# ---- block 1 ----
==> block_1/layer_met1.png <==
Bar = 20 um. Supply wires on this layer in grey.
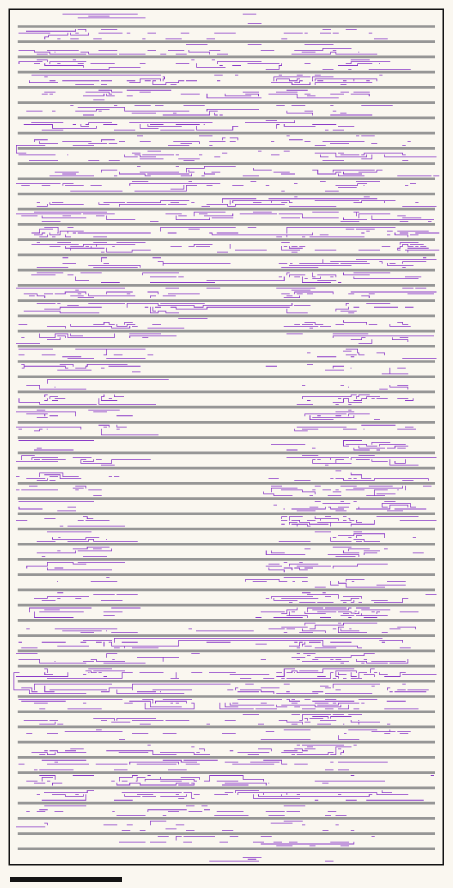
==> block_1/layer_met2.png <==
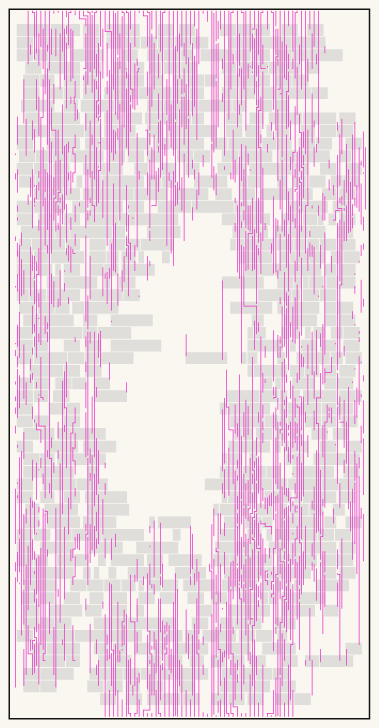
===== config.mk =====
export PLATFORM = sky130hd
export DESIGN_NAME = id_ex_pipe_flat
export DESIGN_NICKNAME = d
export VERILOG_FILES = /design/src/rtl/id_ex_pipe_if.sv /design/src/rtl/id_ex_pipe.sv /design/src/flat_wrapper.sv
export SDC_FILE = /design/constraint.sdc
export NUM_CORES = 1
export LEC_CHECK = 0
export CORE_ASPECT_RATIO = 2
export CORE_UTILIZATION = 37
export DETAILED_ROUTE_END_ITERATION = 12
export GPL_TIMING_DRIVEN = 0
export PLACE_DENSITY = 0.83
export SYNTH_ARGS = -nofsm -noshare
export SYNTH_HDL_FRONTEND = slang
export SYNTH_SLANG_ARGS = --single-unit

===== constraint.sdc =====
create_clock -name clk_i -period 2.7 [get_ports clk_i]
set_input_delay 0.405 -clock clk_i [delete_from_list [all_inputs] [get_ports clk_i]]
set_output_delay 0.405 -clock clk_i [all_outputs]
set_load 0.01 [all_outputs]

===== src/rtl/id_ex_pipe_if.sv =====
// ID/EX pipeline register bus.
// Groups the decode-side inputs (control word, instruction, register data,
// flush/hold) and the EX-side outputs (registered fields, valid, stall,
// bubble counter) of id_ex_pipe.
//   master : decode/test side, drives ID inputs and observes EX outputs
//   slave  : the pipeline register itself
interface id_ex_pipe_if #(
  parameter int unsigned CNT_W = 16
);
  // ID side
  logic [7:0]       ctrl_i;
  logic [31:0]      instr_i;
  logic [31:0]      rs_data_i;
  logic [31:0]      rt_data_i;
  logic             flush_i;
  logic             hold_i;
  // EX side
  logic [7:0]       ex_ctrl_o;
  logic [31:0]      ex_rs_data_o;
  logic [31:0]      ex_rt_data_o;
  logic [31:0]      ex_imm_o;
  logic [4:0]       ex_rs_o;
  logic [4:0]       ex_rt_o;
  logic [4:0]       ex_rd_o;
  logic [5:0]       ex_funct_o;
  logic             ex_valid_o;
  logic             stall_o;
  logic [CNT_W-1:0] bubble_cnt_o;

  modport master (
    output ctrl_i, instr_i, rs_data_i, rt_data_i, flush_i, hold_i,
    input  ex_ctrl_o, ex_rs_data_o, ex_rt_data_o, ex_imm_o, ex_rs_o, ex_rt_o, ex_rd_o,
           ex_funct_o, ex_valid_o, stall_o, bubble_cnt_o
  );

  modport slave (
    input  ctrl_i, instr_i, rs_data_i, rt_data_i, flush_i, hold_i,
    output ex_ctrl_o, ex_rs_data_o, ex_rt_data_o, ex_imm_o, ex_rs_o, ex_rt_o, ex_rd_o,
           ex_funct_o, ex_valid_o, stall_o, bubble_cnt_o
  );
endinterface


===== src/rtl/id_ex_pipe.sv =====
// ID/EX pipeline register for the 5-stage MIPS core.
// Latches the decode control word, register data, extended immediate and
// register specifiers into EX; detects load-use hazards (stall_o freezes PC
// and IF/ID while a bubble is inserted); squashes on flush; counts bubbles.
// Ports:
//   clk_i  : clock, rising edge
//   rst_i  : synchronous active-high reset (overrides hold and flush)
//   bus    : id_ex_pipe_if slave (ID inputs, EX outputs, stall, bubble count)
module id_ex_pipe #(
  parameter int unsigned CNT_W = 16
) (
  input logic          clk_i,
  input logic          rst_i,
  id_ex_pipe_if.slave  bus
);

  typedef struct packed {
    logic [7:0]  ctrl;
    logic [31:0] rs_data;
    logic [31:0] rt_data;
    logic [31:0] imm;
    logic [4:0]  rs;
    logic [4:0]  rt;
    logic [4:0]  rd;
    logic [5:0]  funct;
    logic        valid;
  } ex_t;

  ex_t              ex_q, ex_d;
  logic [CNT_W-1:0] cnt_q, cnt_d;

  // Decode of the instruction sitting in ID
  logic [5:0]  opcode;
  logic [4:0]  id_rs, id_rt, id_rd;
  logic [5:0]  id_funct;
  logic [31:0] id_imm;
  logic        use_rt;
  logic        haz;

  assign opcode   = bus.instr_i[31:26];
  assign id_rs    = bus.instr_i[25:21];
  assign id_rt    = bus.instr_i[20:16];
  assign id_rd    = bus.instr_i[15:11];
  assign id_funct = bus.instr_i[5:0];

  // ori is the only zero-extended immediate in this core
  assign id_imm = (opcode == 6'b001101) ? {16'h0000, bus.instr_i[15:0]}
                                        : {{16{bus.instr_i[15]}}, bus.instr_i[15:0]};

  // rt is a source for R-type, sw and beq; for the rest it is a destination
  assign use_rt = (opcode == 6'b000000) || (opcode == 6'b101011) || (opcode == 6'b000100);

  // Load in EX whose destination is read by ID
  assign haz = ex_q.valid && ex_q.ctrl[5] && (ex_q.rt != 5'd0) &&
               ((ex_q.rt == id_rs) || (use_rt && (ex_q.rt == id_rt)));

  // A squashed instruction never needs to wait
  assign bus.stall_o = haz && !bus.flush_i && !rst_i;

  always_comb begin
    ex_d  = ex_q;
    cnt_d = cnt_q;
    if (!bus.hold_i) begin
      if (bus.flush_i || haz) begin
        // Bubble: everything cleared so forwarding never sees stale specifiers
        ex_d  = '0;
        cnt_d = (&cnt_q) ? cnt_q : cnt_q + CNT_W'(1);
      end else begin
        ex_d.ctrl    = bus.ctrl_i;
        ex_d.rs_data = bus.rs_data_i;
        ex_d.rt_data = bus.rt_data_i;
        ex_d.imm     = id_imm;
        ex_d.rs      = id_rs;
        ex_d.rt      = id_rt;
        ex_d.rd      = id_rd;
        ex_d.funct   = id_funct;
        ex_d.valid   = 1'b1;
      end
    end
  end

  always_ff @(posedge clk_i) begin
    if (rst_i) begin
      ex_q  <= '0;
      cnt_q <= '0;
    end else begin
      ex_q  <= ex_d;
      cnt_q <= cnt_d;
    end
  end

  assign bus.ex_ctrl_o    = ex_q.ctrl;
  assign bus.ex_rs_data_o = ex_q.rs_data;
  assign bus.ex_rt_data_o = ex_q.rt_data;
  assign bus.ex_imm_o     = ex_q.imm;
  assign bus.ex_rs_o      = ex_q.rs;
  assign bus.ex_rt_o      = ex_q.rt;
  assign bus.ex_rd_o      = ex_q.rd;
  assign bus.ex_funct_o   = ex_q.funct;
  assign bus.ex_valid_o   = ex_q.valid;
  assign bus.bubble_cnt_o = cnt_q;

endmodule


===== src/flat_wrapper.sv =====
// flat-port wrapper written by rule: the top's interface ports become plain ports
module id_ex_pipe_flat 
#(
  parameter int unsigned CNT_W = 16
)
  (clk_i, rst_i, bus_ctrl_i, bus_instr_i, bus_rs_data_i, bus_rt_data_i, bus_flush_i, bus_hold_i, bus_ex_ctrl_o, bus_ex_rs_data_o, bus_ex_rt_data_o, bus_ex_imm_o, bus_ex_rs_o, bus_ex_rt_o, bus_ex_rd_o, bus_ex_funct_o, bus_ex_valid_o, bus_stall_o, bus_bubble_cnt_o);
  id_ex_pipe_if #(.CNT_W(CNT_W)) bus_i ();
  input logic clk_i;
  input logic rst_i;
  input wire logic [$bits(bus_i.ctrl_i)-1:0] bus_ctrl_i;
  input wire logic [$bits(bus_i.instr_i)-1:0] bus_instr_i;
  input wire logic [$bits(bus_i.rs_data_i)-1:0] bus_rs_data_i;
  input wire logic [$bits(bus_i.rt_data_i)-1:0] bus_rt_data_i;
  input wire logic [$bits(bus_i.flush_i)-1:0] bus_flush_i;
  input wire logic [$bits(bus_i.hold_i)-1:0] bus_hold_i;
  output wire logic [$bits(bus_i.ex_ctrl_o)-1:0] bus_ex_ctrl_o;
  output wire logic [$bits(bus_i.ex_rs_data_o)-1:0] bus_ex_rs_data_o;
  output wire logic [$bits(bus_i.ex_rt_data_o)-1:0] bus_ex_rt_data_o;
  output wire logic [$bits(bus_i.ex_imm_o)-1:0] bus_ex_imm_o;
  output wire logic [$bits(bus_i.ex_rs_o)-1:0] bus_ex_rs_o;
  output wire logic [$bits(bus_i.ex_rt_o)-1:0] bus_ex_rt_o;
  output wire logic [$bits(bus_i.ex_rd_o)-1:0] bus_ex_rd_o;
  output wire logic [$bits(bus_i.ex_funct_o)-1:0] bus_ex_funct_o;
  output wire logic [$bits(bus_i.ex_valid_o)-1:0] bus_ex_valid_o;
  output wire logic [$bits(bus_i.stall_o)-1:0] bus_stall_o;
  output wire logic [$bits(bus_i.bubble_cnt_o)-1:0] bus_bubble_cnt_o;
  assign bus_i.ctrl_i = bus_ctrl_i;
  assign bus_i.instr_i = bus_instr_i;
  assign bus_i.rs_data_i = bus_rs_data_i;
  assign bus_i.rt_data_i = bus_rt_data_i;
  assign bus_i.flush_i = bus_flush_i;
  assign bus_i.hold_i = bus_hold_i;
  assign bus_ex_ctrl_o = bus_i.ex_ctrl_o;
  assign bus_ex_rs_data_o = bus_i.ex_rs_data_o;
  assign bus_ex_rt_data_o = bus_i.ex_rt_data_o;
  assign bus_ex_imm_o = bus_i.ex_imm_o;
  assign bus_ex_rs_o = bus_i.ex_rs_o;
  assign bus_ex_rt_o = bus_i.ex_rt_o;
  assign bus_ex_rd_o = bus_i.ex_rd_o;
  assign bus_ex_funct_o = bus_i.ex_funct_o;
  assign bus_ex_valid_o = bus_i.ex_valid_o;
  assign bus_stall_o = bus_i.stall_o;
  assign bus_bubble_cnt_o = bus_i.bubble_cnt_o;
  id_ex_pipe #(.CNT_W(CNT_W)) u_core (.clk_i(clk_i), .rst_i(rst_i), .bus(bus_i));
endmodule

==> results.toml <==
# flow metrics
[route]
antenna_left = 0

[layout]
layout.cells.most_common = "clkdlybuf4s50_1"
nClkBuffers = 17
nonClkBufAreaFrac = 0.379
fin_nets = 757
fin_cells = 801

[final_timing]
fin_crit_ns = 2.53
slew_headroom = 0.592
tightestPinTransition_ns = 0.612

[setup_path]
r2r_cells = 9
crit_chain = "or4_1 > o211ai_2 > nor4b_4 > nor2_1 > nor3_1 > dlygate4sd2_1"
path_delay_family = "simple AND/OR/NAND/NOR gates"
r2r_end = "u_core.bus.bubble_cnt_o[1]$_SDFFE_PP0P_"
reg2reg_slack_ns = 0.19
path_class = "register to output port"

[floorplanning]
fp_util = 0.383
dieWidth_um = 77.3
die_h_um = 153
ios = 251
nWellTaps = 140

[logic_synthesis]
top_area_cell = "dfxtp_1"
simple_gate_share = 0.0874
mux_area_frac = 0.00507
topCellsByArea = "dfxtp_1, a22o_1, buf_4"
ys_sh_adder = 0.00298

[pwr]
p_sw_frac = 0.235
comb_power_share = 0.119
power_frac_clock = 0.481

[cts]
numCtsBuffers = 17

[worst_hold_path]
worstHoldStart = "bus_hold_i"

[grt]
antenna_found_initial = 0
grt_pass1_wl_um = 22600
grt_usage = 0.246

[run_status]
status = "completed"
About block_1/layer_met1.png:
The layer holds 34% of the routed length. The layer carries 4920 um of wire. The longest straight run is 47.8 um.

About block_1/layer_met2.png:
The layer holds 55% of the routed length. 697 nets have wire on it. The layer carries 7920 um of wire.
Routed Wire Length: 14300 um
met2 Track Usage GR: 0.472
routed vias: 4184


# ---- block 2 ----
==> block_2/layer_met1.png <==
Bar = 50 um. Supply wires on this layer in grey.
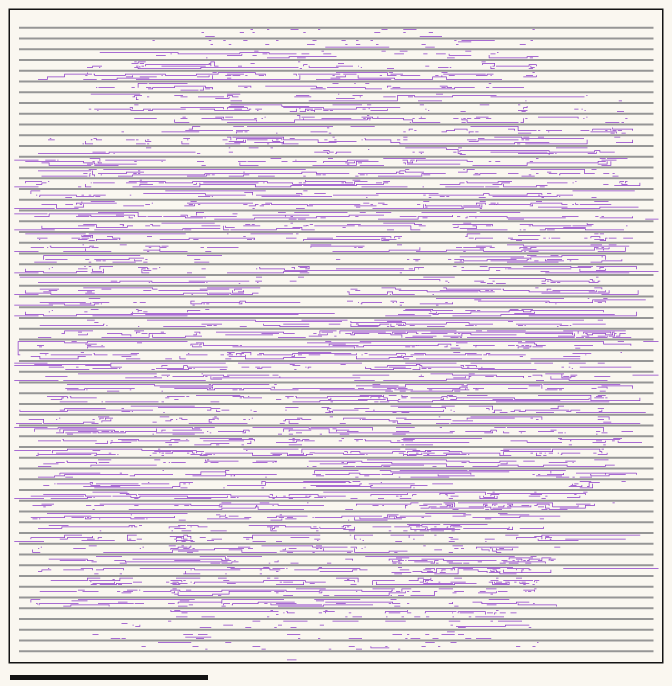
==> src/rtl/demux_4_salida_if.sv <==
// demux_4_salida_if: bundles the producer stream and the four consumer ports of the demux.
// Ports: in_valid/in_ready/in_data/in_sel (producer side), out_valid/out_ready/out_data0..3/count0..3 (consumer side).
// Modports: slave is the demux's view, master is the surrounding producer/consumer view.
interface demux_4_salida_if #(
    parameter int WIDTH = 32,
    parameter int DEPTH = 2
) ();
    localparam int CW = $clog2(DEPTH) + 1;

    logic             in_valid;
    logic             in_ready;
    logic [WIDTH-1:0] in_data;
    logic [1:0]       in_sel;

    logic [3:0]       out_valid;
    logic [3:0]       out_ready;
    logic [WIDTH-1:0] out_data0;
    logic [WIDTH-1:0] out_data1;
    logic [WIDTH-1:0] out_data2;
    logic [WIDTH-1:0] out_data3;
    logic [CW-1:0]    count0;
    logic [CW-1:0]    count1;
    logic [CW-1:0]    count2;
    logic [CW-1:0]    count3;

    modport slave (
        input  in_valid, in_data, in_sel, out_ready,
        output in_ready, out_valid, out_data0, out_data1, out_data2, out_data3,
               count0, count1, count2, count3
    );

    modport master (
        output in_valid, in_data, in_sel, out_ready,
        input  in_ready, out_valid, out_data0, out_data1, out_data2, out_data3,
               count0, count1, count2, count3
    );
endinterface

==> src/rtl/demux_4_salida.sv <==
// demux_4_salida: routes one tagged word stream into four independent per-destination FIFOs.
// Latency: a word accepted at edge k is at the head of its FIFO right after edge k.
// Backpressure: in_ready = !full[in_sel]; a stalled consumer only blocks words aimed at its own FIFO.
// Ports: clk, rst (sync, active-high), bus (demux_4_salida_if.slave: producer stream + 4 consumer ports).
module demux_4_salida #(
    parameter int WIDTH = 32,
    parameter int DEPTH = 2
) (
    input  logic              clk,
    input  logic              rst,
    demux_4_salida_if.slave   bus
);
    localparam int AW = $clog2(DEPTH);
    localparam int CW = AW + 1;

    logic [AW-1:0]    wptr_q [4];
    logic [AW-1:0]    wptr_d [4];
    logic [AW-1:0]    rptr_q [4];
    logic [AW-1:0]    rptr_d [4];
    logic [CW-1:0]    count_q [4];
    logic [CW-1:0]    count_d [4];
    logic [WIDTH-1:0] mem_q [4][DEPTH];
    logic [WIDTH-1:0] mem_d [4][DEPTH];

    logic [3:0] full;
    logic [3:0] not_empty;
    logic [3:0] push;
    logic [3:0] pop;
    logic       accept;

    always_comb begin
        full      = '0;
        not_empty = '0;
        for (int n = 0; n < 4; n++) begin
            full[n]      = (count_q[n] == CW'(DEPTH));
            not_empty[n] = (count_q[n] != '0);
        end
    end

    // Ready only looks at the selected FIFO's stored occupancy, never at out_ready,
    // so a same-cycle pop frees space for the producer one cycle later.
    assign bus.in_ready = !full[bus.in_sel];
    assign accept       = bus.in_valid && bus.in_ready && !rst;

    always_comb begin
        push = '0;
        pop  = '0;
        for (int n = 0; n < 4; n++) begin
            push[n] = accept && (bus.in_sel == n[1:0]);
            pop[n]  = bus.out_ready[n] && not_empty[n];
        end
    end

    always_comb begin
        mem_d = mem_q;
        for (int n = 0; n < 4; n++) begin
            wptr_d[n]  = wptr_q[n];
            rptr_d[n]  = rptr_q[n];
            count_d[n] = count_q[n];
            if (push[n]) begin
                mem_d[n][wptr_q[n]] = bus.in_data;
                wptr_d[n]           = wptr_q[n] + AW'(1);
            end
            if (pop[n]) begin
                rptr_d[n] = rptr_q[n] + AW'(1);
            end
            // Push and pop together leave the occupancy unchanged.
            case ({push[n], pop[n]})
                2'b10:   count_d[n] = count_q[n] + CW'(1);
                2'b01:   count_d[n] = count_q[n] - CW'(1);
                default: count_d[n] = count_q[n];
            endcase
        end
    end

    always_ff @(posedge clk) begin
        if (rst) begin
            for (int n = 0; n < 4; n++) begin
                wptr_q[n]  <= '0;
                rptr_q[n]  <= '0;
                count_q[n] <= '0;
            end
        end else begin
            wptr_q  <= wptr_d;
            rptr_q  <= rptr_d;
            count_q <= count_d;
        end
    end

    // Storage is not cleared on reset; the zeroed counts make stale entries invisible.
    always_ff @(posedge clk) begin
        mem_q <= mem_d;
    end

    assign bus.out_valid = not_empty;
    assign bus.out_data0 = not_empty[0] ? mem_q[0][rptr_q[0]] : '0;
    assign bus.out_data1 = not_empty[1] ? mem_q[1][rptr_q[1]] : '0;
    assign bus.out_data2 = not_empty[2] ? mem_q[2][rptr_q[2]] : '0;
    assign bus.out_data3 = not_empty[3] ? mem_q[3][rptr_q[3]] : '0;
    assign bus.count0    = count_q[0];
    assign bus.count1    = count_q[1];
    assign bus.count2    = count_q[2];
    assign bus.count3    = count_q[3];
endmodule

==> src/flat_wrapper.sv <==
// flat-port wrapper written by rule: the top's interface ports become plain ports
module demux_4_salida_flat 
#(
    parameter int WIDTH = 32,
    parameter int DEPTH = 2
)
  (clk, rst, bus_in_valid, bus_in_data, bus_in_sel, bus_out_ready, bus_in_ready, bus_out_valid, bus_out_data0, bus_out_data1, bus_out_data2, bus_out_data3, bus_count0, bus_count1, bus_count2, bus_count3);
  demux_4_salida_if #(.WIDTH(WIDTH), .DEPTH(DEPTH)) bus_i ();
  input  logic clk;
  input  logic rst;
  input wire logic [$bits(bus_i.in_valid)-1:0] bus_in_valid;
  input wire logic [$bits(bus_i.in_data)-1:0] bus_in_data;
  input wire logic [$bits(bus_i.in_sel)-1:0] bus_in_sel;
  input wire logic [$bits(bus_i.out_ready)-1:0] bus_out_ready;
  output wire logic [$bits(bus_i.in_ready)-1:0] bus_in_ready;
  output wire logic [$bits(bus_i.out_valid)-1:0] bus_out_valid;
  output wire logic [$bits(bus_i.out_data0)-1:0] bus_out_data0;
  output wire logic [$bits(bus_i.out_data1)-1:0] bus_out_data1;
  output wire logic [$bits(bus_i.out_data2)-1:0] bus_out_data2;
  output wire logic [$bits(bus_i.out_data3)-1:0] bus_out_data3;
  output wire logic [$bits(bus_i.count0)-1:0] bus_count0;
  output wire logic [$bits(bus_i.count1)-1:0] bus_count1;
  output wire logic [$bits(bus_i.count2)-1:0] bus_count2;
  output wire logic [$bits(bus_i.count3)-1:0] bus_count3;
  assign bus_i.in_valid = bus_in_valid;
  assign bus_i.in_data = bus_in_data;
  assign bus_i.in_sel = bus_in_sel;
  assign bus_i.out_ready = bus_out_ready;
  assign bus_in_ready = bus_i.in_ready;
  assign bus_out_valid = bus_i.out_valid;
  assign bus_out_data0 = bus_i.out_data0;
  assign bus_out_data1 = bus_i.out_data1;
  assign bus_out_data2 = bus_i.out_data2;
  assign bus_out_data3 = bus_i.out_data3;
  assign bus_count0 = bus_i.count0;
  assign bus_count1 = bus_i.count1;
  assign bus_count2 = bus_i.count2;
  assign bus_count3 = bus_i.count3;
  demux_4_salida #(.WIDTH(WIDTH), .DEPTH(DEPTH)) u_core (.clk(clk), .rst(rst), .bus(bus_i));
endmodule
==> config.mk <==
export PLATFORM = sky130hd
export DESIGN_NAME = demux_4_salida_flat
export DESIGN_NICKNAME = d
export VERILOG_FILES = /design/src/rtl/demux_4_salida_if.sv /design/src/rtl/demux_4_salida.sv /design/src/flat_wrapper.sv
export SDC_FILE = /design/constraint.sdc
export NUM_CORES = 1
export LEC_CHECK = 0
export ABC_AREA = 1
export CORE_MARGIN = 2
export CORE_UTILIZATION = 40
export DETAILED_ROUTE_END_ITERATION = 8
export GPL_TIMING_DRIVEN = 0
export PLACE_DENSITY_LB_ADDON = 0.12
export SLEW_MARGIN = 20
export SYNTH_ARGS = -nofsm -noshare
export SYNTH_HDL_FRONTEND = slang
export SYNTH_SLANG_ARGS = --single-unit
==> constraint.sdc <==
create_clock -name clk -period 7.6 [get_ports clk]
set_input_delay 0.76 -clock clk [delete_from_list [all_inputs] [get_ports clk]]
set_output_delay 0.76 -clock clk [all_outputs]
set_load 0.005 [all_outputs]
==> results.toml <==
# flow metrics
[run_status]
status = "completed"

[worst_hold_path]
min_path_type = "register to register"

[layout]
finish.instance_area_um2 = 13700
ff_latch_area_um2 = 8010
layout_top_cells = "nand2_1, edfxtp_1, clkdlybuf4s50_1"
fin_nets = 1078
nClkBuffers = 41
drive_gt1_frac = 0.0645
fillers = 2153

[route]
vias_per_cell = 4.89
drt_first_iter_violations = 448
firstDrtPassIters = 4
wl_met2_um = 12000

[logic_synthesis]
synthCells = 814
topCombFamilyByArea = "simple AND/OR/NAND/NOR gates"
ys_ff = 272
synth_nets = 859
yosys_warnings = 0
common_cells = "nand2_1, edfxtp_1, a21oi_1"

[final_timing]
fin_crit_sh = 0.453

[pwr]
comb_cell_power_w = 0.000475
vdd_drop_max_mv = 0.168
power-top-group = "sequential cells"

[setup_path]
r2r_cells = 9
cp-end-kind = "output port"
slowest_stage = "nor2_1"

[cts]
hold_buffers = 0
cts_resized = 0

[placement]
pre_cts_ws_ns = 4.50
place_inst = 1333
place_hpwl_um = 17700

[grt]
grt_max_degree = 25
grt_busiest_layer = "met2"
## Picture notes: block_2/layer_met1.png
The wires run mostly horizontal. The layer holds 46% of the routed length. The longest straight run is 52.9 um. The layer carries 12300 um of wire.
routed vias: 6762
M1 GR Usage: 0.281
Routed Wire Length: 26500 um


# ---- block 3 ----
==> block_3/layer_met1.png <==
Bar = 20 um. Supply wires on this layer in grey.
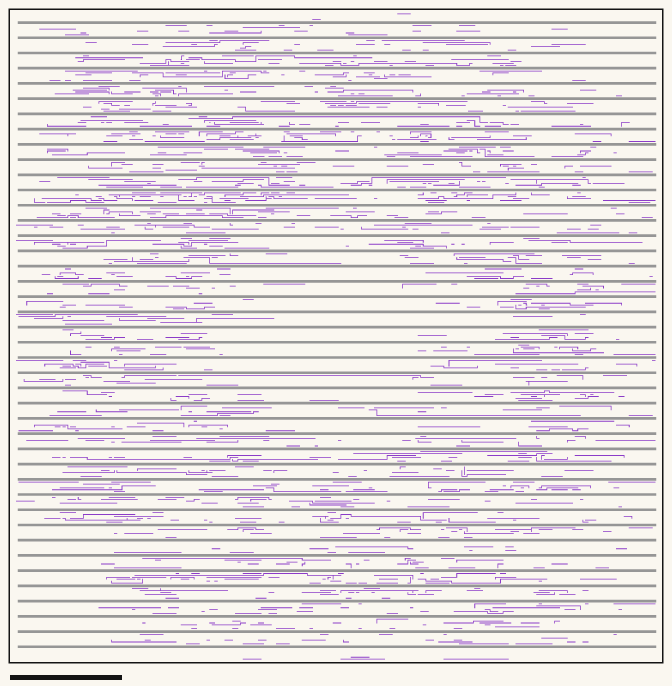
==> block_3/layer_met2.png <==
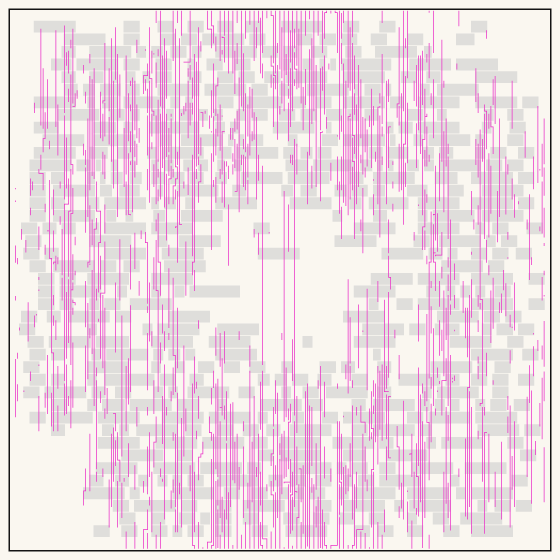
--- src/rtl/uc_upipe.sv ---
`timescale 1ns/1ps
// -----------------------------------------------------------------------------
// uc_upipe -- micro-instruction pipeline for the control unit.
//
// Carries each micro-instruction through STAGES registered stages. A bubble
// (NOP_U, valid low) is inserted wherever a hold or a flush needs one. A hold
// comes from the level request HOLD_REQ, or from a down-counter loaded by a
// HOLD_LD pulse. Holds inserted into the pipeline are counted in BUBBLE_CNT.
//
// Ports
//   CLK         in   clock, rising edge
//   RST_N       in   asynchronous active-low reset
//   U_IN        in   [UW]   micro-instruction from the sequencer
//   U_IN_VALID  in          U_IN is meaningful
//   HOLD_REQ    in          level hold request from the hazard unit
//   HOLD_LD     in          one-cycle pulse: load the hold counter with HOLD_CYC
//   HOLD_CYC    in   [CW]   number of hold cycles to load
//   FLUSH       in          discard everything in flight
//   READY       out         U_IN is consumed at this edge
//   U_STG       out  [STAGES*UW] stage k at [k*UW +: UW], stage 0 youngest
//   V_STG       out  [STAGES]    per-stage valid bits
//   HOLD_BUSY   out         hold counter nonzero (FSM is in WAIT)
//   BUBBLE_CNT  out  [16]   saturating count of hold-inserted bubbles
//
// Handshake: the sequencer presents U_IN/U_IN_VALID; READY high means the edge
// that closes this cycle consumes U_IN. With READY low, stage 0 is frozen, so
// the sequencer must hold U_IN and U_IN_VALID steady until READY returns.
// -----------------------------------------------------------------------------
module uc_upipe #(
  parameter int              UW     = 34,
  parameter int              STAGES = 3,
  parameter int              CW     = 4,
  parameter logic [UW-1:0]   NOP_U  = {UW{1'b0}}
) (
  input  logic                   CLK,
  input  logic                   RST_N,
  input  logic [UW-1:0]          U_IN,
  input  logic                   U_IN_VALID,
  input  logic                   HOLD_REQ,
  input  logic                   HOLD_LD,
  input  logic [CW-1:0]          HOLD_CYC,
  input  logic                   FLUSH,
  output logic                   READY,
  output logic [STAGES*UW-1:0]   U_STG,
  output logic [STAGES-1:0]      V_STG,
  output logic                   HOLD_BUSY,
  output logic [15:0]            BUBBLE_CNT
);

  // Hold counter FSM. WAIT always coincides with cnt != 0, and HOLD_BUSY
  // is the externally visible copy of the state.
  typedef enum logic {
    ST_IDLE = 1'b0,
    ST_WAIT = 1'b1
  } hold_state_e;

  hold_state_e           state_q, state_d;
  logic [CW-1:0]         cnt_q, cnt_d;
  logic [UW-1:0]         u_q [STAGES];
  logic [UW-1:0]         u_d [STAGES];
  logic [STAGES-1:0]     v_q, v_d;
  logic [15:0]           bubble_q, bubble_d;
  logic                  hold_eff;

  assign hold_eff = HOLD_REQ | (cnt_q != '0);

  // ---------------------------------------------------------------------------
  // Hold counter next state. A load wins over the decrement; a flush wins
  // over everything, including a load in the same cycle.
  // ---------------------------------------------------------------------------
  always_comb begin
    cnt_d   = cnt_q;
    state_d = state_q;
    case (state_q)
      ST_IDLE: begin
        if (HOLD_LD) cnt_d = HOLD_CYC;
      end
      ST_WAIT: begin
        if (HOLD_LD) cnt_d = HOLD_CYC;
        else         cnt_d = cnt_q - CW'(1);
      end
      default: cnt_d = '0;
    endcase
    if (FLUSH) cnt_d = '0;
    // Loading zero, or decrementing from 1, lands back in IDLE.
    state_d = (cnt_d != '0) ? ST_WAIT : ST_IDLE;
  end

  // ---------------------------------------------------------------------------
  // Pipeline next state. During a hold, stage 0 is frozen and the bubble is
  // injected into stage 1, so the older stages keep draining.
  // ---------------------------------------------------------------------------
  always_comb begin
    u_d      = u_q;
    v_d      = v_q;
    bubble_d = bubble_q;
    if (FLUSH) begin
      for (int k = 0; k < STAGES; k++) u_d[k] = NOP_U;
      v_d = '0;
    end else if (hold_eff) begin
      for (int k = STAGES - 1; k >= 2; k--) begin
        u_d[k] = u_q[k-1];
        v_d[k] = v_q[k-1];
      end
      u_d[1] = NOP_U;
      v_d[1] = 1'b0;
      if (bubble_q != 16'hFFFF) bubble_d = bubble_q + 16'd1;
    end else begin
      for (int k = STAGES - 1; k >= 1; k--) begin
        u_d[k] = u_q[k-1];
        v_d[k] = v_q[k-1];
      end
      u_d[0] = U_IN_VALID ? U_IN : NOP_U;
      v_d[0] = U_IN_VALID;
    end
  end

  always_ff @(posedge CLK or negedge RST_N) begin
    if (!RST_N) begin
      state_q  <= ST_IDLE;
      cnt_q    <= '0;
      v_q      <= '0;
      bubble_q <= '0;
      for (int k = 0; k < STAGES; k++) u_q[k] <= NOP_U;
    end else begin
      state_q  <= state_d;
      cnt_q    <= cnt_d;
      v_q      <= v_d;
      bubble_q <= bubble_d;
      for (int k = 0; k < STAGES; k++) u_q[k] <= u_d[k];
    end
  end

  // ---------------------------------------------------------------------------
  // Outputs
  // ---------------------------------------------------------------------------
  always_comb begin
    U_STG = '0;
    for (int k = 0; k < STAGES; k++) U_STG[k*UW +: UW] = u_q[k];
  end

  assign V_STG      = v_q;
  assign READY      = ~FLUSH & ~hold_eff;
  assign HOLD_BUSY  = (state_q == ST_WAIT);
  assign BUBBLE_CNT = bubble_q;

endmodule

--- config.mk ---
export PLATFORM = sky130hd
export DESIGN_NAME = uc_upipe
export DESIGN_NICKNAME = d
export VERILOG_FILES = /design/src/rtl/uc_upipe.sv
export SDC_FILE = /design/constraint.sdc
export NUM_CORES = 1
export LEC_CHECK = 0
export CELL_PAD_IN_SITES_DETAIL_PLACEMENT = 1
export CELL_PAD_IN_SITES_GLOBAL_PLACEMENT = 1
export CORE_UTILIZATION = 35
export CTS_CLUSTER_DIAMETER = 50
export CTS_CLUSTER_SIZE = 20
export DETAILED_ROUTE_END_ITERATION = 8
export PLACE_DENSITY = 0.85
export REMOVE_ABC_BUFFERS = 1
export SLEW_MARGIN = 20
export SYNTH_ARGS = -nofsm -noshare
export SYNTH_HDL_FRONTEND = slang
export SYNTH_SLANG_ARGS = --single-unit
--- constraint.sdc ---
create_clock -name CLK -period 2.45 [get_ports CLK]
set_input_delay 0.245 -clock CLK [delete_from_list [all_inputs] [get_ports CLK]]
set_output_delay 0.245 -clock CLK [all_outputs]
set_load 0.02 [all_outputs]
==> results.toml <==
# flow metrics
[route]
drc = 0
firstDrtPassIters = 4

[setup_path]
r2r_end = "BUBBLE_CNT[1]$_DFFE_PN0P_"
worstPathArrival_ns = 2.51
reg2reg_slack_ns = 0.24

[layout]
drive_gt1_frac = 0.108
fin_nets = 562
nonClkBufAreaFrac = 0.249
seq_cell_count = 126
layout.cells.most_common = "clkdlybuf4s50_1"
num_antenna_cells = 0
inverters_excl_clock = 3
clock_tree_area_fraction = 0.0912

[logic_synthesis]
synth_top_flop_cell = "dfrtp_1"
common_cells = "dfrtp_1, and2_1, nor2b_1"
ys_cells = 333
topCombFamilyByArea = "simple AND/OR/NAND/NOR gates"
ys_seq_share = 0.687
yosys_warnings = 0

[pwr]
vdd_drop_max_mv = 0.390

[final_timing]
fin_crit_ns = 2.21

[placement]
place_congestion = 0.854

[cts]
clock-sinks = 126
htree_levels = 4

[run_status]
status = "completed"
Notes on block_3/layer_met1.png above:
The wires run mostly horizontal. 486 nets have wire on it. The layer carries 5140 um of wire. The layer holds 37% of the routed length.

Notes on block_3/layer_met2.png above:
The layer carries 7610 um of wire. The layer holds 55% of the routed length. 536 nets have wire on it. The longest straight run is 59.5 um. The wires run mostly vertical.


# ---- block 4 ----
### src/rtl/raster_read_sequencer_if.sv
// ============================================================================
// raster_read_sequencer_if : control, pixel-memory and pixel-stream bundle
// Rev 1.0 - initial release (PatternSel present with RASTER_TEST_PATTERN_EN)
// ============================================================================
`default_nettype none

interface raster_read_sequencer_if #(
  parameter int WIDTH  = 8,
  parameter int ADDR_W = 12
);
  logic              Start;
  logic              Abort;
  logic              Busy;
  logic              Done;
  logic              RdEn;
  logic [ADDR_W-1:0] RdAddr;
  logic [WIDTH-1:0]  RdData;
  logic [WIDTH-1:0]  Pixel;
  logic              PixelValid;
  logic              Frame;
  logic              Line;
`ifdef RASTER_TEST_PATTERN_EN
  logic              PatternSel;

  modport master (
    input  Start, Abort, RdData, PatternSel,
    output Busy, Done, RdEn, RdAddr, Pixel, PixelValid, Frame, Line
  );

  modport slave (
    output Start, Abort, RdData, PatternSel,
    input  Busy, Done, RdEn, RdAddr, Pixel, PixelValid, Frame, Line
  );
`else
  modport master (
    input  Start, Abort, RdData,
    output Busy, Done, RdEn, RdAddr, Pixel, PixelValid, Frame, Line
  );

  modport slave (
    output Start, Abort, RdData,
    input  Busy, Done, RdEn, RdAddr, Pixel, PixelValid, Frame, Line
  );
`endif
endinterface

`default_nettype wire

### src/rtl/raster_read_sequencer.sv
// ============================================================================
// raster_read_sequencer : raster-order frame reader with line/frame markers
// Optional macro RASTER_TEST_PATTERN_EN adds a (col ^ row) test pattern.
// Rev 1.0 - initial release
// ============================================================================
`default_nettype none

module raster_read_sequencer #(
  parameter int WIDTH  = 8,
  parameter int COLS   = 64,
  parameter int ROWS   = 64,
  parameter int HBLANK = 4,
  parameter int ADDR_W = 12
) (
  input  logic                    Clk,
  input  logic                    Reset,
  raster_read_sequencer_if.master bus
);

  localparam int COL_W = $clog2(COLS);
  localparam int ROW_W = $clog2(ROWS);
  localparam int BLK_W = (HBLANK > 1) ? $clog2(HBLANK) : 1;

  localparam logic [COL_W-1:0] c_LAST_COL = COL_W'(COLS - 1);
  localparam logic [ROW_W-1:0] c_LAST_ROW = ROW_W'(ROWS - 1);
  localparam logic [BLK_W-1:0] c_LAST_BLK = BLK_W'(HBLANK - 1);

  typedef enum logic [2:0] {
    ST_IDLE   = 3'd0,
    ST_SOF    = 3'd1,
    ST_ACTIVE = 3'd2,
    ST_HBLANK = 3'd3,
    ST_EOF    = 3'd4,
    ST_DRAIN  = 3'd5,
    ST_DONE   = 3'd6
  } state_t;

  state_t            r_state;
  logic [COL_W-1:0]  r_col;
  logic [ROW_W-1:0]  r_row;
  logic [BLK_W-1:0]  r_blank;
  logic              r_drain;
  logic [ADDR_W-1:0] r_addr;

  logic              r_busy;
  logic              r_done;
  logic              r_rd_en;
  logic              r_act;       // read slot this cycle (memory or pattern)
  logic              r_frame_f;
  logic              r_line_f;

  logic              r_s1_frame;
  logic              r_s1_valid;
  logic              r_s1_line;
  logic              r_frame;
  logic              r_valid;
  logic              r_line;
  logic [WIDTH-1:0]  r_pixel;

  logic              w_pat_sel;
  logic [WIDTH-1:0]  w_pix_src;

`ifdef RASTER_TEST_PATTERN_EN
  logic              r_pat_sel;
  logic [WIDTH-1:0]  r_s1_pat;
  logic [WIDTH-1:0]  w_pat_val;

  assign w_pat_val = WIDTH'(r_col) ^ WIDTH'(r_row);
  assign w_pat_sel = r_pat_sel;
  assign w_pix_src = r_pat_sel ? r_s1_pat : bus.RdData;

  // Pattern select is frozen for the whole frame at the accepted Start
  always_ff @(posedge Clk) begin
    if (Reset || bus.Abort) begin
      r_pat_sel <= 1'b0;
      r_s1_pat  <= '0;
    end else begin
      r_s1_pat <= w_pat_val;
      if (r_state == ST_IDLE && bus.Start) begin
        r_pat_sel <= bus.PatternSel;
      end
    end
  end
`else
  assign w_pat_sel = 1'b0;
  assign w_pix_src = bus.RdData;
`endif

  always_ff @(posedge Clk) begin
    if (Reset || bus.Abort) begin
      r_state    <= ST_IDLE;
      r_col      <= '0;
      r_row      <= '0;
      r_blank    <= '0;
      r_drain    <= 1'b0;
      r_addr     <= '0;
      r_busy     <= 1'b0;
      r_done     <= 1'b0;
      r_rd_en    <= 1'b0;
      r_act      <= 1'b0;
      r_frame_f  <= 1'b0;
      r_line_f   <= 1'b0;
      r_s1_frame <= 1'b0;
      r_s1_valid <= 1'b0;
      r_s1_line  <= 1'b0;
      r_frame    <= 1'b0;
      r_valid    <= 1'b0;
      r_line     <= 1'b0;
    end else begin
      // Two-stage flag pipe lines markers up with memory read latency
      r_s1_frame <= r_frame_f;
      r_s1_valid <= r_act;
      r_s1_line  <= r_line_f;
      r_frame    <= r_s1_frame;
      r_valid    <= r_s1_valid;
      r_line     <= r_s1_line;

      r_frame_f  <= 1'b0;
      r_line_f   <= 1'b0;
      r_done     <= 1'b0;

      case (r_state)
        ST_IDLE: begin
          if (bus.Start) begin
            r_state   <= ST_SOF;
            r_busy    <= 1'b1;
            r_frame_f <= 1'b1;
            r_col     <= '0;
            r_row     <= '0;
            r_addr    <= '0;
          end
        end
        ST_SOF: begin
          r_state <= ST_ACTIVE;
          r_act   <= 1'b1;
          r_rd_en <= ~w_pat_sel;
        end
        ST_ACTIVE: begin
          if (r_col == c_LAST_COL) begin
            r_col    <= '0;
            r_act    <= 1'b0;
            r_rd_en  <= 1'b0;
            r_line_f <= 1'b1;
            if (r_row == c_LAST_ROW) begin
              r_state <= ST_EOF;
              r_addr  <= '0;
            end else begin
              r_state <= ST_HBLANK;
              r_blank <= '0;
              r_addr  <= r_addr + ADDR_W'(1);
            end
          end else begin
            r_col  <= r_col + COL_W'(1);
            r_addr <= r_addr + ADDR_W'(1);
          end
        end
        ST_HBLANK: begin
          if (r_blank == c_LAST_BLK) begin
            r_state <= ST_ACTIVE;
            r_row   <= r_row + ROW_W'(1);
            r_act   <= 1'b1;
            r_rd_en <= ~w_pat_sel;
          end else begin
            r_blank <= r_blank + BLK_W'(1);
          end
        end
        ST_EOF: begin
          r_state <= ST_DRAIN;
          r_drain <= 1'b0;
          r_row   <= '0;
        end
        ST_DRAIN: begin
          if (r_drain) begin
            r_state <= ST_DONE;
            r_busy  <= 1'b0;
            r_done  <= 1'b1;
          end else begin
            r_drain <= 1'b1;
          end
        end
        ST_DONE: begin
          r_state <= ST_IDLE;
        end
        default: begin
          r_state <= ST_IDLE;
        end
      endcase
    end
  end

  // Pixel holds between valid beats and survives Abort; only Reset zeroes it
  always_ff @(posedge Clk) begin
    if (Reset) begin
      r_pixel <= '0;
    end else if (!bus.Abort && r_s1_valid) begin
      r_pixel <= w_pix_src;
    end
  end

  assign bus.Busy       = r_busy;
  assign bus.Done       = r_done;
  assign bus.RdEn       = r_rd_en;
  assign bus.RdAddr     = r_addr;
  assign bus.Pixel      = r_pixel;
  assign bus.PixelValid = r_valid;
  assign bus.Frame      = r_frame;
  assign bus.Line       = r_line;

endmodule

`default_nettype wire

### src/flat_wrapper.sv
// flat-port wrapper written by rule: the top's interface ports become plain ports
module raster_read_sequencer_flat 
#(
  parameter int WIDTH  = 8,
  parameter int COLS   = 64,
  parameter int ROWS   = 64,
  parameter int HBLANK = 4,
  parameter int ADDR_W = 12
)
  (Clk, Reset, bus_Start, bus_Abort, bus_RdData, bus_Busy, bus_Done, bus_RdEn, bus_RdAddr, bus_Pixel, bus_PixelValid, bus_Frame, bus_Line);
  raster_read_sequencer_if #(.WIDTH(WIDTH), .ADDR_W(ADDR_W)) bus_i ();
  input  logic Clk;
  input  logic Reset;
  input wire logic [$bits(bus_i.Start)-1:0] bus_Start;
  input wire logic [$bits(bus_i.Abort)-1:0] bus_Abort;
  input wire logic [$bits(bus_i.RdData)-1:0] bus_RdData;
  output wire logic [$bits(bus_i.Busy)-1:0] bus_Busy;
  output wire logic [$bits(bus_i.Done)-1:0] bus_Done;
  output wire logic [$bits(bus_i.RdEn)-1:0] bus_RdEn;
  output wire logic [$bits(bus_i.RdAddr)-1:0] bus_RdAddr;
  output wire logic [$bits(bus_i.Pixel)-1:0] bus_Pixel;
  output wire logic [$bits(bus_i.PixelValid)-1:0] bus_PixelValid;
  output wire logic [$bits(bus_i.Frame)-1:0] bus_Frame;
  output wire logic [$bits(bus_i.Line)-1:0] bus_Line;
  assign bus_i.Start = bus_Start;
  assign bus_i.Abort = bus_Abort;
  assign bus_i.RdData = bus_RdData;
  assign bus_Busy = bus_i.Busy;
  assign bus_Done = bus_i.Done;
  assign bus_RdEn = bus_i.RdEn;
  assign bus_RdAddr = bus_i.RdAddr;
  assign bus_Pixel = bus_i.Pixel;
  assign bus_PixelValid = bus_i.PixelValid;
  assign bus_Frame = bus_i.Frame;
  assign bus_Line = bus_i.Line;
  raster_read_sequencer #(.WIDTH(WIDTH), .COLS(COLS), .ROWS(ROWS), .HBLANK(HBLANK), .ADDR_W(ADDR_W)) u_core (.Clk(Clk), .Reset(Reset), .bus(bus_i));
endmodule
### config.mk
export PLATFORM = sky130hd
export DESIGN_NAME = raster_read_sequencer_flat
export DESIGN_NICKNAME = d
export VERILOG_FILES = /design/src/rtl/raster_read_sequencer_if.sv /design/src/rtl/raster_read_sequencer.sv /design/src/flat_wrapper.sv
export SDC_FILE = /design/constraint.sdc
export NUM_CORES = 1
export LEC_CHECK = 0
export CELL_PAD_IN_SITES_DETAIL_PLACEMENT = 1
export CELL_PAD_IN_SITES_GLOBAL_PLACEMENT = 2
export CORE_MARGIN = 2
export CORE_UTILIZATION = 31
export CTS_CLUSTER_SIZE = 28
export DETAILED_ROUTE_END_ITERATION = 7
export PLACE_DENSITY = 0.8
export REMOVE_ABC_BUFFERS = 1
export SYNTH_ARGS = -nofsm -noshare
export SYNTH_HDL_FRONTEND = slang
export SYNTH_SLANG_ARGS = --single-unit
### constraint.sdc
create_clock -name Clk -period 2.08 [get_ports Clk]
set_input_delay 0.416 -clock Clk [delete_from_list [all_inputs] [get_ports Clk]]
set_output_delay 0.416 -clock Clk [all_outputs]
set_load 0.03 [all_outputs]
==> results.toml <==
# flow metrics
[placement]
place_hpwl_um = 4190
place_congestion = 0.761
io_buffers = 37
placed_area_um2 = 2760

[pwr]
p_clk_w = 0.000825
power_w = 0.00194
power_frac_seq = 0.491

[floorplanning]
dieWidth_um = 88.8
fp_util = 0.324
die_h_um = 88.8

[layout]
largest_class = "multi-input combinational cells"
logic_area_um2 = 1160
comb.multi_input.count = 198
utilization = 0.422
largest_reg_flops = 12

[final_timing]
fmax_mhz = 526
worst_hold_slack_ns = 0.435
fin_crit_sh = 0.914

[cts]
clk_pin_slew_ns = 0.10
cts_buffer_depth = 2
numCtsBuffers = 5

[setup_path]
start_kind = "register"
reg2reg_slack_ns = 0.26
slowest_stage = "clkdlybuf4s50_1"
required_ns = 1.66
cp-end-kind = "output port"

[logic_synthesis]
yosys_area_um2 = 2230
synth_area_per_cell_um2 = 8.40
ys_ff = 49
synth_top_flop_cell = "dfxtp_1"
ys_cells = 265
synth_top_cell_by_count = "dfxtp_1"
yosys_warnings = 0
topCombFamilyByArea = "simple AND/OR/NAND/NOR gates"

[run_status]
status = "completed"

[grt]
grt_max_degree = 23
antenna_found_initial = 0

[route]
firstDrtPassIters = 7

[worst_hold_path]
hold_depth = 1
==> block_4/layer_met1.png <==
Bar = 20 um. Supply wires on this layer in grey.
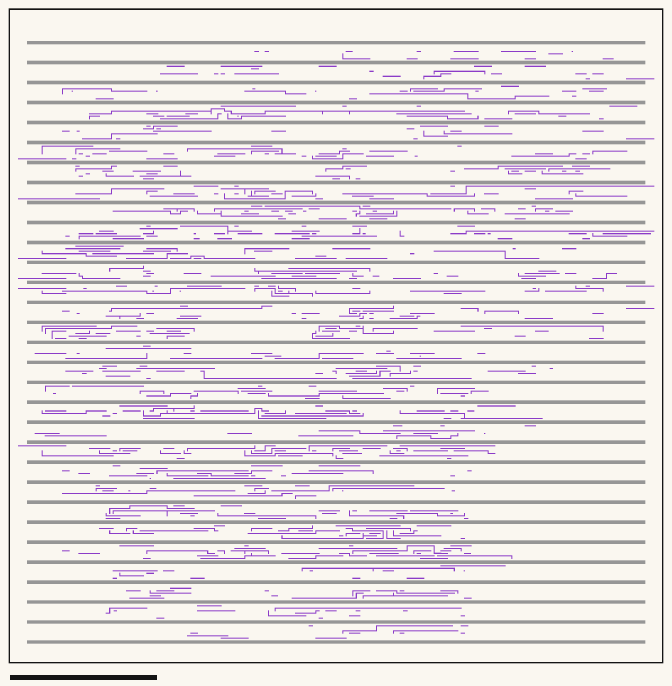
The wires run mostly horizontal. The layer holds 49% of the routed length. The longest straight run is 27.1 um. 306 nets have wire on it. The layer carries 2780 um of wire.
Routed Wire Length: 5690 um
M1 GR Usage: 0.209
routed vias: 2015

==> block_4/layer_met2.png <==
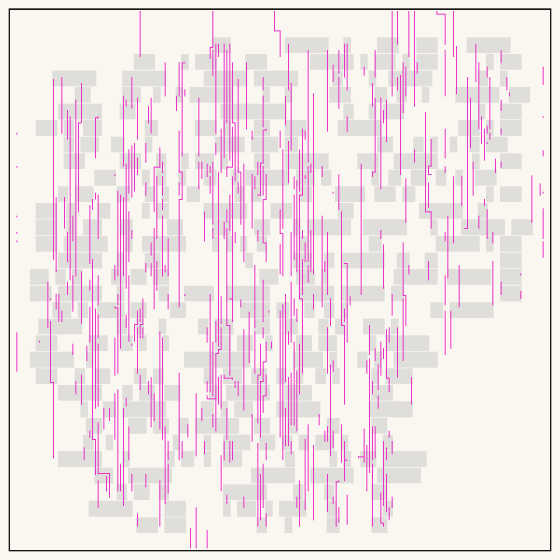
The layer carries 2650 um of wire. The wires run mostly vertical. The longest straight run is 29.6 um. 281 nets have wire on it.
met2 Track Usage GR: 0.251


# ---- block 5 ----
$ cat src/rtl/adsr_pkg.sv
// adsr_pkg: shared definitions for the polyphonic ADSR envelope generator.
// Holds the per-voice state encoding and its width.
package adsr_pkg;

  localparam int STATE_W = 3;

  typedef enum logic [STATE_W-1:0] {
    IDLE    = 3'd0,
    ATTACK  = 3'd1,
    DECAY   = 3'd2,
    SUSTAIN = 3'd3,
    RELEASE = 3'd4
  } adsr_state_t;

endpackage

$ cat src/rtl/adsr_voice.sv
// adsr_voice: one ADSR envelope channel.
// Ports:
//   clk, rst_n                  - clock, async active-low reset
//   a/d/r_interval              - step period minus 1 for attack/decay/release
//   sus_lvl                     - sustain level
//   step                        - level change per step (0 behaves as 1)
//   retrig_zero                 - gate rise in RELEASE restarts from 0 when high
//   gate                        - key held
//   out_value, stage, running   - registered level, state code, not-IDLE flag
module adsr_voice
  import adsr_pkg::*;
#(
  parameter int OUT_W      = 8,
  parameter int INTERVAL_W = 16,
  parameter int STEP_W     = 4
) (
  input  logic                  clk,
  input  logic                  rst_n,
  input  logic [INTERVAL_W-1:0] a_interval,
  input  logic [INTERVAL_W-1:0] d_interval,
  input  logic [INTERVAL_W-1:0] r_interval,
  input  logic [OUT_W-1:0]      sus_lvl,
  input  logic [STEP_W-1:0]     step,
  input  logic                  retrig_zero,
  input  logic                  gate,
  output logic [OUT_W-1:0]      out_value,
  output logic [STATE_W-1:0]    stage,
  output logic                  running
);

  localparam int EW = OUT_W + 1;
  localparam logic [EW-1:0]         MAX_EXT  = {1'b0, {OUT_W{1'b1}}};
  localparam logic [EW-1:0]         STEP_ONE = {{OUT_W{1'b0}}, 1'b1};
  localparam logic [INTERVAL_W-1:0] CNT_ZERO = {INTERVAL_W{1'b0}};
  localparam logic [INTERVAL_W-1:0] CNT_ONE  = {{(INTERVAL_W-1){1'b0}}, 1'b1};
  localparam logic [OUT_W-1:0]      LVL_ZERO = {OUT_W{1'b0}};

  adsr_state_t           state, state_n;
  logic [OUT_W-1:0]      level, level_n;
  logic [INTERVAL_W-1:0] cnt, cnt_n;
  logic                  gate_d;
  logic                  run_flag;

  logic [INTERVAL_W-1:0] interval;
  logic [EW-1:0]         step_ext, level_ext, sus_ext, sum, diff;
  logic                  rise, fall, due;

  assign rise      = gate & ~gate_d;
  assign fall      = ~gate & gate_d;
  assign step_ext  = (step == {STEP_W{1'b0}}) ? STEP_ONE : EW'(step);
  assign level_ext = {1'b0, level};
  assign sus_ext   = {1'b0, sus_lvl};
  assign sum       = level_ext + step_ext;
  assign diff      = level_ext - step_ext;
  // >= rather than == so a shortened interval written mid-stage fires at once
  assign due       = (cnt >= interval);

  // Select the step period of the current timed stage.
  always_comb begin
    interval = CNT_ZERO;
    case (state)
      ATTACK:  interval = a_interval;
      DECAY:   interval = d_interval;
      RELEASE: interval = r_interval;
      default: interval = CNT_ZERO;
    endcase
  end

  // Next-state, next-level and step counter logic.
  always_comb begin
    state_n = state;
    level_n = level;
    cnt_n   = cnt;
    case (state)
      IDLE: begin
        if (rise) begin
          state_n = ATTACK;
          cnt_n   = CNT_ZERO;
        end else begin
          state_n = IDLE;
        end
      end
      ATTACK: begin
        // A fall drops any step due on the same edge.
        if (fall) begin
          state_n = RELEASE;
          cnt_n   = CNT_ZERO;
        end else if (due) begin
          cnt_n = CNT_ZERO;
          if (sum >= MAX_EXT) begin
            level_n = {OUT_W{1'b1}};
            state_n = DECAY;
          end else begin
            level_n = sum[OUT_W-1:0];
          end
        end else begin
          cnt_n = cnt + CNT_ONE;
        end
      end
      DECAY: begin
        if (fall) begin
          state_n = RELEASE;
          cnt_n   = CNT_ZERO;
        end else if (due) begin
          cnt_n = CNT_ZERO;
          // Compare before subtracting so a level at or below sustain clamps too.
          if (level_ext <= sus_ext + step_ext) begin
            level_n = sus_lvl;
            state_n = SUSTAIN;
          end else begin
            level_n = diff[OUT_W-1:0];
          end
        end else begin
          cnt_n = cnt + CNT_ONE;
        end
      end
      SUSTAIN: begin
        cnt_n = CNT_ZERO;
        if (fall) begin
          state_n = RELEASE;
        end else begin
          level_n = sus_lvl;
        end
      end
      RELEASE: begin
        if (rise) begin
          state_n = ATTACK;
          cnt_n   = CNT_ZERO;
          level_n = retrig_zero ? LVL_ZERO : level;
        end else if (due) begin
          cnt_n = CNT_ZERO;
          if (level_ext <= step_ext) begin
            level_n = LVL_ZERO;
            state_n = IDLE;
          end else begin
            level_n = diff[OUT_W-1:0];
          end
        end else begin
          cnt_n = cnt + CNT_ONE;
        end
      end
      default: begin
        state_n = IDLE;
        level_n = LVL_ZERO;
        cnt_n   = CNT_ZERO;
      end
    endcase
  end

  // State, level, counter and gate history registers.
  always_ff @(posedge clk or negedge rst_n) begin
    if (!rst_n) begin
      state    <= IDLE;
      level    <= LVL_ZERO;
      cnt      <= CNT_ZERO;
      gate_d   <= 1'b0;
      run_flag <= 1'b0;
    end else begin
      state    <= state_n;
      level    <= level_n;
      cnt      <= cnt_n;
      gate_d   <= gate;
      run_flag <= (state_n != IDLE);
    end
  end

  assign out_value = level;
  assign stage     = state;
  assign running   = run_flag;

endmodule

$ cat src/rtl/adsr_poly.sv
// adsr_poly: VOICES independent ADSR envelopes sharing one set of timing inputs.
// Ports:
//   clk, rst_n            - clock, async active-low reset
//   a/d/r_interval, sus_lvl, step, retrig_zero - shared envelope settings
//   gate[v]               - per-voice key held
//   out_value             - voice v level at [v*OUT_W +: OUT_W]
//   stage                 - voice v state code at [v*STATE_W +: STATE_W]
//   running[v]            - voice v not IDLE
module adsr_poly
  import adsr_pkg::*;
#(
  parameter int VOICES     = 4,
  parameter int OUT_W      = 8,
  parameter int INTERVAL_W = 16,
  parameter int STEP_W     = 4
) (
  input  logic                      clk,
  input  logic                      rst_n,
  input  logic [INTERVAL_W-1:0]     a_interval,
  input  logic [INTERVAL_W-1:0]     d_interval,
  input  logic [INTERVAL_W-1:0]     r_interval,
  input  logic [OUT_W-1:0]          sus_lvl,
  input  logic [STEP_W-1:0]         step,
  input  logic                      retrig_zero,
  input  logic [VOICES-1:0]         gate,
  output logic [VOICES*OUT_W-1:0]   out_value,
  output logic [VOICES*STATE_W-1:0] stage,
  output logic [VOICES-1:0]         running
);

  for (genvar v = 0; v < VOICES; v++) begin : g_voice
    adsr_voice #(
      .OUT_W      (OUT_W),
      .INTERVAL_W (INTERVAL_W),
      .STEP_W     (STEP_W)
    ) u_voice (
      .clk         (clk),
      .rst_n       (rst_n),
      .a_interval  (a_interval),
      .d_interval  (d_interval),
      .r_interval  (r_interval),
      .sus_lvl     (sus_lvl),
      .step        (step),
      .retrig_zero (retrig_zero),
      .gate        (gate[v]),
      .out_value   (out_value[v*OUT_W +: OUT_W]),
      .stage       (stage[v*STATE_W +: STATE_W]),
      .running     (running[v])
    );
  end

endmodule

$ cat config.mk
export PLATFORM = sky130hd
export DESIGN_NAME = adsr_poly
export DESIGN_NICKNAME = d
export VERILOG_FILES = /design/src/rtl/adsr_pkg.sv /design/src/rtl/adsr_voice.sv /design/src/rtl/adsr_poly.sv
export SDC_FILE = /design/constraint.sdc
export NUM_CORES = 1
export LEC_CHECK = 0
export CORE_ASPECT_RATIO = 2
export CORE_MARGIN = 5
export CORE_UTILIZATION = 60
export DETAILED_ROUTE_END_ITERATION = 8
export PLACE_DENSITY = 0.9
export SYNTH_ARGS = -nofsm -noshare
export SYNTH_HDL_FRONTEND = slang
export SYNTH_SLANG_ARGS = --single-unit
$ cat constraint.sdc
create_clock -name clk -period 4.53 [get_ports clk]
set_input_delay 0.453 -clock clk [delete_from_list [all_inputs] [get_ports clk]]
set_output_delay 0.453 -clock clk [all_outputs]
set_load 0.01 [all_outputs]
==> block_5/layer_met1.png <==
Bar = 20 um. Supply wires on this layer in grey.
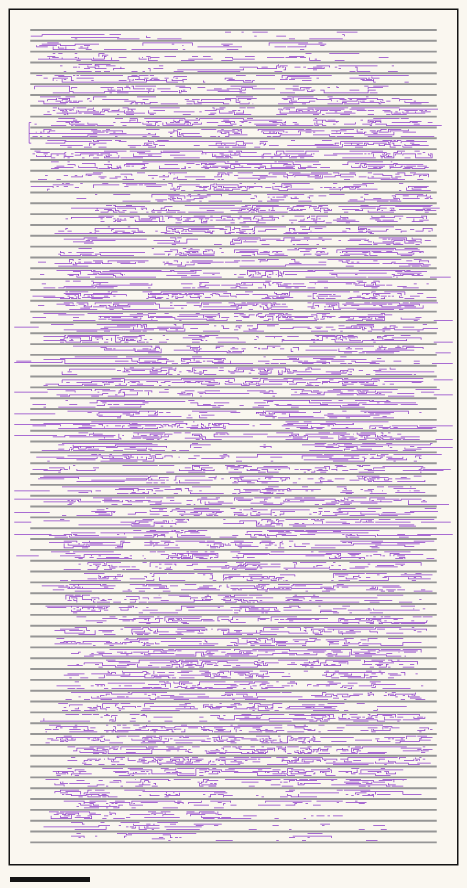
The longest straight run is 31.3 um. The wires run mostly horizontal.

==> block_5/layer_met2.png <==
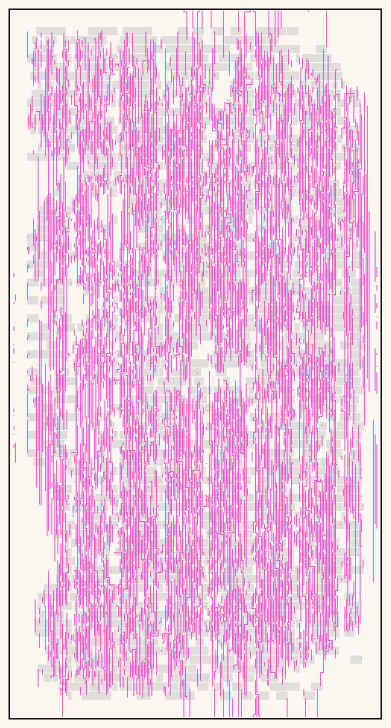
The longest straight run is 82.6 um. The wires run mostly vertical. The layer holds 51% of the routed length. 1700 nets have wire on it. The layer carries 22.7 mm of wire.
Routed Wire Length: 44800 um
routed vias: 13962

==> results.toml <==
# flow metrics
[placement]
io_buffers = 114
place_hpwl_um = 33900

[route]
wl_met2_um = 22700
drc = 0
vias_per_cell = 6.93

[job]
tool_warnings = 42

[logic_synthesis]
mux_area_frac = 0.00818
async_flop_share = 1.00
topCellsByArea = "dfrtp_1, ha_1, o21ai_0"
top_area_frac = 0.231
synth_nets = 1845

[layout]
largest_reg_flops = 64
clock_tree_area_fraction = 0.0397
layout.cells.most_common = "nor2_1"
num_antenna_cells = 0

[setup_path]
reg2reg_slack_ns = 0.24
critical_path.startpoint = "g_voice[2].u_voice.stage[0]$_DFF_PN0_"
required_ns = 4.83

[final_timing]
hold_violations = 0
fin_crit_ns = 4.29
fin_crit_sh = 0.947

[cts]
clk_pin_slew_ns = 0.06
hold_buffers = 1

[grt]
grt_use_met3 = 0.0666

[pwr]
intPower_w = 0.00413
power-top-group = "combinational logic"

[run_status]
status = "completed"

[floorplanning]
die_area_um2 = 24100
==> block_5/layer_met3.png <==
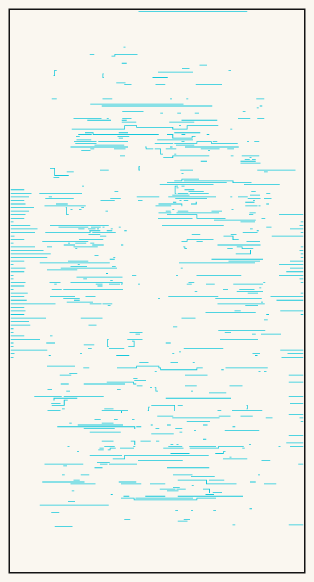
The wires run mostly horizontal. The layer holds 6.9% of the routed length. The longest straight run is 41.9 um. 314 nets have wire on it. The layer carries 3090 um of wire.


# ---- block 6 ----
==> block_6/layer_met1.png <==
Bar = 50 um. Supply wires on this layer in grey.
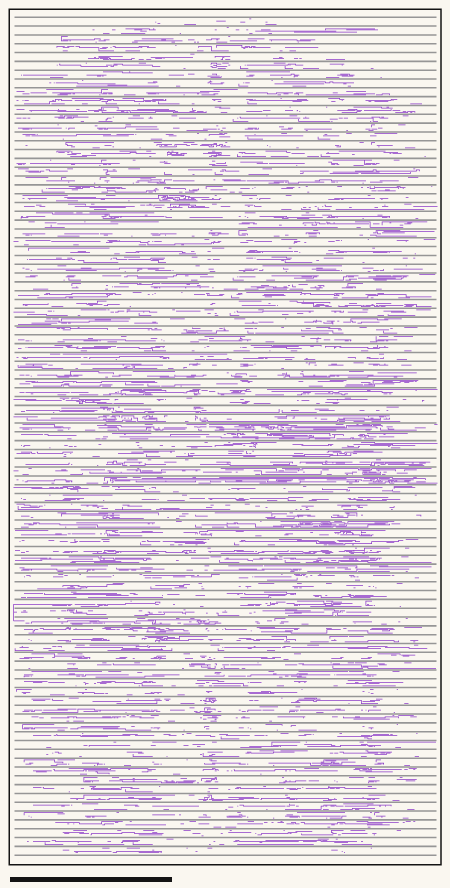
==> block_6/layer_met2.png <==
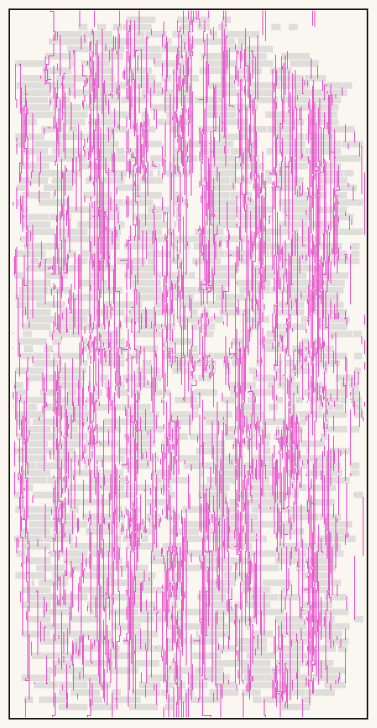
==> block_6/layer_met3.png <==
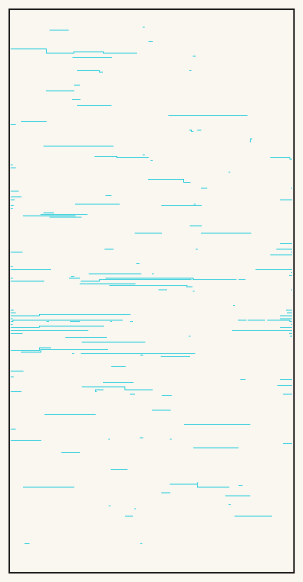
## src/rtl/fifo_bank4.sv

```systemverilog
// Four-channel 12-bit input FIFO bank feeding the arbiter; one shared registered read port.
// Define FIFO_BANK_ERR_STICKY_EN to make error bits sticky until reset (default: one-cycle pulse).
module fifo_bank4 #(
  parameter int DATA_WIDTH = 12,
  parameter int DEPTH      = 8,
  parameter int AF_THRESH  = 6,
  parameter int AE_THRESH  = 2
) (
  input  logic                  clk,
  input  logic                  reset,
  input  logic [3:0]            push,
  input  logic [DATA_WIDTH-1:0] data_in0,
  input  logic [DATA_WIDTH-1:0] data_in1,
  input  logic [DATA_WIDTH-1:0] data_in2,
  input  logic [DATA_WIDTH-1:0] data_in3,
  input  logic [3:0]            pop,
  output logic [DATA_WIDTH-1:0] fifo_out,
  output logic                  fifo_valid,
  output logic [3:0]            empty,
  output logic [3:0]            full,
  output logic [3:0]            almost_full,
  output logic [3:0]            almost_empty,
  output logic [3:0]            error
);

  localparam int PW = $clog2(DEPTH);
  localparam int CW = PW + 1;
  localparam logic [CW-1:0] DEPTH_C = CW'(DEPTH);
  localparam logic [CW-1:0] AF_C    = CW'(AF_THRESH);
  localparam logic [CW-1:0] AE_C    = CW'(AE_THRESH);

  logic [DATA_WIDTH-1:0] mem_q [4][DEPTH];
  logic [DATA_WIDTH-1:0] data_in [4];
  logic [PW-1:0]         wptr_q [4];
  logic [PW-1:0]         wptr_d [4];
  logic [PW-1:0]         rptr_q [4];
  logic [PW-1:0]         rptr_d [4];
  logic [CW-1:0]         count_q [4];
  logic [CW-1:0]         count_d [4];
  logic [DATA_WIDTH-1:0] fifo_out_q, fifo_out_d;
  logic                  fifo_valid_q, fifo_valid_d;
  logic [3:0]            error_q, error_d;
  logic [3:0]            pop_sel, pop_ok, push_ok, err_now;

  assign data_in[0] = data_in0;
  assign data_in[1] = data_in1;
  assign data_in[2] = data_in2;
  assign data_in[3] = data_in3;

  // A full channel still accepts a push when the same edge pops it, so count stays at DEPTH.
  always_comb begin
    pop_sel      = pop & (~pop + 4'd1);
    pop_ok       = '0;
    push_ok      = '0;
    err_now      = '0;
    fifo_out_d   = fifo_out_q;
    fifo_valid_d = 1'b0;
    for (int i = 0; i < 4; i++) begin
      wptr_d[i]  = wptr_q[i];
      rptr_d[i]  = rptr_q[i];
      count_d[i] = count_q[i];
      pop_ok[i]  = pop_sel[i] && (count_q[i] != '0);
      push_ok[i] = push[i] && ((count_q[i] != DEPTH_C) || pop_ok[i]);
      err_now[i] = (pop[i] && !pop_sel[i]) || (pop_sel[i] && !pop_ok[i]) ||
                   (push[i] && !push_ok[i]);
      if (push_ok[i]) wptr_d[i] = wptr_q[i] + PW'(1);
      if (pop_ok[i]) begin
        rptr_d[i]    = rptr_q[i] + PW'(1);
        fifo_out_d   = mem_q[i][rptr_q[i]];
        fifo_valid_d = 1'b1;
      end
      case ({push_ok[i], pop_ok[i]})
        2'b10:   count_d[i] = count_q[i] + CW'(1);
        2'b01:   count_d[i] = count_q[i] - CW'(1);
        default: count_d[i] = count_q[i];
      endcase
    end
`ifdef FIFO_BANK_ERR_STICKY_EN
    error_d = error_q | err_now;
`else
    error_d = err_now;
`endif
  end

  always_ff @(posedge clk) begin
    for (int i = 0; i < 4; i++) begin
      if (push_ok[i]) mem_q[i][wptr_q[i]] <= data_in[i];
    end
  end

  always_ff @(posedge clk or posedge reset) begin
    if (reset) begin
      for (int i = 0; i < 4; i++) begin
        wptr_q[i]  <= '0;
        rptr_q[i]  <= '0;
        count_q[i] <= '0;
      end
      fifo_out_q   <= '0;
      fifo_valid_q <= 1'b0;
      error_q      <= '0;
    end else begin
      for (int i = 0; i < 4; i++) begin
        wptr_q[i]  <= wptr_d[i];
        rptr_q[i]  <= rptr_d[i];
        count_q[i] <= count_d[i];
      end
      fifo_out_q   <= fifo_out_d;
      fifo_valid_q <= fifo_valid_d;
      error_q      <= error_d;
    end
  end

  always_comb begin
    empty        = '0;
    full         = '0;
    almost_full  = '0;
    almost_empty = '0;
    for (int i = 0; i < 4; i++) begin
      empty[i]        = (count_q[i] == '0);
      full[i]         = (count_q[i] == DEPTH_C);
      almost_full[i]  = (count_q[i] >= AF_C);
      almost_empty[i] = (count_q[i] <= AE_C);
    end
  end

  assign fifo_out   = fifo_out_q;
  assign fifo_valid = fifo_valid_q;
  assign error      = error_q;

endmodule
```

## config.mk

```make
export PLATFORM = sky130hd
export DESIGN_NAME = fifo_bank4
export DESIGN_NICKNAME = d
export VERILOG_FILES = /design/src/rtl/fifo_bank4.sv
export SDC_FILE = /design/constraint.sdc
export NUM_CORES = 1
export LEC_CHECK = 0
export CELL_PAD_IN_SITES_DETAIL_PLACEMENT = 0
export CELL_PAD_IN_SITES_GLOBAL_PLACEMENT = 1
export CORE_ASPECT_RATIO = 2
export CORE_UTILIZATION = 52
export DETAILED_ROUTE_END_ITERATION = 6
export PLACE_DENSITY_LB_ADDON = 0.1
export SETUP_SLACK_MARGIN = 0.5
export SYNTH_ARGS = -nofsm -noshare
export SYNTH_HDL_FRONTEND = slang
export SYNTH_SLANG_ARGS = --single-unit
```

## constraint.sdc

```tcl
create_clock -name clk -period 3.5 [get_ports clk]
set_input_delay 0.875 -clock clk [delete_from_list [all_inputs] [get_ports clk]]
set_output_delay 0.875 -clock clk [all_outputs]
set_load 0.01 [all_outputs]
```

==> results.toml <==
# flow metrics
[final_timing]
finalSetupTns_ns = 0
slew_viol_final = 0
slew_headroom = 0.404
hold_violations = 0

[floorplanning]
nWellTaps = 436
fp_util = 0.528

[cts]
cts_buffer_depth = 3
hold_buffers = 0

[layout]
clock_tree_area_fraction = 0.0622
n_all_buffers = 157
ff_latch_area_um2 = 13000
fin_nets = 1129

[grt]
grt_busiest_layer = "met2"
grt_pass1_wl_um = 56200
grt_usage = 0.223

[setup_path]
critPathMaxFanout = 10
path_delay_family = "buffers and inverters"
rr_startpoint = "count_q[12]$_DFFE_PP0P_"
reg2reg_slack_ns = 0.92
slowest_stage = "clkdlybuf4s50_1"

[pwr]
power_frac_clock = 0.259
power_frac_seq = 0.442

[logic_synthesis]
synthCells = 899
common_cells = "edfxtp_1, mux4_2, dfrtp_1"
synth_top_cell_by_count = "edfxtp_1"
ys_cells = 899
yosys_area_um2 = 17800

[placement]
place_congestion = 0.784

[run_status]
status = "completed"

[job]
tool_warnings = 31
## Picture notes: block_6/layer_met1.png
The wires run mostly horizontal. The layer carries 13600 um of wire. The layer holds 37% of the routed length. The longest straight run is 63.0 um.
routed vias: 8634
Routed Wire Length: 36900 um
M1 GR Usage: 0.256

## Picture notes: block_6/layer_met2.png
The layer holds 54% of the routed length. The longest straight run is 91.5 um.
met2 Track Usage GR: 0.402

## Picture notes: block_6/layer_met3.png
The layer holds 4.2% of the routed length. The wires run mostly horizontal. 98 nets have wire on it. The longest straight run is 53.4 um.
GR Layer Usage met3: 0.0341


# ---- block 7 ----
File: config.mk
export PLATFORM = sky130hd
export DESIGN_NAME = natalius_io_hub
export DESIGN_NICKNAME = d
export VERILOG_FILES = /design/src/rtl/natalius_pkg.sv /design/src/rtl/natalius_cursor.sv /design/src/rtl/natalius_io_hub.sv
export SDC_FILE = /design/constraint.sdc
export NUM_CORES = 1
export LEC_CHECK = 0
export ABC_AREA = 1
export CAP_MARGIN = 25
export CELL_PAD_IN_SITES_DETAIL_PLACEMENT = 2
export CELL_PAD_IN_SITES_GLOBAL_PLACEMENT = 2
export CORE_ASPECT_RATIO = 1.1
export CORE_MARGIN = 2
export CORE_UTILIZATION = 31
export DETAILED_ROUTE_END_ITERATION = 7
export DONT_BUFFER_PORTS = 1
export HOLD_SLACK_MARGIN = 0.12
export MAX_ROUTING_LAYER = met4
export PLACE_DENSITY_LB_ADDON = 0.3
export SETUP_SLACK_MARGIN = 0.4
export SKIP_CTS_REPAIR_TIMING = 1
export SYNTH_ARGS = -nofsm -noshare
export SYNTH_HDL_FRONTEND = slang
export SYNTH_SLANG_ARGS = --single-unit
File: constraint.sdc
create_clock -name clk -period 1.2 [get_ports clk]
set_input_delay 0.24 -clock clk [delete_from_list [all_inputs] [get_ports clk]]
set_output_delay 0.24 -clock clk [all_outputs]
set_load 0.01 [all_outputs]
File: src/rtl/natalius_pkg.sv
`default_nettype none
// ============================================================================
//  Module   : natalius_pkg
//  Purpose  : Shared constants for the Natalius I/O hub: port-address region
//             codes and the fill-engine state type.
//  Revision : 1.0  initial release
// ============================================================================
package natalius_pkg;

    // Region codes carried on port_addr[7:5]
    localparam logic [2:0] REG_RAM   = 3'b000;
    localparam logic [2:0] REG_COL   = 3'b001;
    localparam logic [2:0] REG_ROW   = 3'b010;
    localparam logic [2:0] REG_COLOR = 3'b011;
    localparam logic [2:0] REG_SRST  = 3'b100;
    localparam logic [2:0] REG_PIX   = 3'b101;
    localparam logic [2:0] REG_CTRL  = 3'b110;
    localparam logic [2:0] REG_IO    = 3'b111;

    // Fill engine states
    typedef enum logic [0:0] {
        IDLE = 1'b0,
        FILL = 1'b1
    } fill_state_t;

endpackage
`default_nettype wire

File: src/rtl/natalius_cursor.sv
`default_nettype none
// ============================================================================
//  Module   : natalius_cursor
//  Purpose  : Column/row position counter with clamped load and raster-order
//             increment that wraps at the end of each row and of the frame.
//  Revision : 1.0  initial release
// ============================================================================
module natalius_cursor #(
    parameter int COLS  = 40,
    parameter int ROWS  = 30,
    parameter int COL_W = $clog2(COLS),
    parameter int ROW_W = $clog2(ROWS)
) (
    input  logic             clk,
    input  logic             rst,
    input  logic             i_load_col,
    input  logic             i_load_row,
    input  logic [7:0]       i_load_val,
    input  logic             i_inc,
    output logic [COL_W-1:0] o_col,
    output logic [ROW_W-1:0] o_row,
    output logic             o_at_end
);

    localparam logic [8:0]       c_col_lim = 9'(COLS);
    localparam logic [8:0]       c_row_lim = 9'(ROWS);
    localparam logic [COL_W-1:0] c_col_max = COL_W'(COLS - 1);
    localparam logic [ROW_W-1:0] c_row_max = ROW_W'(ROWS - 1);

    logic [COL_W-1:0] r_col;
    logic [ROW_W-1:0] r_row;
    logic             w_col_last;
    logic             w_row_last;
    logic [COL_W-1:0] w_col_load;
    logic [ROW_W-1:0] w_row_load;

    // Out-of-range load values saturate to the last column/row
    assign w_col_load = ({1'b0, i_load_val} >= c_col_lim) ? c_col_max : i_load_val[COL_W-1:0];
    assign w_row_load = ({1'b0, i_load_val} >= c_row_lim) ? c_row_max : i_load_val[ROW_W-1:0];
    assign w_col_last = (r_col == c_col_max);
    assign w_row_last = (r_row == c_row_max);

    // Position update: loads take priority over increment
    always_ff @(posedge clk) begin
        if (rst) begin
            r_col <= '0;
            r_row <= '0;
        end else begin
            if (i_load_col)
                r_col <= w_col_load;
            else if (i_inc)
                r_col <= w_col_last ? '0 : r_col + COL_W'(1);

            if (i_load_row)
                r_row <= w_row_load;
            else if (i_inc && w_col_last)
                r_row <= w_row_last ? '0 : r_row + ROW_W'(1);
        end
    end

    assign o_col    = r_col;
    assign o_row    = r_row;
    assign o_at_end = w_col_last && w_row_last;

endmodule
`default_nettype wire

File: src/rtl/natalius_io_hub.sv
`default_nettype none
// ============================================================================
//  Module   : natalius_io_hub
//  Purpose  : Processor port hub: scratch-RAM read path, text-cursor / pixel
//             video writes, synchronised input ports, registered output ports
//             and a software reset flag.
//             Define NATALIUS_IO_HUB_FILL_EN to build in the full-screen fill
//             engine (ctrl bit1).
//  Revision : 1.0  initial release
// ============================================================================
module natalius_io_hub
    import natalius_pkg::*;
#(
    parameter int NUM_OUT = 2,
    parameter int NUM_IN  = 2,
    parameter int COLS    = 40,
    parameter int ROWS    = 30,
    parameter int COLOR_W = 3
) (
    input  logic                                   clk,
    input  logic                                   rst,
    input  logic [7:0]                             port_addr,
    input  logic                                   write_e,
    input  logic                                   read_e,
    input  logic [7:0]                             data_out,
    output logic [7:0]                             data_in,
    input  logic [7:0]                             mem_out,
    input  logic [8*NUM_IN-1:0]                    din,
    output logic [8*NUM_OUT-1:0]                   dout,
    output logic                                   soft_rst,
    output logic                                   vid_we,
    output logic [$clog2(ROWS)+$clog2(COLS)-1:0]   vid_addr,
    output logic [COLOR_W-1:0]                     vid_color
);

    localparam int COL_W = $clog2(COLS);
    localparam int ROW_W = $clog2(ROWS);

    logic [2:0]             w_region;
    logic                   w_busy;
    logic                   w_col_wr;
    logic                   w_row_wr;
    logic                   w_color_wr;
    logic                   w_pix_wr;
    logic                   w_ctrl_wr;
    logic                   w_srst_wr;
    logic                   w_io_wr;
    logic [COL_W-1:0]       w_col;
    logic [ROW_W-1:0]       w_row;
    logic                   w_cur_end;
    logic                   w_fill_we;
    logic [COL_W-1:0]       w_fill_col;
    logic [ROW_W-1:0]       w_fill_row;
    logic [7:0]             w_io_rd;
    logic                   w_unused;

    logic [COLOR_W-1:0]     r_color;
    logic                   r_autoinc;
    logic                   r_soft_rst;
    logic [8*NUM_OUT-1:0]   r_dout;
    logic [8*NUM_IN-1:0]    r_sync1;
    logic [8*NUM_IN-1:0]    r_sync2;
    logic                   r_vid_we;
    logic [ROW_W+COL_W-1:0] r_vid_addr;
    logic [COLOR_W-1:0]     r_vid_color;

    // read_e has no side effects and the middle address bits are not decoded
    assign w_unused = ^{read_e, port_addr[4:2], w_cur_end};

    // Write strobes; video-side writes are locked out while a fill runs
    assign w_region   = port_addr[7:5];
    assign w_col_wr   = write_e && (w_region == REG_COL)   && !w_busy;
    assign w_row_wr   = write_e && (w_region == REG_ROW)   && !w_busy;
    assign w_color_wr = write_e && (w_region == REG_COLOR) && !w_busy;
    assign w_pix_wr   = write_e && (w_region == REG_PIX)   && !w_busy;
    assign w_ctrl_wr  = write_e && (w_region == REG_CTRL);
    assign w_srst_wr  = write_e && (w_region == REG_SRST);
    assign w_io_wr    = write_e && (w_region == REG_IO);

    natalius_cursor #(
        .COLS  (COLS),
        .ROWS  (ROWS),
        .COL_W (COL_W),
        .ROW_W (ROW_W)
    ) u_cursor (
        .clk        (clk),
        .rst        (rst),
        .i_load_col (w_col_wr),
        .i_load_row (w_row_wr),
        .i_load_val (data_out),
        .i_inc      (w_pix_wr && r_autoinc),
        .o_col      (w_col),
        .o_row      (w_row),
        .o_at_end   (w_cur_end)
    );

`ifdef NATALIUS_IO_HUB_FILL_EN
    fill_state_t r_state;
    logic        w_fill_start;
    logic        w_fill_end;

    assign w_busy       = (r_state == FILL);
    assign w_fill_start = w_ctrl_wr && data_out[1] && !w_busy;
    assign w_fill_we    = w_busy;

    // Fill address walker; cleared to {0,0} when a fill starts
    natalius_cursor #(
        .COLS  (COLS),
        .ROWS  (ROWS),
        .COL_W (COL_W),
        .ROW_W (ROW_W)
    ) u_fill_cursor (
        .clk        (clk),
        .rst        (rst),
        .i_load_col (w_fill_start),
        .i_load_row (w_fill_start),
        .i_load_val (8'd0),
        .i_inc      (w_busy),
        .o_col      (w_fill_col),
        .o_row      (w_fill_row),
        .o_at_end   (w_fill_end)
    );

    // Fill FSM: leaves FILL after the last raster address has been issued
    always_ff @(posedge clk) begin
        if (rst)
            r_state <= IDLE;
        else if (w_fill_start)
            r_state <= FILL;
        else if (w_busy && w_fill_end)
            r_state <= IDLE;
    end
`else
    assign w_busy     = 1'b0;
    assign w_fill_we  = 1'b0;
    assign w_fill_col = '0;
    assign w_fill_row = '0;
`endif

    // Control registers: colour, autoinc, soft reset
    always_ff @(posedge clk) begin
        if (rst) begin
            r_color    <= '0;
            r_autoinc  <= 1'b0;
            r_soft_rst <= 1'b0;
        end else begin
            if (w_color_wr) r_color    <= data_out[COLOR_W-1:0];
            if (w_ctrl_wr)  r_autoinc  <= data_out[0];
            if (w_srst_wr)  r_soft_rst <= data_out[0];
        end
    end

    // Output ports; indices beyond NUM_OUT match no port and are dropped
    always_ff @(posedge clk) begin
        if (rst) begin
            r_dout <= '0;
        end else begin
            for (int k = 0; k < NUM_OUT; k++) begin
                if (w_io_wr && (port_addr[1:0] == 2'(k)))
                    r_dout[8*k +: 8] <= data_out;
            end
        end
    end

    // Two-flop input synchroniser, held clear while soft reset is asserted
    always_ff @(posedge clk) begin
        if (rst || r_soft_rst) begin
            r_sync1 <= '0;
            r_sync2 <= '0;
        end else begin
            r_sync1 <= din;
            r_sync2 <= r_sync1;
        end
    end

    // Video write port: fill traffic or a single processor pixel write
    always_ff @(posedge clk) begin
        if (rst) begin
            r_vid_we    <= 1'b0;
            r_vid_addr  <= '0;
            r_vid_color <= '0;
        end else if (w_fill_we) begin
            r_vid_we    <= 1'b1;
            r_vid_addr  <= {w_fill_row, w_fill_col};
            r_vid_color <= r_color;
        end else if (w_pix_wr) begin
            r_vid_we    <= 1'b1;
            r_vid_addr  <= {w_row, w_col};
            r_vid_color <= data_out[COLOR_W-1:0];
        end else begin
            r_vid_we    <= 1'b0;
        end
    end

    // Synchronised input port selected by port_addr[1:0]
    always_comb begin
        w_io_rd = 8'h00;
        for (int k = 0; k < NUM_IN; k++) begin
            if (port_addr[1:0] == 2'(k))
                w_io_rd = r_sync2[8*k +: 8];
        end
    end

    // Processor read mux
    always_comb begin
        data_in = 8'h00;
        case (w_region)
            REG_RAM:   data_in = mem_out;
            REG_COL:   data_in = 8'(w_col);
            REG_ROW:   data_in = 8'(w_row);
            REG_COLOR: data_in = 8'(r_color);
            REG_SRST:  data_in = {7'b0, r_soft_rst};
            REG_PIX:   data_in = 8'h00;
            REG_CTRL:  data_in = {w_busy, 5'b0, 1'b0, r_autoinc};
            REG_IO:    data_in = w_io_rd;
            default:   data_in = 8'h00;
        endcase
    end

    assign dout      = r_dout;
    assign soft_rst  = r_soft_rst;
    assign vid_we    = r_vid_we;
    assign vid_addr  = r_vid_addr;
    assign vid_color = r_vid_color;

endmodule
`default_nettype wire

==> block_7/layer_met1.png <==
Bar = 20 um. Supply wires on this layer in grey.
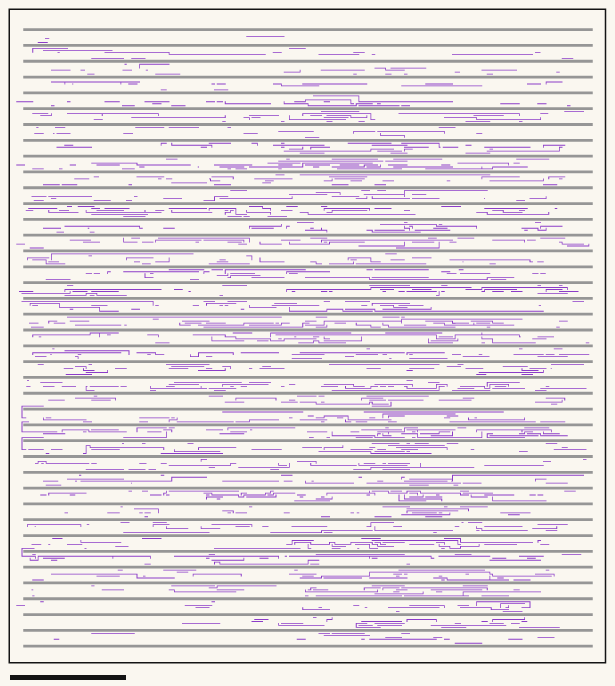
The wires run mostly horizontal. The longest straight run is 36.8 um.

==> block_7/layer_met4.png <==
Bar = 20 um. Supply wires on this layer in grey.
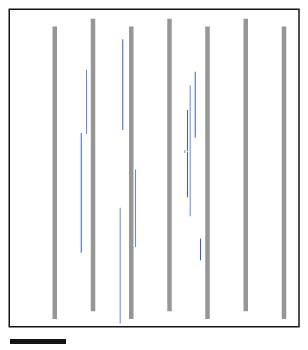
The layer carries 272 um of wire. The wires run mostly vertical. 6 nets have wire on it. The layer holds 2.2% of the routed length.
Routed Wire Length: 12700 um
routed vias: 3270

==> results.toml <==
# flow metrics
[setup_path]
required_ns = 0.96
worstPathArrival_ns = 1.20
cp-end-kind = "output port"
reg2reg_slack_ns = -0.19
crit_cells = 3
endpoint = "data_in[0]"

[pwr]
power_frac_clock = 0.446
comb_cell_power_w = 0.000632

[logic_synthesis]
ys_sh_xor = 0.0133
topCombFamilyByArea = "simple AND/OR/NAND/NOR gates"
aoi_share = 0.144
synth_area_um2 = 3300
ys_cells = 452
ys_ff = 79
top_area_frac = 0.480
ys_seq_share = 0.480

[run_status]
violations = "hold timing, setup timing"
status = "complete, but fails checks"

[placement]
pre_cts_ws_ns = -0.151
place_inst = 614

[final_timing]
setup_viol = 18
hold_violations = 8
clock_skew_ns = 0.00608
worst_hold_slack_ns = -0.0438
fin_ws_ns = -0.238
slew_headroom = 0.745
grt_setup_unrepaired = "true"

[floorplanning]
nWellTaps = 143
dieWidth_um = 102
ios = 84
fp_util = 0.317

[layout]
drive_gt1_frac = 0.423
sh_seq_area = 0.334
num_antenna_cells = 0
fin_cells = 665
utilization = 0.478

[cts]
cts_buffer_depth = 2

[grt]
grt_use_met3 = 0.0560
grt_pass1_wl_um = 16700
grt_use_met1 = 0.220
grt.overflow.total = 0

[route]
antenna_left = 0
wl_met2_um = 7010
top_layer_used = "met4"

# ---- block 8 ----
--- src/rtl/core_ldst_pkg.sv ---
// Shared encodings for the pipeline-control load/store port: access orders and responder states.
// The alignment helper is used only when PIPELINE_CONTROL_LDST_ALIGN_CHECK_EN is defined.
package core_ldst_pkg;

  localparam logic [1:0] ORDER_BYTE = 2'b00;
  localparam logic [1:0] ORDER_HALF = 2'b01;
  localparam logic [1:0] ORDER_WORD = 2'b10;
  localparam logic [1:0] ORDER_NONE = 2'b11;

  typedef enum logic [1:0] {
    ST_IDLE     = 2'b00,
    ST_MEM_REQ  = 2'b01,
    ST_MEM_WAIT = 2'b10,
    ST_DONE     = 2'b11
  } state_t;

  // A halfword must sit on an even byte and a word on a 4-byte boundary.
  function automatic logic is_misaligned(input logic [1:0] order, input logic [1:0] addr_lo);
    return ((order == ORDER_HALF) && addr_lo[0]) ||
           ((order == ORDER_WORD) && (addr_lo != 2'b00));
  endfunction

endpackage

--- src/rtl/pipeline_control_ldst_lane.sv ---
// Big-endian byte-lane logic: byte mask and write-data replication from order/address,
// and right-justified, zero-extended extraction of read data.
module pipeline_control_ldst_lane
  import core_ldst_pkg::*;
(
  input  logic [1:0]  order,
  input  logic [1:0]  addr_lo,
  input  logic [31:0] wdata,
  input  logic [31:0] rword,
  output logic [3:0]  mask,
  output logic [31:0] wlane,
  output logic [31:0] rdata
);

  // Lane 0 is the most significant byte of the memory word.
  logic [7:0] byte_lane [4];

  for (genvar gi = 0; gi < 4; gi++) begin : g_lane
    assign byte_lane[gi] = rword[31 - 8*gi -: 8];
  end

  always_comb begin
    mask  = 4'b0000;
    wlane = '0;
    rdata = '0;
    case (order)
      ORDER_BYTE: begin
        mask  = 4'b1000 >> addr_lo;
        wlane = {4{wdata[7:0]}};
        rdata = {24'b0, byte_lane[addr_lo]};
      end
      ORDER_HALF: begin
        mask  = addr_lo[1] ? 4'b0011 : 4'b1100;
        wlane = {2{wdata[15:0]}};
        rdata = addr_lo[1] ? {16'b0, rword[15:0]} : {16'b0, rword[31:16]};
      end
      ORDER_WORD: begin
        mask  = 4'b1111;
        wlane = wdata;
        rdata = rword;
      end
      default: ;
    endcase
  end

endmodule

--- src/rtl/pipeline_control_ldst_responder.sv ---
// Single-outstanding load/store responder: one request becomes one word-aligned, byte-masked
// memory access. Optional alignment fault via PIPELINE_CONTROL_LDST_ALIGN_CHECK_EN.
module pipeline_control_ldst_responder
  import core_ldst_pkg::*;
#(
  parameter int ADDR_W = 32,
  parameter int DATA_W = 32
) (
  input  logic              iCLOCK,
  input  logic              inRESET,
  input  logic              iRESET_SYNC,
  input  logic              iLDST_USE,
  input  logic              iLDST_REQ,
  output logic              oLDST_BUSY,
  input  logic [1:0]        iLDST_ORDER,
  input  logic              iLDST_RW,
  input  logic [ADDR_W-1:0] iLDST_ADDR,
  input  logic [DATA_W-1:0] iLDST_DATA,
  output logic              oLDST_VALID,
  output logic [DATA_W-1:0] oLDST_DATA,
  output logic              oLDST_FAULT,
  output logic              oMEM_REQ,
  input  logic              iMEM_LOCK,
  output logic [3:0]        oMEM_MASK,
  output logic              oMEM_RW,
  output logic [ADDR_W-1:0] oMEM_ADDR,
  output logic [DATA_W-1:0] oMEM_DATA,
  input  logic              iMEM_VALID,
  input  logic [DATA_W-1:0] iMEM_DATA
);

  state_t            state_reg, state_next;
  logic [1:0]        order_reg;
  logic              rw_reg;
  logic [ADDR_W-1:0] addr_reg;
  logic [DATA_W-1:0] wdata_reg;
  logic [DATA_W-1:0] rdata_reg;

  logic              accept;
  logic              misaligned_req;
  logic              mem_active;
  logic [3:0]        lane_mask;
  logic [DATA_W-1:0] lane_wdata;
  logic [DATA_W-1:0] lane_rdata;

  assign accept = (state_reg == ST_IDLE) && iLDST_USE && iLDST_REQ;

`ifdef PIPELINE_CONTROL_LDST_ALIGN_CHECK_EN
  logic fault_reg;

  assign misaligned_req = is_misaligned(iLDST_ORDER, iLDST_ADDR[1:0]);

  always_ff @(posedge iCLOCK) begin
    if (!inRESET || iRESET_SYNC) begin
      fault_reg <= 1'b0;
    end else if (accept) begin
      fault_reg <= misaligned_req;
    end
  end

  assign oLDST_FAULT = fault_reg && (state_reg == ST_DONE);
`else
  assign misaligned_req = 1'b0;
  assign oLDST_FAULT    = 1'b0;
`endif

  pipeline_control_ldst_lane u_lane (
    .order   (order_reg),
    .addr_lo (addr_reg[1:0]),
    .wdata   (wdata_reg),
    .rword   (iMEM_DATA),
    .mask    (lane_mask),
    .wlane   (lane_wdata),
    .rdata   (lane_rdata)
  );

  always_ff @(posedge iCLOCK) begin
    if (!inRESET || iRESET_SYNC) begin
      state_reg <= ST_IDLE;
      order_reg <= ORDER_BYTE;
      rw_reg    <= 1'b0;
      addr_reg  <= '0;
      wdata_reg <= '0;
      rdata_reg <= '0;
    end else begin
      state_reg <= state_next;
      if (accept) begin
        order_reg <= iLDST_ORDER;
        rw_reg    <= iLDST_RW;
        addr_reg  <= iLDST_ADDR;
        wdata_reg <= iLDST_DATA;
        // A faulting access skips memory, so its response data is cleared here.
        if (misaligned_req) begin
          rdata_reg <= '0;
        end
      end
      if ((state_reg == ST_MEM_WAIT) && iMEM_VALID) begin
        rdata_reg <= rw_reg ? '0 : lane_rdata;
      end
    end
  end

  always_comb begin
    state_next = state_reg;
    case (state_reg)
      ST_IDLE:     if (accept) state_next = misaligned_req ? ST_DONE : ST_MEM_REQ;
      ST_MEM_REQ:  if (!iMEM_LOCK) state_next = ST_MEM_WAIT;
      ST_MEM_WAIT: if (iMEM_VALID) state_next = ST_DONE;
      ST_DONE:     state_next = ST_IDLE;
      default:     state_next = ST_IDLE;
    endcase
  end

  // Memory-side fields are only presented while the request is asserted.
  assign mem_active  = (state_reg == ST_MEM_REQ);
  assign oMEM_REQ    = mem_active;
  assign oMEM_RW     = mem_active && rw_reg;
  assign oMEM_MASK   = mem_active ? lane_mask : 4'b0000;
  assign oMEM_ADDR   = mem_active ? {addr_reg[ADDR_W-1:2], 2'b00} : '0;
  assign oMEM_DATA   = mem_active ? lane_wdata : '0;
  assign oLDST_BUSY  = (state_reg != ST_IDLE);
  assign oLDST_VALID = (state_reg == ST_DONE);
  assign oLDST_DATA  = rdata_reg;

endmodule

--- config.mk ---
export PLATFORM = sky130hd
export DESIGN_NAME = pipeline_control_ldst_responder
export DESIGN_NICKNAME = d
export VERILOG_FILES = /design/src/rtl/core_ldst_pkg.sv /design/src/rtl/pipeline_control_ldst_lane.sv /design/src/rtl/pipeline_control_ldst_responder.sv
export SDC_FILE = /design/constraint.sdc
export NUM_CORES = 1
export LEC_CHECK = 0
export CORE_MARGIN = 10
export CORE_UTILIZATION = 43
export DETAILED_ROUTE_END_ITERATION = 12
export GPL_TIMING_DRIVEN = 1
export PLACE_DENSITY = 0.92
export SLEW_MARGIN = 15
export SYNTH_ARGS = -nofsm -noshare
export SYNTH_HDL_FRONTEND = slang
export SYNTH_SLANG_ARGS = --single-unit
--- constraint.sdc ---
create_clock -name iCLOCK -period 2 [get_ports iCLOCK]
set_input_delay 0.4 -clock iCLOCK [delete_from_list [all_inputs] [get_ports iCLOCK]]
set_output_delay 0.4 -clock iCLOCK [all_outputs]
set_load 0.005 [all_outputs]
==> block_8/layer_met1.png <==
Bar = 50 um. Supply wires on this layer in grey.
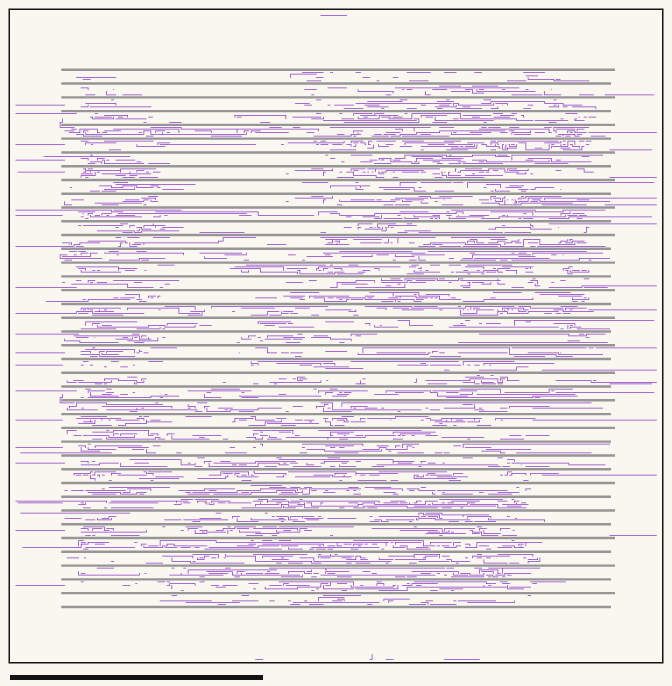
The wires run mostly horizontal. The longest straight run is 49.2 um.

==> results.toml <==
# flow metrics
[run_status]
status = "completed"

[pwr]
power_switching_w = 0.00110
power_density_nw_per_um2 = 580
total_leakage_power_nw = 2.88
power_frac_clock = 0.400
p_sw_frac = 0.246
intPower_w = 0.00335

[route]
drt_first_iter_violations = 492
top_layer_used = "met4"

[setup_path]
cp-end-kind = "output port"
start_kind = "register"
worstPathArrival_ns = 1.59
crit_buf_inv = 4
path_class = "register to output port"

[layout]
nClkBuffers = 9
sh_seq_area = 0.265
layout_top_cells = "nand2_1, clkdlybuf4s50_1, dfxtp_1"
finish.instance_area_um2 = 7670

[floorplanning]
die_area_um2 = 16600
dieWidth_um = 129
ios = 211
die_h_um = 129

[logic_synthesis]
synth_area_per_cell_um2 = 8.13
aoi_share = 0.207
mux_area_frac = 0.0866
ys_cells = 626
ys_sh_adder = 0.00984
yosys_area_um2 = 5090
ys_ff = 101
synth_top_cell_by_count = "nand2_1"
async_flop_share = 0

[placement]
place_hpwl_um = 13200
place_inst = 948
io_buffers = 207
placed_area_um2 = 7370

[final_timing]
clock_skew_ns = 0.0101
fin_ws_ns = 0.0100
fin_crit_sh = 0.995

[grt]
gr-usage-met2 = 0.341
grt_use_met3 = 0.0743
grt_max_degree = 77
grt_pass1_wl_um = 28000

[cts]
clk_pin_slew_ns = 0.07
numCtsBuffers = 9
cts_root_buf = "clkbuf_16"

# ---- block 9 ----
### config.mk
export PLATFORM = sky130hd
export DESIGN_NAME = mod_counter
export DESIGN_NICKNAME = d
export VERILOG_FILES = /design/src/rtl/counter_pkg.sv /design/src/rtl/counter_prescaler.sv /design/src/rtl/mod_counter.sv
export SDC_FILE = /design/constraint.sdc
export NUM_CORES = 1
export LEC_CHECK = 0
export ABC_AREA = 1
export CORE_MARGIN = 4
export CORE_UTILIZATION = 48
export DETAILED_ROUTE_END_ITERATION = 8
export PLACE_DENSITY = 0.87
export SYNTH_ARGS = -nofsm -noshare
export SYNTH_HDL_FRONTEND = slang
export SYNTH_SLANG_ARGS = --single-unit
export TNS_END_PERCENT = 1
### constraint.sdc
create_clock -name clk -period 1.65 [get_ports clk]
set_clock_uncertainty 0.05 [all_clocks]
set_input_delay 0.33 -clock clk [delete_from_list [all_inputs] [get_ports clk]]
set_output_delay 0.33 -clock clk [all_outputs]
set_load 0.02 [all_outputs]
### src/rtl/counter_pkg.sv
// Shared constants and helpers for the modulo up/down counter.
//   DIR_UP / DIR_DOWN    : encodings of the up_dn input
//   MODE_WRAP / MODE_SAT : encodings of the sat_mode input
//   clog2()              : bit width needed to hold values 0..v-1
package counter_pkg;

   localparam logic DIR_UP    = 1'b1;
   localparam logic DIR_DOWN  = 1'b0;
   localparam logic MODE_WRAP = 1'b0;
   localparam logic MODE_SAT  = 1'b1;

   // Minimum width for a counter that runs 0..v-1 (never less than 1 bit).
   function automatic int unsigned clog2(input int unsigned v);
      int unsigned w;
      w = 1;
      while ((32'd1 << w) < v) begin
         w = w + 1;
      end
      return w;
   endfunction

endpackage : counter_pkg

### src/rtl/counter_prescaler.sv
// Enabled-cycle prescaler: asserts tick on every PRESCALE-th cycle with en=1.
// Ports:
//   clk  in  clock
//   rst  in  synchronous active-high reset (restarts the divide sequence)
//   clr  in  synchronous clear, same effect as rst (used on parallel load)
//   en   in  cycle enable; the divider holds while en=0
//   tick out combinational: this enabled cycle completes a PRESCALE group
module counter_prescaler
   import counter_pkg::*;
#(
   parameter int unsigned PRESCALE = 4
) (
   input  logic clk,
   input  logic rst,
   input  logic clr,
   input  logic en,
   output logic tick
);

   localparam int unsigned PW = clog2(PRESCALE);
   localparam logic [PW-1:0] LAST = PW'(PRESCALE - 1);

   logic [PW-1:0] cnt;
   logic [PW-1:0] cnt_nxt;

   // Tick on the last enabled cycle of each group.
   always_comb begin
      tick    = 1'b0;
      cnt_nxt = cnt;
      if (clr) begin
         cnt_nxt = '0;
      end else if (en) begin
         if (cnt == LAST) begin
            tick    = 1'b1;
            cnt_nxt = '0;
         end else begin
            cnt_nxt = cnt + PW'(1);
         end
      end
   end

   always_ff @(posedge clk) begin
      if (rst) begin
         cnt <= '0;
      end else begin
         cnt <= cnt_nxt;
      end
   end

endmodule : counter_prescaler

### src/rtl/mod_counter.sv
// Parametrised modulo up/down counter with load, wrap/saturate mode,
// a one-cycle wrap pulse and a sticky overflow flag.
// Build option: define COUNTER_PRESCALE_EN to step only on every
// PRESCALE-th enabled cycle (prescaler cleared by rst and load).
// Ports:
//   clk       in  clock
//   rst       in  synchronous active-high reset, overrides everything
//   en        in  count enable
//   up_dn     in  1 = up, 0 = down
//   sat_mode  in  1 = saturate at the limit, 0 = wrap modulo MAX_VAL+1
//   load      in  parallel load strobe (beats en; value clamped to MAX_VAL)
//   load_val  in  load value
//   clr_ovf   in  clears ovf (a same-cycle wrap wins)
//   count     out registered count, always 0..MAX_VAL
//   wrap      out registered pulse after a MAX_VAL<->0 wrap step
//   ovf       out registered sticky wrap flag
//   at_max    out combinational count == MAX_VAL
//   at_min    out combinational count == 0
module mod_counter
   import counter_pkg::*;
#(
   parameter int unsigned WIDTH    = 8,
   parameter int unsigned MAX_VAL  = (1 << WIDTH) - 1,
   parameter int unsigned PRESCALE = 4
) (
   input  logic             clk,
   input  logic             rst,
   input  logic             en,
   input  logic             up_dn,
   input  logic             sat_mode,
   input  logic             load,
   input  logic [WIDTH-1:0] load_val,
   input  logic             clr_ovf,
   output logic [WIDTH-1:0] count,
   output logic             wrap,
   output logic             ovf,
   output logic             at_max,
   output logic             at_min
);

   localparam logic [WIDTH-1:0] MAX_C = WIDTH'(MAX_VAL);

   // Elaboration-time parameter sanity checks.
   if (WIDTH < 2) begin : g_chk_width
      $error("mod_counter: WIDTH must be >= 2");
   end
   if (MAX_VAL < 1 || MAX_VAL > (1 << WIDTH) - 1) begin : g_chk_max
      $error("mod_counter: MAX_VAL out of range");
   end
   if (PRESCALE < 2) begin : g_chk_prescale
      $error("mod_counter: PRESCALE must be >= 2");
   end

   logic step;

`ifdef COUNTER_PRESCALE_EN
   counter_prescaler #(
      .PRESCALE (PRESCALE)
   ) u_prescaler (
      .clk  (clk),
      .rst  (rst),
      .clr  (load),
      .en   (en),
      .tick (step)
   );
`else
   assign step = en;
`endif

   logic [WIDTH-1:0] count_nxt;
   logic             wrap_nxt;
   logic             ovf_nxt;

   // Next-state: load beats step; wrap/ovf only come from a wrapping step.
   always_comb begin
      count_nxt = count;
      wrap_nxt  = 1'b0;
      if (load) begin
         count_nxt = (load_val > MAX_C) ? MAX_C : load_val;
      end else if (step) begin
         if (up_dn == DIR_UP) begin
            if (count != MAX_C) begin
               count_nxt = count + WIDTH'(1);
            end else if (sat_mode == MODE_WRAP) begin
               count_nxt = '0;
               wrap_nxt  = 1'b1;
            end
         end else begin
            if (count != '0) begin
               count_nxt = count - WIDTH'(1);
            end else if (sat_mode == MODE_WRAP) begin
               count_nxt = MAX_C;
               wrap_nxt  = 1'b1;
            end
         end
      end
      // A wrap in the same cycle as clr_ovf leaves the flag set.
      ovf_nxt = wrap_nxt | (ovf & ~clr_ovf);
   end

   always_ff @(posedge clk) begin
      if (rst) begin
         count <= '0;
         wrap  <= 1'b0;
         ovf   <= 1'b0;
      end else begin
         count <= count_nxt;
         wrap  <= wrap_nxt;
         ovf   <= ovf_nxt;
      end
   end

   assign at_max = (count == MAX_C);
   assign at_min = (count == '0);

endmodule : mod_counter

==> block_9/layer_met1.png <==
Bar = 20 um. Supply wires on this layer in grey.
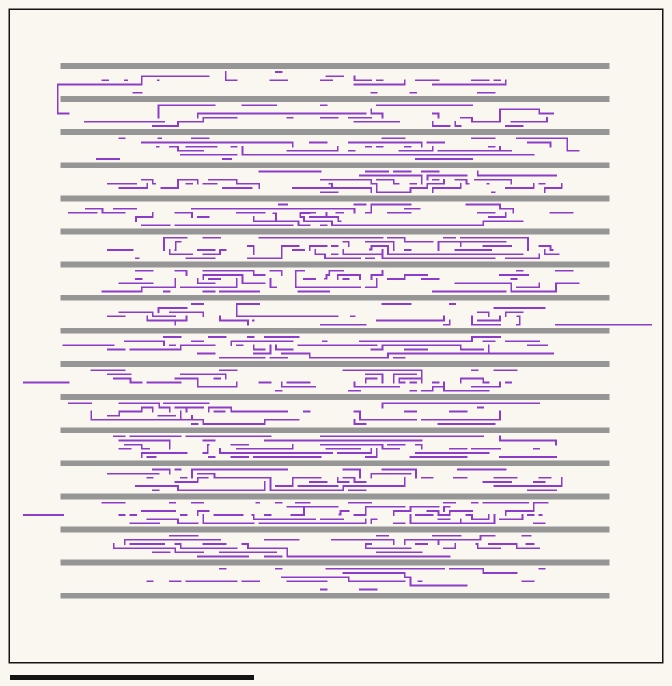
221 nets have wire on it. The longest straight run is 23.9 um. The layer carries 1340 um of wire. The layer holds 38% of the routed length.

==> block_9/layer_met2.png <==
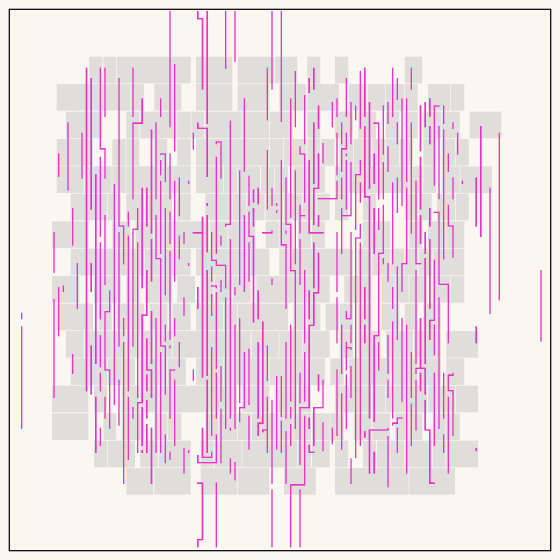
203 nets have wire on it. The wires run mostly vertical. The layer holds 51% of the routed length. The layer carries 1790 um of wire.

==> results.toml <==
# flow metrics
[grt]
grt_pass1_vias = 1293
grt_use_met3 = 0.0249
gr-usage-met2 = 0.478
antenna_found_initial = 0
grt_pass1_wl_um = 5460
grt_usage = 0.260

[setup_path]
critPathMaxFanout = 5
endpoint = "count[1]$_SDFFE_PP0P_"
reg2reg_slack_ns = 0.007

[cts]
hold_buffers = 0
clkLatencyLatePin_ns = 0.28
clk_pin_slew_ns = 0.07

[pwr]
comb_cell_power_w = 0.000461
power_frac_seq = 0.287
power-top-group = "combinational logic"

[logic_synthesis]
mux_area_frac = 0
top_area_cell = "nand2_1"

[floorplanning]
die_area_um2 = 2870
die_h_um = 53.6
core-area_um2 = 1960

[layout]
nClkBuffers = 4
layout_top_cells = "nand2_1, buf_4, inv_1"
sh_comb_area = 0.458
sh_seq_area = 0.133
finish.instance_area_um2 = 1520

[final_timing]
slew_headroom = 0.822

[job]
drv_cap = 0

[placement]
place_hpwl_um = 2770
io_buffers = 26
pre_cts_ws_ns = -0.167

[run_status]
status = "completed"

[route]
drt_first_iter_violations = 60
vias_per_cell = 5.34
==> block_9/layer_met3.png <==
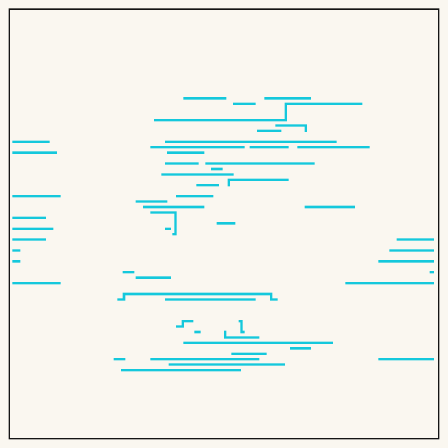
The layer holds 9.9% of the routed length. The layer carries 350 um of wire. 42 nets have wire on it.


# ---- block 10 ----
==> block_10/placement_by_type.png <==
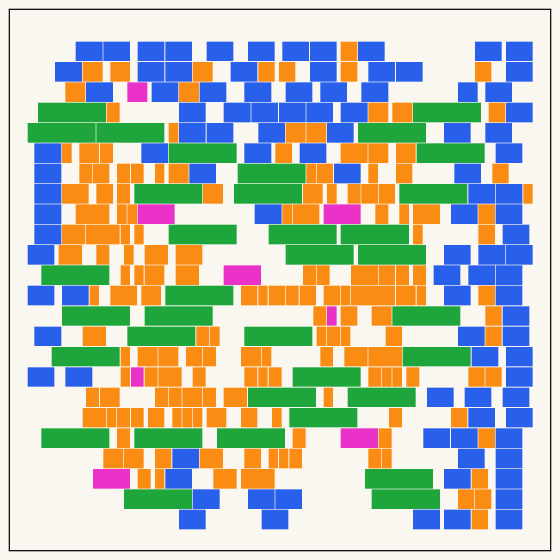
==> block_10/layer_met3.png <==
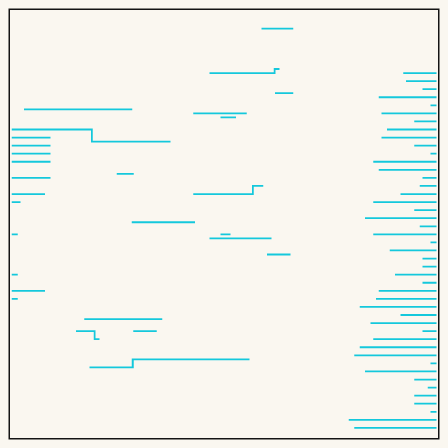
==> src/rtl/mac_seq.sv <==
// Operand sequencer and result collector for the mac accumulator: streams one
// neuron's input/weight pairs into mac, then writes the activated result.
module mac_seq #(
  parameter int N_IN  = 784,
  parameter int N_OUT = 32,
  parameter int SHIFT = 0,
  parameter int IA_W  = (N_IN > 1) ? $clog2(N_IN) : 1,
  parameter int WA_W  = (N_IN * N_OUT > 1) ? $clog2(N_IN * N_OUT) : 1,
  parameter int OA_W  = (N_OUT > 1) ? $clog2(N_OUT) : 1
) (
  input  logic               clk,
  input  logic               rst_n,
  input  logic               start,
  output logic [IA_W-1:0]    in_addr,
  input  logic signed [7:0]  in_rdata,
  output logic [WA_W-1:0]    w_addr,
  input  logic signed [7:0]  w_rdata,
  output logic signed [7:0]  mac_a,
  output logic signed [7:0]  mac_b,
  output logic               mac_clr_n,
  input  logic signed [25:0] mac_acc,
  output logic [OA_W-1:0]    out_addr,
  output logic [7:0]         out_data,
  output logic               out_we,
  output logic               busy,
  output logic               done
);

  // state   | meaning
  // IDLE    | waiting for start
  // CLR     | synchronous clear of mac accumulator
  // MAC     | issue one input/weight address pair per cycle
  // DRAIN   | last pair reaches mac operands
  // WRITE   | acc final; write activated result for current neuron
  typedef enum logic [2:0] {S_IDLE, S_CLR, S_MAC, S_DRAIN, S_WRITE} state_t;

  state_t            r_state;
  state_t            w_next;
  logic [IA_W-1:0]   r_in_addr;
  logic [WA_W-1:0]   r_w_addr;
  logic [OA_W-1:0]   r_neuron;
  logic              r_vld;
  logic              r_done;
  logic              w_last_i;
  logic              w_last_n;
  logic              w_clr_n;
  logic              w_we;
  logic              w_busy;
  logic              w_issue;
  logic signed [25:0] w_shr;
  logic [7:0]        w_act;

  assign w_last_i = (r_in_addr == IA_W'(N_IN - 1));
  assign w_last_n = (r_neuron == OA_W'(N_OUT - 1));

  always_ff @(posedge clk or negedge rst_n) begin
    if (!rst_n) r_state <= S_IDLE;
    else        r_state <= w_next;
  end

  always_comb begin
    w_next = r_state;
    unique case (r_state)
      S_IDLE:  if (start) w_next = S_CLR;
      S_CLR:   w_next = S_MAC;
      S_MAC:   if (w_last_i) w_next = S_DRAIN;
      S_DRAIN: w_next = S_WRITE;
      S_WRITE: w_next = w_last_n ? S_IDLE : S_CLR;
      default: w_next = S_IDLE;
    endcase
  end

  always_comb begin
    w_clr_n = 1'b1;
    w_we    = 1'b0;
    w_busy  = 1'b1;
    w_issue = 1'b0;
    unique case (r_state)
      S_IDLE:  w_busy  = 1'b0;
      S_CLR:   w_clr_n = 1'b0;
      S_MAC:   w_issue = 1'b1;
      S_DRAIN: ;
      S_WRITE: w_we    = 1'b1;
      default: w_busy  = 1'b0;
    endcase
  end

  // w_addr runs continuously across neurons, giving neuron*N_IN+i without a multiplier
  always_ff @(posedge clk or negedge rst_n) begin
    if (!rst_n) begin
      r_in_addr <= '0;
      r_w_addr  <= '0;
      r_neuron  <= '0;
      r_vld     <= 1'b0;
      r_done    <= 1'b0;
    end else begin
      r_vld  <= w_issue;
      r_done <= w_we && w_last_n;
      unique case (r_state)
        S_IDLE: begin
          if (start) begin
            r_in_addr <= '0;
            r_w_addr  <= '0;
            r_neuron  <= '0;
          end
        end
        S_MAC: begin
          r_in_addr <= w_last_i ? '0 : r_in_addr + IA_W'(1);
          r_w_addr  <= r_w_addr + WA_W'(1);
        end
        S_WRITE: r_neuron <= w_last_n ? '0 : r_neuron + OA_W'(1);
        default: ;
      endcase
    end
  end

  assign w_shr = mac_acc >>> SHIFT;

  always_comb begin
    w_act = '0;
    if (!mac_acc[25]) w_act = (|w_shr[25:7]) ? 8'd127 : w_shr[7:0];
  end

  // operands are zero on non-pair cycles because mac accumulates every cycle
  assign mac_a     = r_vld ? in_rdata : '0;
  assign mac_b     = r_vld ? w_rdata  : '0;
  assign mac_clr_n = w_clr_n;
  assign in_addr   = r_in_addr;
  assign w_addr    = r_w_addr;
  assign out_addr  = r_neuron;
  assign out_data  = w_we ? w_act : '0;
  assign out_we    = w_we;
  assign busy      = w_busy;
  assign done      = r_done;

endmodule

==> config.mk <==
export PLATFORM = sky130hd
export DESIGN_NAME = mac_seq
export DESIGN_NICKNAME = d
export VERILOG_FILES = /design/src/rtl/mac_seq.sv
export SDC_FILE = /design/constraint.sdc
export NUM_CORES = 1
export LEC_CHECK = 0
export ABC_CLOCK_PERIOD_IN_PS = 4500
export CAP_MARGIN = 20
export CORE_MARGIN = 2
export CORE_UTILIZATION = 42
export CTS_CLUSTER_SIZE = 30
export DETAILED_ROUTE_END_ITERATION = 10
export GPL_ROUTABILITY_DRIVEN = 0
export MAX_ROUTING_LAYER = met4
export PLACE_DENSITY = 0.95
export SYNTH_ARGS = -nofsm -noshare
export SYNTH_HDL_FRONTEND = slang
export SYNTH_SLANG_ARGS = --single-unit
==> constraint.sdc <==
create_clock -name clk -period 4.5 [get_ports clk]
set_clock_uncertainty 0.2 [all_clocks]
set_input_delay 0.45 -clock clk [delete_from_list [all_inputs] [get_ports clk]]
set_output_delay 0.45 -clock clk [all_outputs]
set_load 0.005 [all_outputs]
==> results.toml <==
# flow metrics
[layout]
finish.instance_area_um2 = 3060
layout_top_cells = "clkdlybuf4s50_1, dfrtp_1, nand2_1"
clock_tree_area_fraction = 0.0278
sh_seq_area = 0.286
n_all_buffers = 102

[grt]
grt_usage = 0.207
grt_use_met1 = 0.229

[logic_synthesis]
synth_top_flop_cell = "dfrtp_1"
ys_types = 43
ys_seq_share = 0.449
synthCells = 211
ys_ff = 35

[placement]
placed_area_um2 = 2980
place_hpwl_um = 4010
pre_cts_ws_ns = 1.30

[setup_path]
crit_chain = "clkdlybuf4s50_1 > nor4_1 > nand4_1 > or4_1 > o21a_1 > clkdlybuf4s50_1"
endpoint = "out_data[1]"
start_kind = "input pin"

[run_status]
status = "completed"

[final_timing]
grt_setup_unrepaired = "false"
fin_crit_sh = 0.706
tightestPinTransition_ns = 0.697

[cts]
htree_levels = 2

[pwr]
power_w = 0.000604
powerSeq_w = 0.000314

[floorplanning]
rows = 24
About block_10/placement_by_type.png:
Key: blue = other buffers and delay cells [cells 102, share of their area 34%]; orange = combinational and other logic [cells 167, share of their area 34%]; magenta = clock drivers and dummy loads [cells 8, share of their area 2.8%]; green = flops [cells 35, share of their area 29%]

About block_10/layer_met3.png:
68 nets have wire on it. The layer holds 9.5% of the routed length. The longest straight run is 19.5 um. The layer carries 499 um of wire.


# ---- block 11 ----
==> block_11/layer_met4.png <==
Bar = 50 um. Supply wires on this layer in grey.
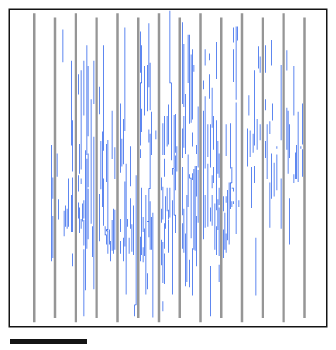
==> block_11/layer_met1.png <==
Bar = 50 um. Supply wires on this layer in grey.
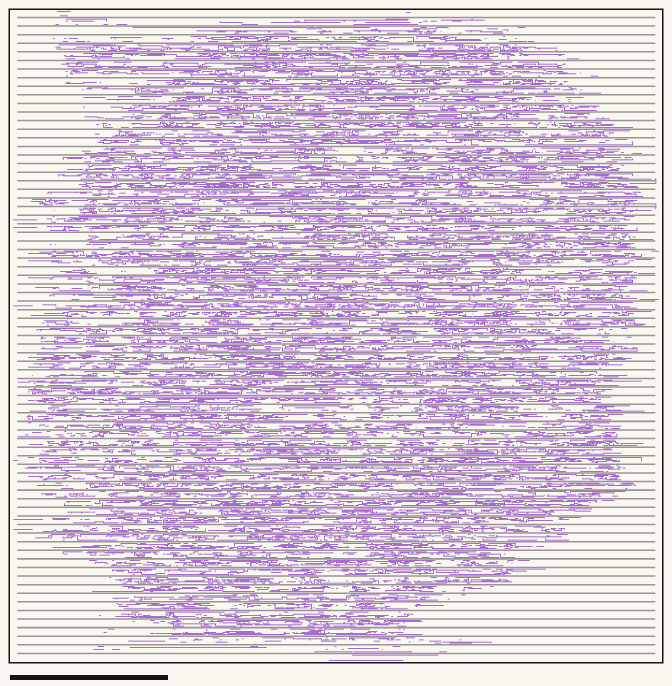
## config.mk

```make
export PLATFORM = sky130hd
export DESIGN_NAME = apb3_slave_mem
export DESIGN_NICKNAME = d
export VERILOG_FILES = /design/src/rtl/apb3_pkg.sv /design/src/rtl/apb3_wait_ctr.sv /design/src/rtl/apb3_slave_mem.sv
export SDC_FILE = /design/constraint.sdc
export NUM_CORES = 2
export LEC_CHECK = 0
export CAP_MARGIN = 5
export CORE_MARGIN = 2
export CORE_UTILIZATION = 64
export DETAILED_ROUTE_END_ITERATION = 16
export PLACE_DENSITY = 0.93
export SLEW_MARGIN = 20
export SYNTH_ARGS = -nofsm -noshare
export SYNTH_HDL_FRONTEND = slang
export SYNTH_SLANG_ARGS = --single-unit
```

## constraint.sdc

```tcl
create_clock -name pclk_i -period 6.3 [get_ports pclk_i]
set_input_delay 1.26 -clock pclk_i [delete_from_list [all_inputs] [get_ports pclk_i]]
set_output_delay 1.26 -clock pclk_i [all_outputs]
set_load 0.05 [all_outputs]
```

## src/rtl/apb3_pkg.sv

```systemverilog
// Shared types and helpers for the APB3 register-array completer.
// The FSM state enum, the wait counter width and the lane/shift helpers
// that turn a data width into byte-lane count and word-index shift.
package apb3_pkg;

    // Transfer FSM: IDLE waits for a setup phase, WAIT burns the
    // programmed wait states, DONE holds pready until the access completes.
    typedef enum logic [1:0] {
        IDLE = 2'd0,
        WAIT = 2'd1,
        DONE = 2'd2
    } apb3_state_e;

    // Wait-state counter width (0..15 wait states).
    localparam int unsigned CNT_W = 4;

    // Number of byte lanes in a data word.
    function automatic int unsigned lanes_of(input int unsigned width);
        return width / 8;
    endfunction

    // Right shift that turns a byte address into a word index.
    function automatic int unsigned idx_shift_of(input int unsigned width);
        return $clog2(width / 8);
    endfunction

endpackage

```

## src/rtl/apb3_wait_ctr.sv

```systemverilog
// Loadable 4-bit down-counter used by the APB FSM to time wait states.
// done_o flags value == 1, i.e. the next decrement ends the wait.
module apb3_wait_ctr
    import apb3_pkg::*;
(
    input  logic             clk_i,
    input  logic             rst_i,
    input  logic             load_i,
    input  logic [CNT_W-1:0] load_val_i,
    input  logic             dec_i,
    output logic [CNT_W-1:0] value_o,
    output logic             done_o
);

    logic [CNT_W-1:0] cnt_d;
    logic [CNT_W-1:0] cnt_q;

    // Next count: load has priority, decrement saturates at zero.
    always_comb begin
        cnt_d = cnt_q;
        if (load_i) begin
            cnt_d = load_val_i;
        end else if (dec_i && (cnt_q != '0)) begin
            cnt_d = cnt_q - 1'b1;
        end
    end

    // Count register with synchronous clear.
    always_ff @(posedge clk_i) begin
        if (rst_i) begin
            cnt_q <= '0;
        end else begin
            cnt_q <= cnt_d;
        end
    end

    assign value_o = cnt_q;
    assign done_o  = (cnt_q == CNT_W'(1));

endmodule

```

## src/rtl/apb3_slave_mem.sv

```systemverilog
// APB3 completer backed by a DEPTH x WIDTH register array.
// Programmable wait states, PSLVERR on misaligned or out-of-range access.
// Optional byte strobes: define APB_PSTRB_EN to add pstrb_i (APB4 style).
//
// Handshake: a transfer starts with a setup edge (psel_i=1, penable_i=0)
// seen in IDLE; it completes on the edge where psel_i, penable_i and
// pready_o are all 1. Dropping psel_i before that aborts without effect.
// prdata_o / pslverr_o are only meaningful while pready_o=1.
//
// Parameter limits: WIDTH in {8,16,32,64}, WAIT_STATES in 0..15,
// DEPTH*(WIDTH/8) <= 2**ADDR_WIDTH.
module apb3_slave_mem
    import apb3_pkg::*;
#(
    parameter int unsigned ADDR_WIDTH  = 8,
    parameter int unsigned WIDTH       = 32,
    parameter int unsigned DEPTH       = 16,
    parameter int unsigned WAIT_STATES = 2
) (
    input  logic                  pclk_i,
    input  logic                  preset_i,
    input  logic                  psel_i,
    input  logic                  penable_i,
    input  logic                  pwrite_i,
    input  logic [ADDR_WIDTH-1:0] paddr_i,
    input  logic [WIDTH-1:0]      pwdata_i,
`ifdef APB_PSTRB_EN
    input  logic [WIDTH/8-1:0]    pstrb_i,
`endif
    output logic [WIDTH-1:0]      prdata_o,
    output logic                  pready_o,
    output logic                  pslverr_o,
    output apb3_state_e           dbg_state_o
);

    localparam int unsigned LANES  = lanes_of(WIDTH);
    localparam int unsigned SHIFT  = idx_shift_of(WIDTH);
    localparam int unsigned IDX_W  = ADDR_WIDTH - SHIFT;
    localparam int unsigned MIDX_W = (DEPTH > 1) ? $clog2(DEPTH) : 1;

    localparam logic [ADDR_WIDTH-1:0] ALIGN_MASK = ADDR_WIDTH'((1 << SHIFT) - 1);
    localparam logic [IDX_W:0]        DEPTH_L    = (IDX_W + 1)'(DEPTH);
    localparam logic [CNT_W-1:0]      WS_L       = CNT_W'(WAIT_STATES);

    // Request captured at the setup edge and held for the whole transfer.
    // The word index is stored instead of the byte address; the address
    // is fully decoded into widx/err at capture.
    typedef struct packed {
        logic [MIDX_W-1:0] widx;
        logic              write;
        logic [WIDTH-1:0]  wdata;
        logic              err;
        logic [LANES-1:0]  strb;
    } req_t;

    apb3_state_e      state_d, state_q;
    req_t             req_d, req_q;
    logic             pready_d, pready_q;
    logic             pslverr_d, pslverr_q;
    logic [WIDTH-1:0] prdata_d, prdata_q;
    logic [WIDTH-1:0] mem_d [DEPTH];
    logic [WIDTH-1:0] mem_q [DEPTH];

    logic [IDX_W-1:0] full_idx;
    logic             misaligned;
    logic             oob;
    logic [LANES-1:0] strb_in;
    logic             cnt_load;
    logic             cnt_dec;
    logic             cnt_done;
    logic [CNT_W-1:0] cnt_value;
    logic             enter_done;
    logic             wr_commit;

    // Address decode of the live bus address (only used at setup).
    always_comb begin
        full_idx   = paddr_i[ADDR_WIDTH-1:SHIFT];
        misaligned = ((paddr_i & ALIGN_MASK) != '0);
        oob        = ({1'b0, full_idx} >= DEPTH_L);
`ifdef APB_PSTRB_EN
        strb_in    = pstrb_i;
`else
        strb_in    = '1;
`endif
    end

    apb3_wait_ctr u_wait_ctr (
        .clk_i      (pclk_i),
        .rst_i      (preset_i),
        .load_i     (cnt_load),
        .load_val_i (WS_L),
        .dec_i      (cnt_dec),
        .value_o    (cnt_value),
        .done_o     (cnt_done)
    );

    // FSM next state, request capture and registered bus outputs.
    always_comb begin
        state_d    = state_q;
        req_d      = req_q;
        pready_d   = pready_q;
        pslverr_d  = pslverr_q;
        prdata_d   = prdata_q;
        cnt_load   = 1'b0;
        cnt_dec    = 1'b0;
        enter_done = 1'b0;
        wr_commit  = 1'b0;

        case (state_q)
            IDLE: begin
                // psel_i & penable_i without a prior setup is not a transfer.
                if (psel_i && !penable_i) begin
                    req_d.widx  = full_idx[MIDX_W-1:0];
                    req_d.write = pwrite_i;
                    req_d.wdata = pwdata_i;
                    req_d.err   = misaligned | oob;
                    req_d.strb  = strb_in;
                    cnt_load    = 1'b1;
                    if (WS_L == '0) begin
                        state_d    = DONE;
                        enter_done = 1'b1;
                    end else begin
                        state_d = WAIT;
                    end
                end
            end
            WAIT: begin
                if (!psel_i) begin
                    state_d = IDLE;
                end else begin
                    cnt_dec = 1'b1;
                    if (cnt_done) begin
                        state_d    = DONE;
                        enter_done = 1'b1;
                    end
                end
            end
            DONE: begin
                if (!psel_i) begin
                    state_d   = IDLE;
                    pready_d  = 1'b0;
                    pslverr_d = 1'b0;
                    prdata_d  = '0;
                end else if (penable_i) begin
                    wr_commit = req_q.write & ~req_q.err;
                    state_d   = IDLE;
                    pready_d  = 1'b0;
                    pslverr_d = 1'b0;
                    prdata_d  = '0;
                end
            end
            default: begin
                state_d   = IDLE;
                pready_d  = 1'b0;
                pslverr_d = 1'b0;
                prdata_d  = '0;
            end
        endcase

        // Response is registered on the edge that enters DONE; req_d is
        // the request in force whether it was captured now or earlier.
        if (enter_done) begin
            pready_d  = 1'b1;
            pslverr_d = req_d.err;
            prdata_d  = (req_d.write || req_d.err) ? '0 : mem_q[req_d.widx];
        end
    end

    // Memory write on completion, honouring the captured byte strobes.
    always_comb begin
        mem_d = mem_q;
        if (wr_commit) begin
            for (int b = 0; b < int'(LANES); b++) begin
                if (req_q.strb[b]) begin
                    mem_d[req_q.widx][8*b +: 8] = req_q.wdata[8*b +: 8];
                end
            end
        end
    end

    // Control and response registers; reset abandons any transfer.
    always_ff @(posedge pclk_i) begin
        if (preset_i) begin
            state_q   <= IDLE;
            req_q     <= '0;
            pready_q  <= 1'b0;
            pslverr_q <= 1'b0;
            prdata_q  <= '0;
        end else begin
            state_q   <= state_d;
            req_q     <= req_d;
            pready_q  <= pready_d;
            pslverr_q <= pslverr_d;
            prdata_q  <= prdata_d;
        end
    end

    // Register array, cleared by reset.
    always_ff @(posedge pclk_i) begin
        if (preset_i) begin
            for (int i = 0; i < int'(DEPTH); i++) begin
                mem_q[i] <= '0;
            end
        end else begin
            mem_q <= mem_d;
        end
    end

    assign prdata_o    = prdata_q;
    assign pready_o    = pready_q;
    assign pslverr_o   = pslverr_q;
    assign dbg_state_o = state_q;

endmodule

```

==> results.toml <==
# flow metrics
[cts]
clkLatencyLatePin_ns = 0.63
cts_buffer_depth = 3
cts_tree = "yes"
cts_root_buf = "clkbuf_16"

[logic_synthesis]
ys_types = 53
common_cells = "nand2_1, a21oi_1, dfxtp_1"
topCellsByArea = "dfxtp_1, nand2_1, a21oi_1"
topCombFamilyByArea = "simple AND/OR/NAND/NOR gates"

[placement]
placed_area_um2 = 26900
io_buffers = 80
place_inst = 3746

[route]
drt-met1-wl_um = 30600

[final_timing]
grt_setup_unrepaired = "false"
clock_skew_ns = 0.0122
fmax_mhz = 215
worst_hold_slack_ns = 0.455

[grt]
grt.overflow.total = 0
grt_pass1_vias = 24547
grt_usage = 0.408
gr-usage-met2 = 0.596
antenna_found_initial = 1
grt_max_degree = 147

[floorplanning]
ios = 81

[layout]
fin_nets = 3322
sh_seq_area = 0.408
fillers = 2915
areaGrowthSynthToFinish_pct = 10.5
finish.instance_area_um2 = 29000
comb.multi_input.count = 2481
n_all_buffers = 140

[worst_hold_path]
whs_endpoint = "mem_q[413]$_SDFFE_PP0P_"
worstHoldStart = "mem_q[413]$_SDFFE_PP0P_"

[setup_path]
crit_buf_inv = 4
crit_cells = 10
critPathMaxFanout = 76
cp-end-kind = "register"
r2r_end = "prdata_o[14]$_SDFFE_PP0P_"
worstPathArrival_ns = 5.15

[run_status]
status = "completed"

[pwr]
intPower_w = 0.00610
power_frac_clock = 0.467
power_switching_w = 0.00191
## Picture notes: block_11/layer_met4.png
The wires run mostly vertical. The layer holds 7.1% of the routed length. 122 nets have wire on it. The longest straight run is 99.3 um. The layer carries 6260 um of wire.

## Picture notes: block_11/layer_met1.png
The longest straight run is 55.2 um. The wires run mostly horizontal.
routed vias: 25878
Routed Wire Length: 88100 um
M1 GR Usage: 0.515



==> gallery <==
M4 wires.
Plate I
Bar = 20 um. Supply wires on this layer in grey.
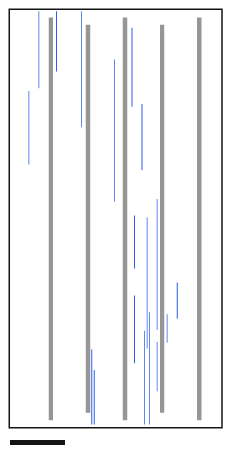
Plate II
Bar = 20 um. Supply wires on this layer in grey.
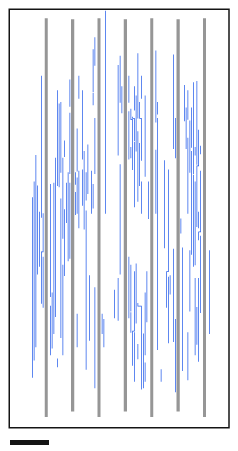
Plate III
Bar = 20 um. Supply wires on this layer in grey.
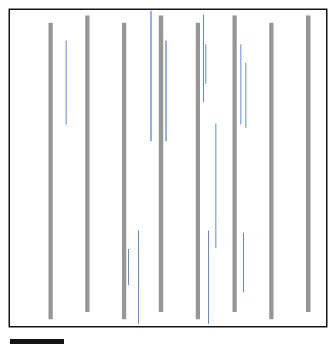
Plate IV
Bar = 50 um. Supply wires on this layer in grey.
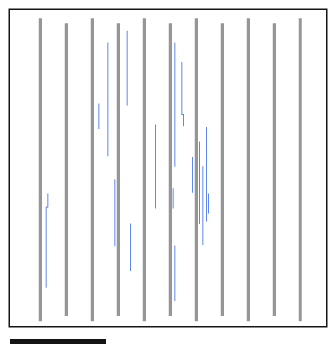
Plate V
Bar = 50 um. Supply wires on this layer in grey.
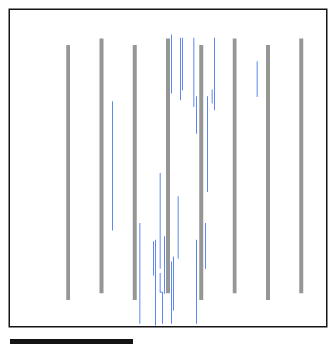
Plate VI
Bar = 50 um. Supply wires on this layer in grey.
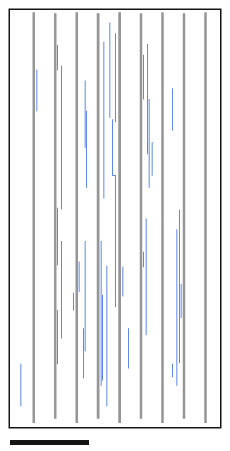
Plate I: block 1
Plate III: block 3
Plate II: block 5
Plate VI: block 6
Plate IV: block 2
Plate V: block 8

Key to Plate II:
The wires run mostly vertical. The layer carries 4070 um of wire.


## Gallery

Metal 2.
panel A
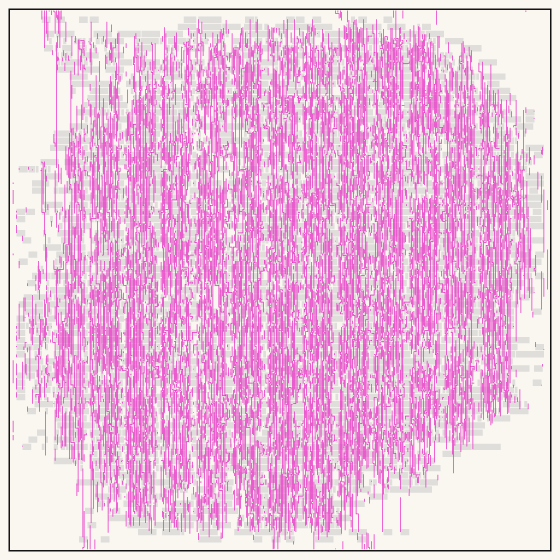
panel B
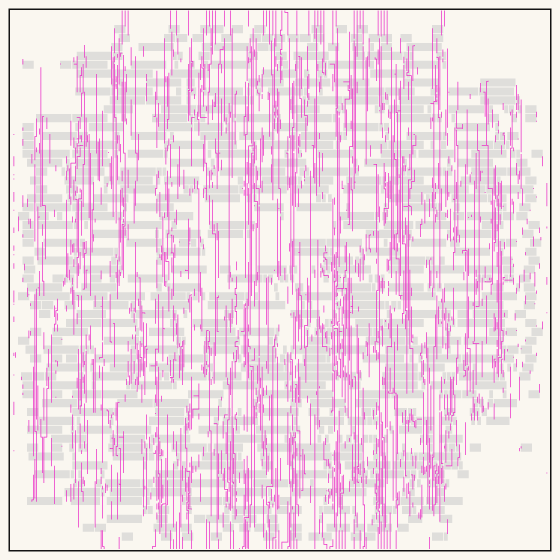
panel C
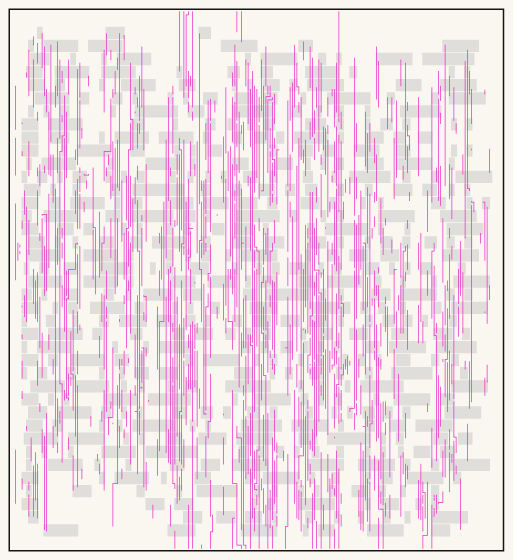
panel D
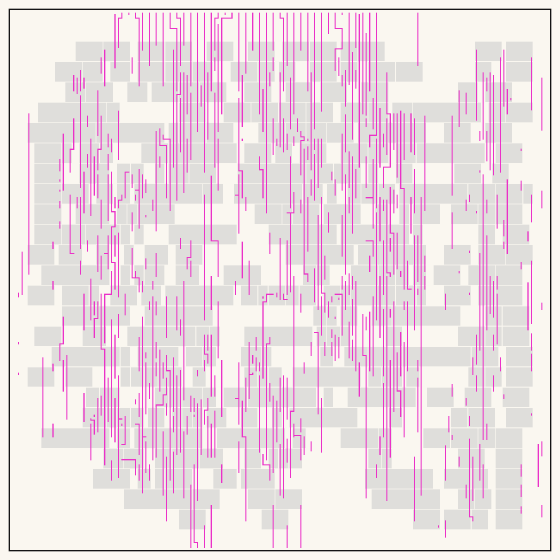
panel E
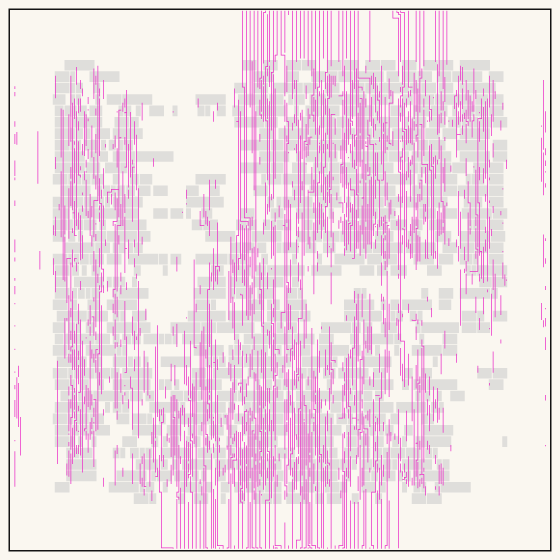
| from | picture |
|---|---|
| block 11 | panel A |
| block 2 | panel B |
| block 8 | panel E |
| block 10 | panel D |
| block 7 | panel C |

Power and IR drop assume default switching activity.
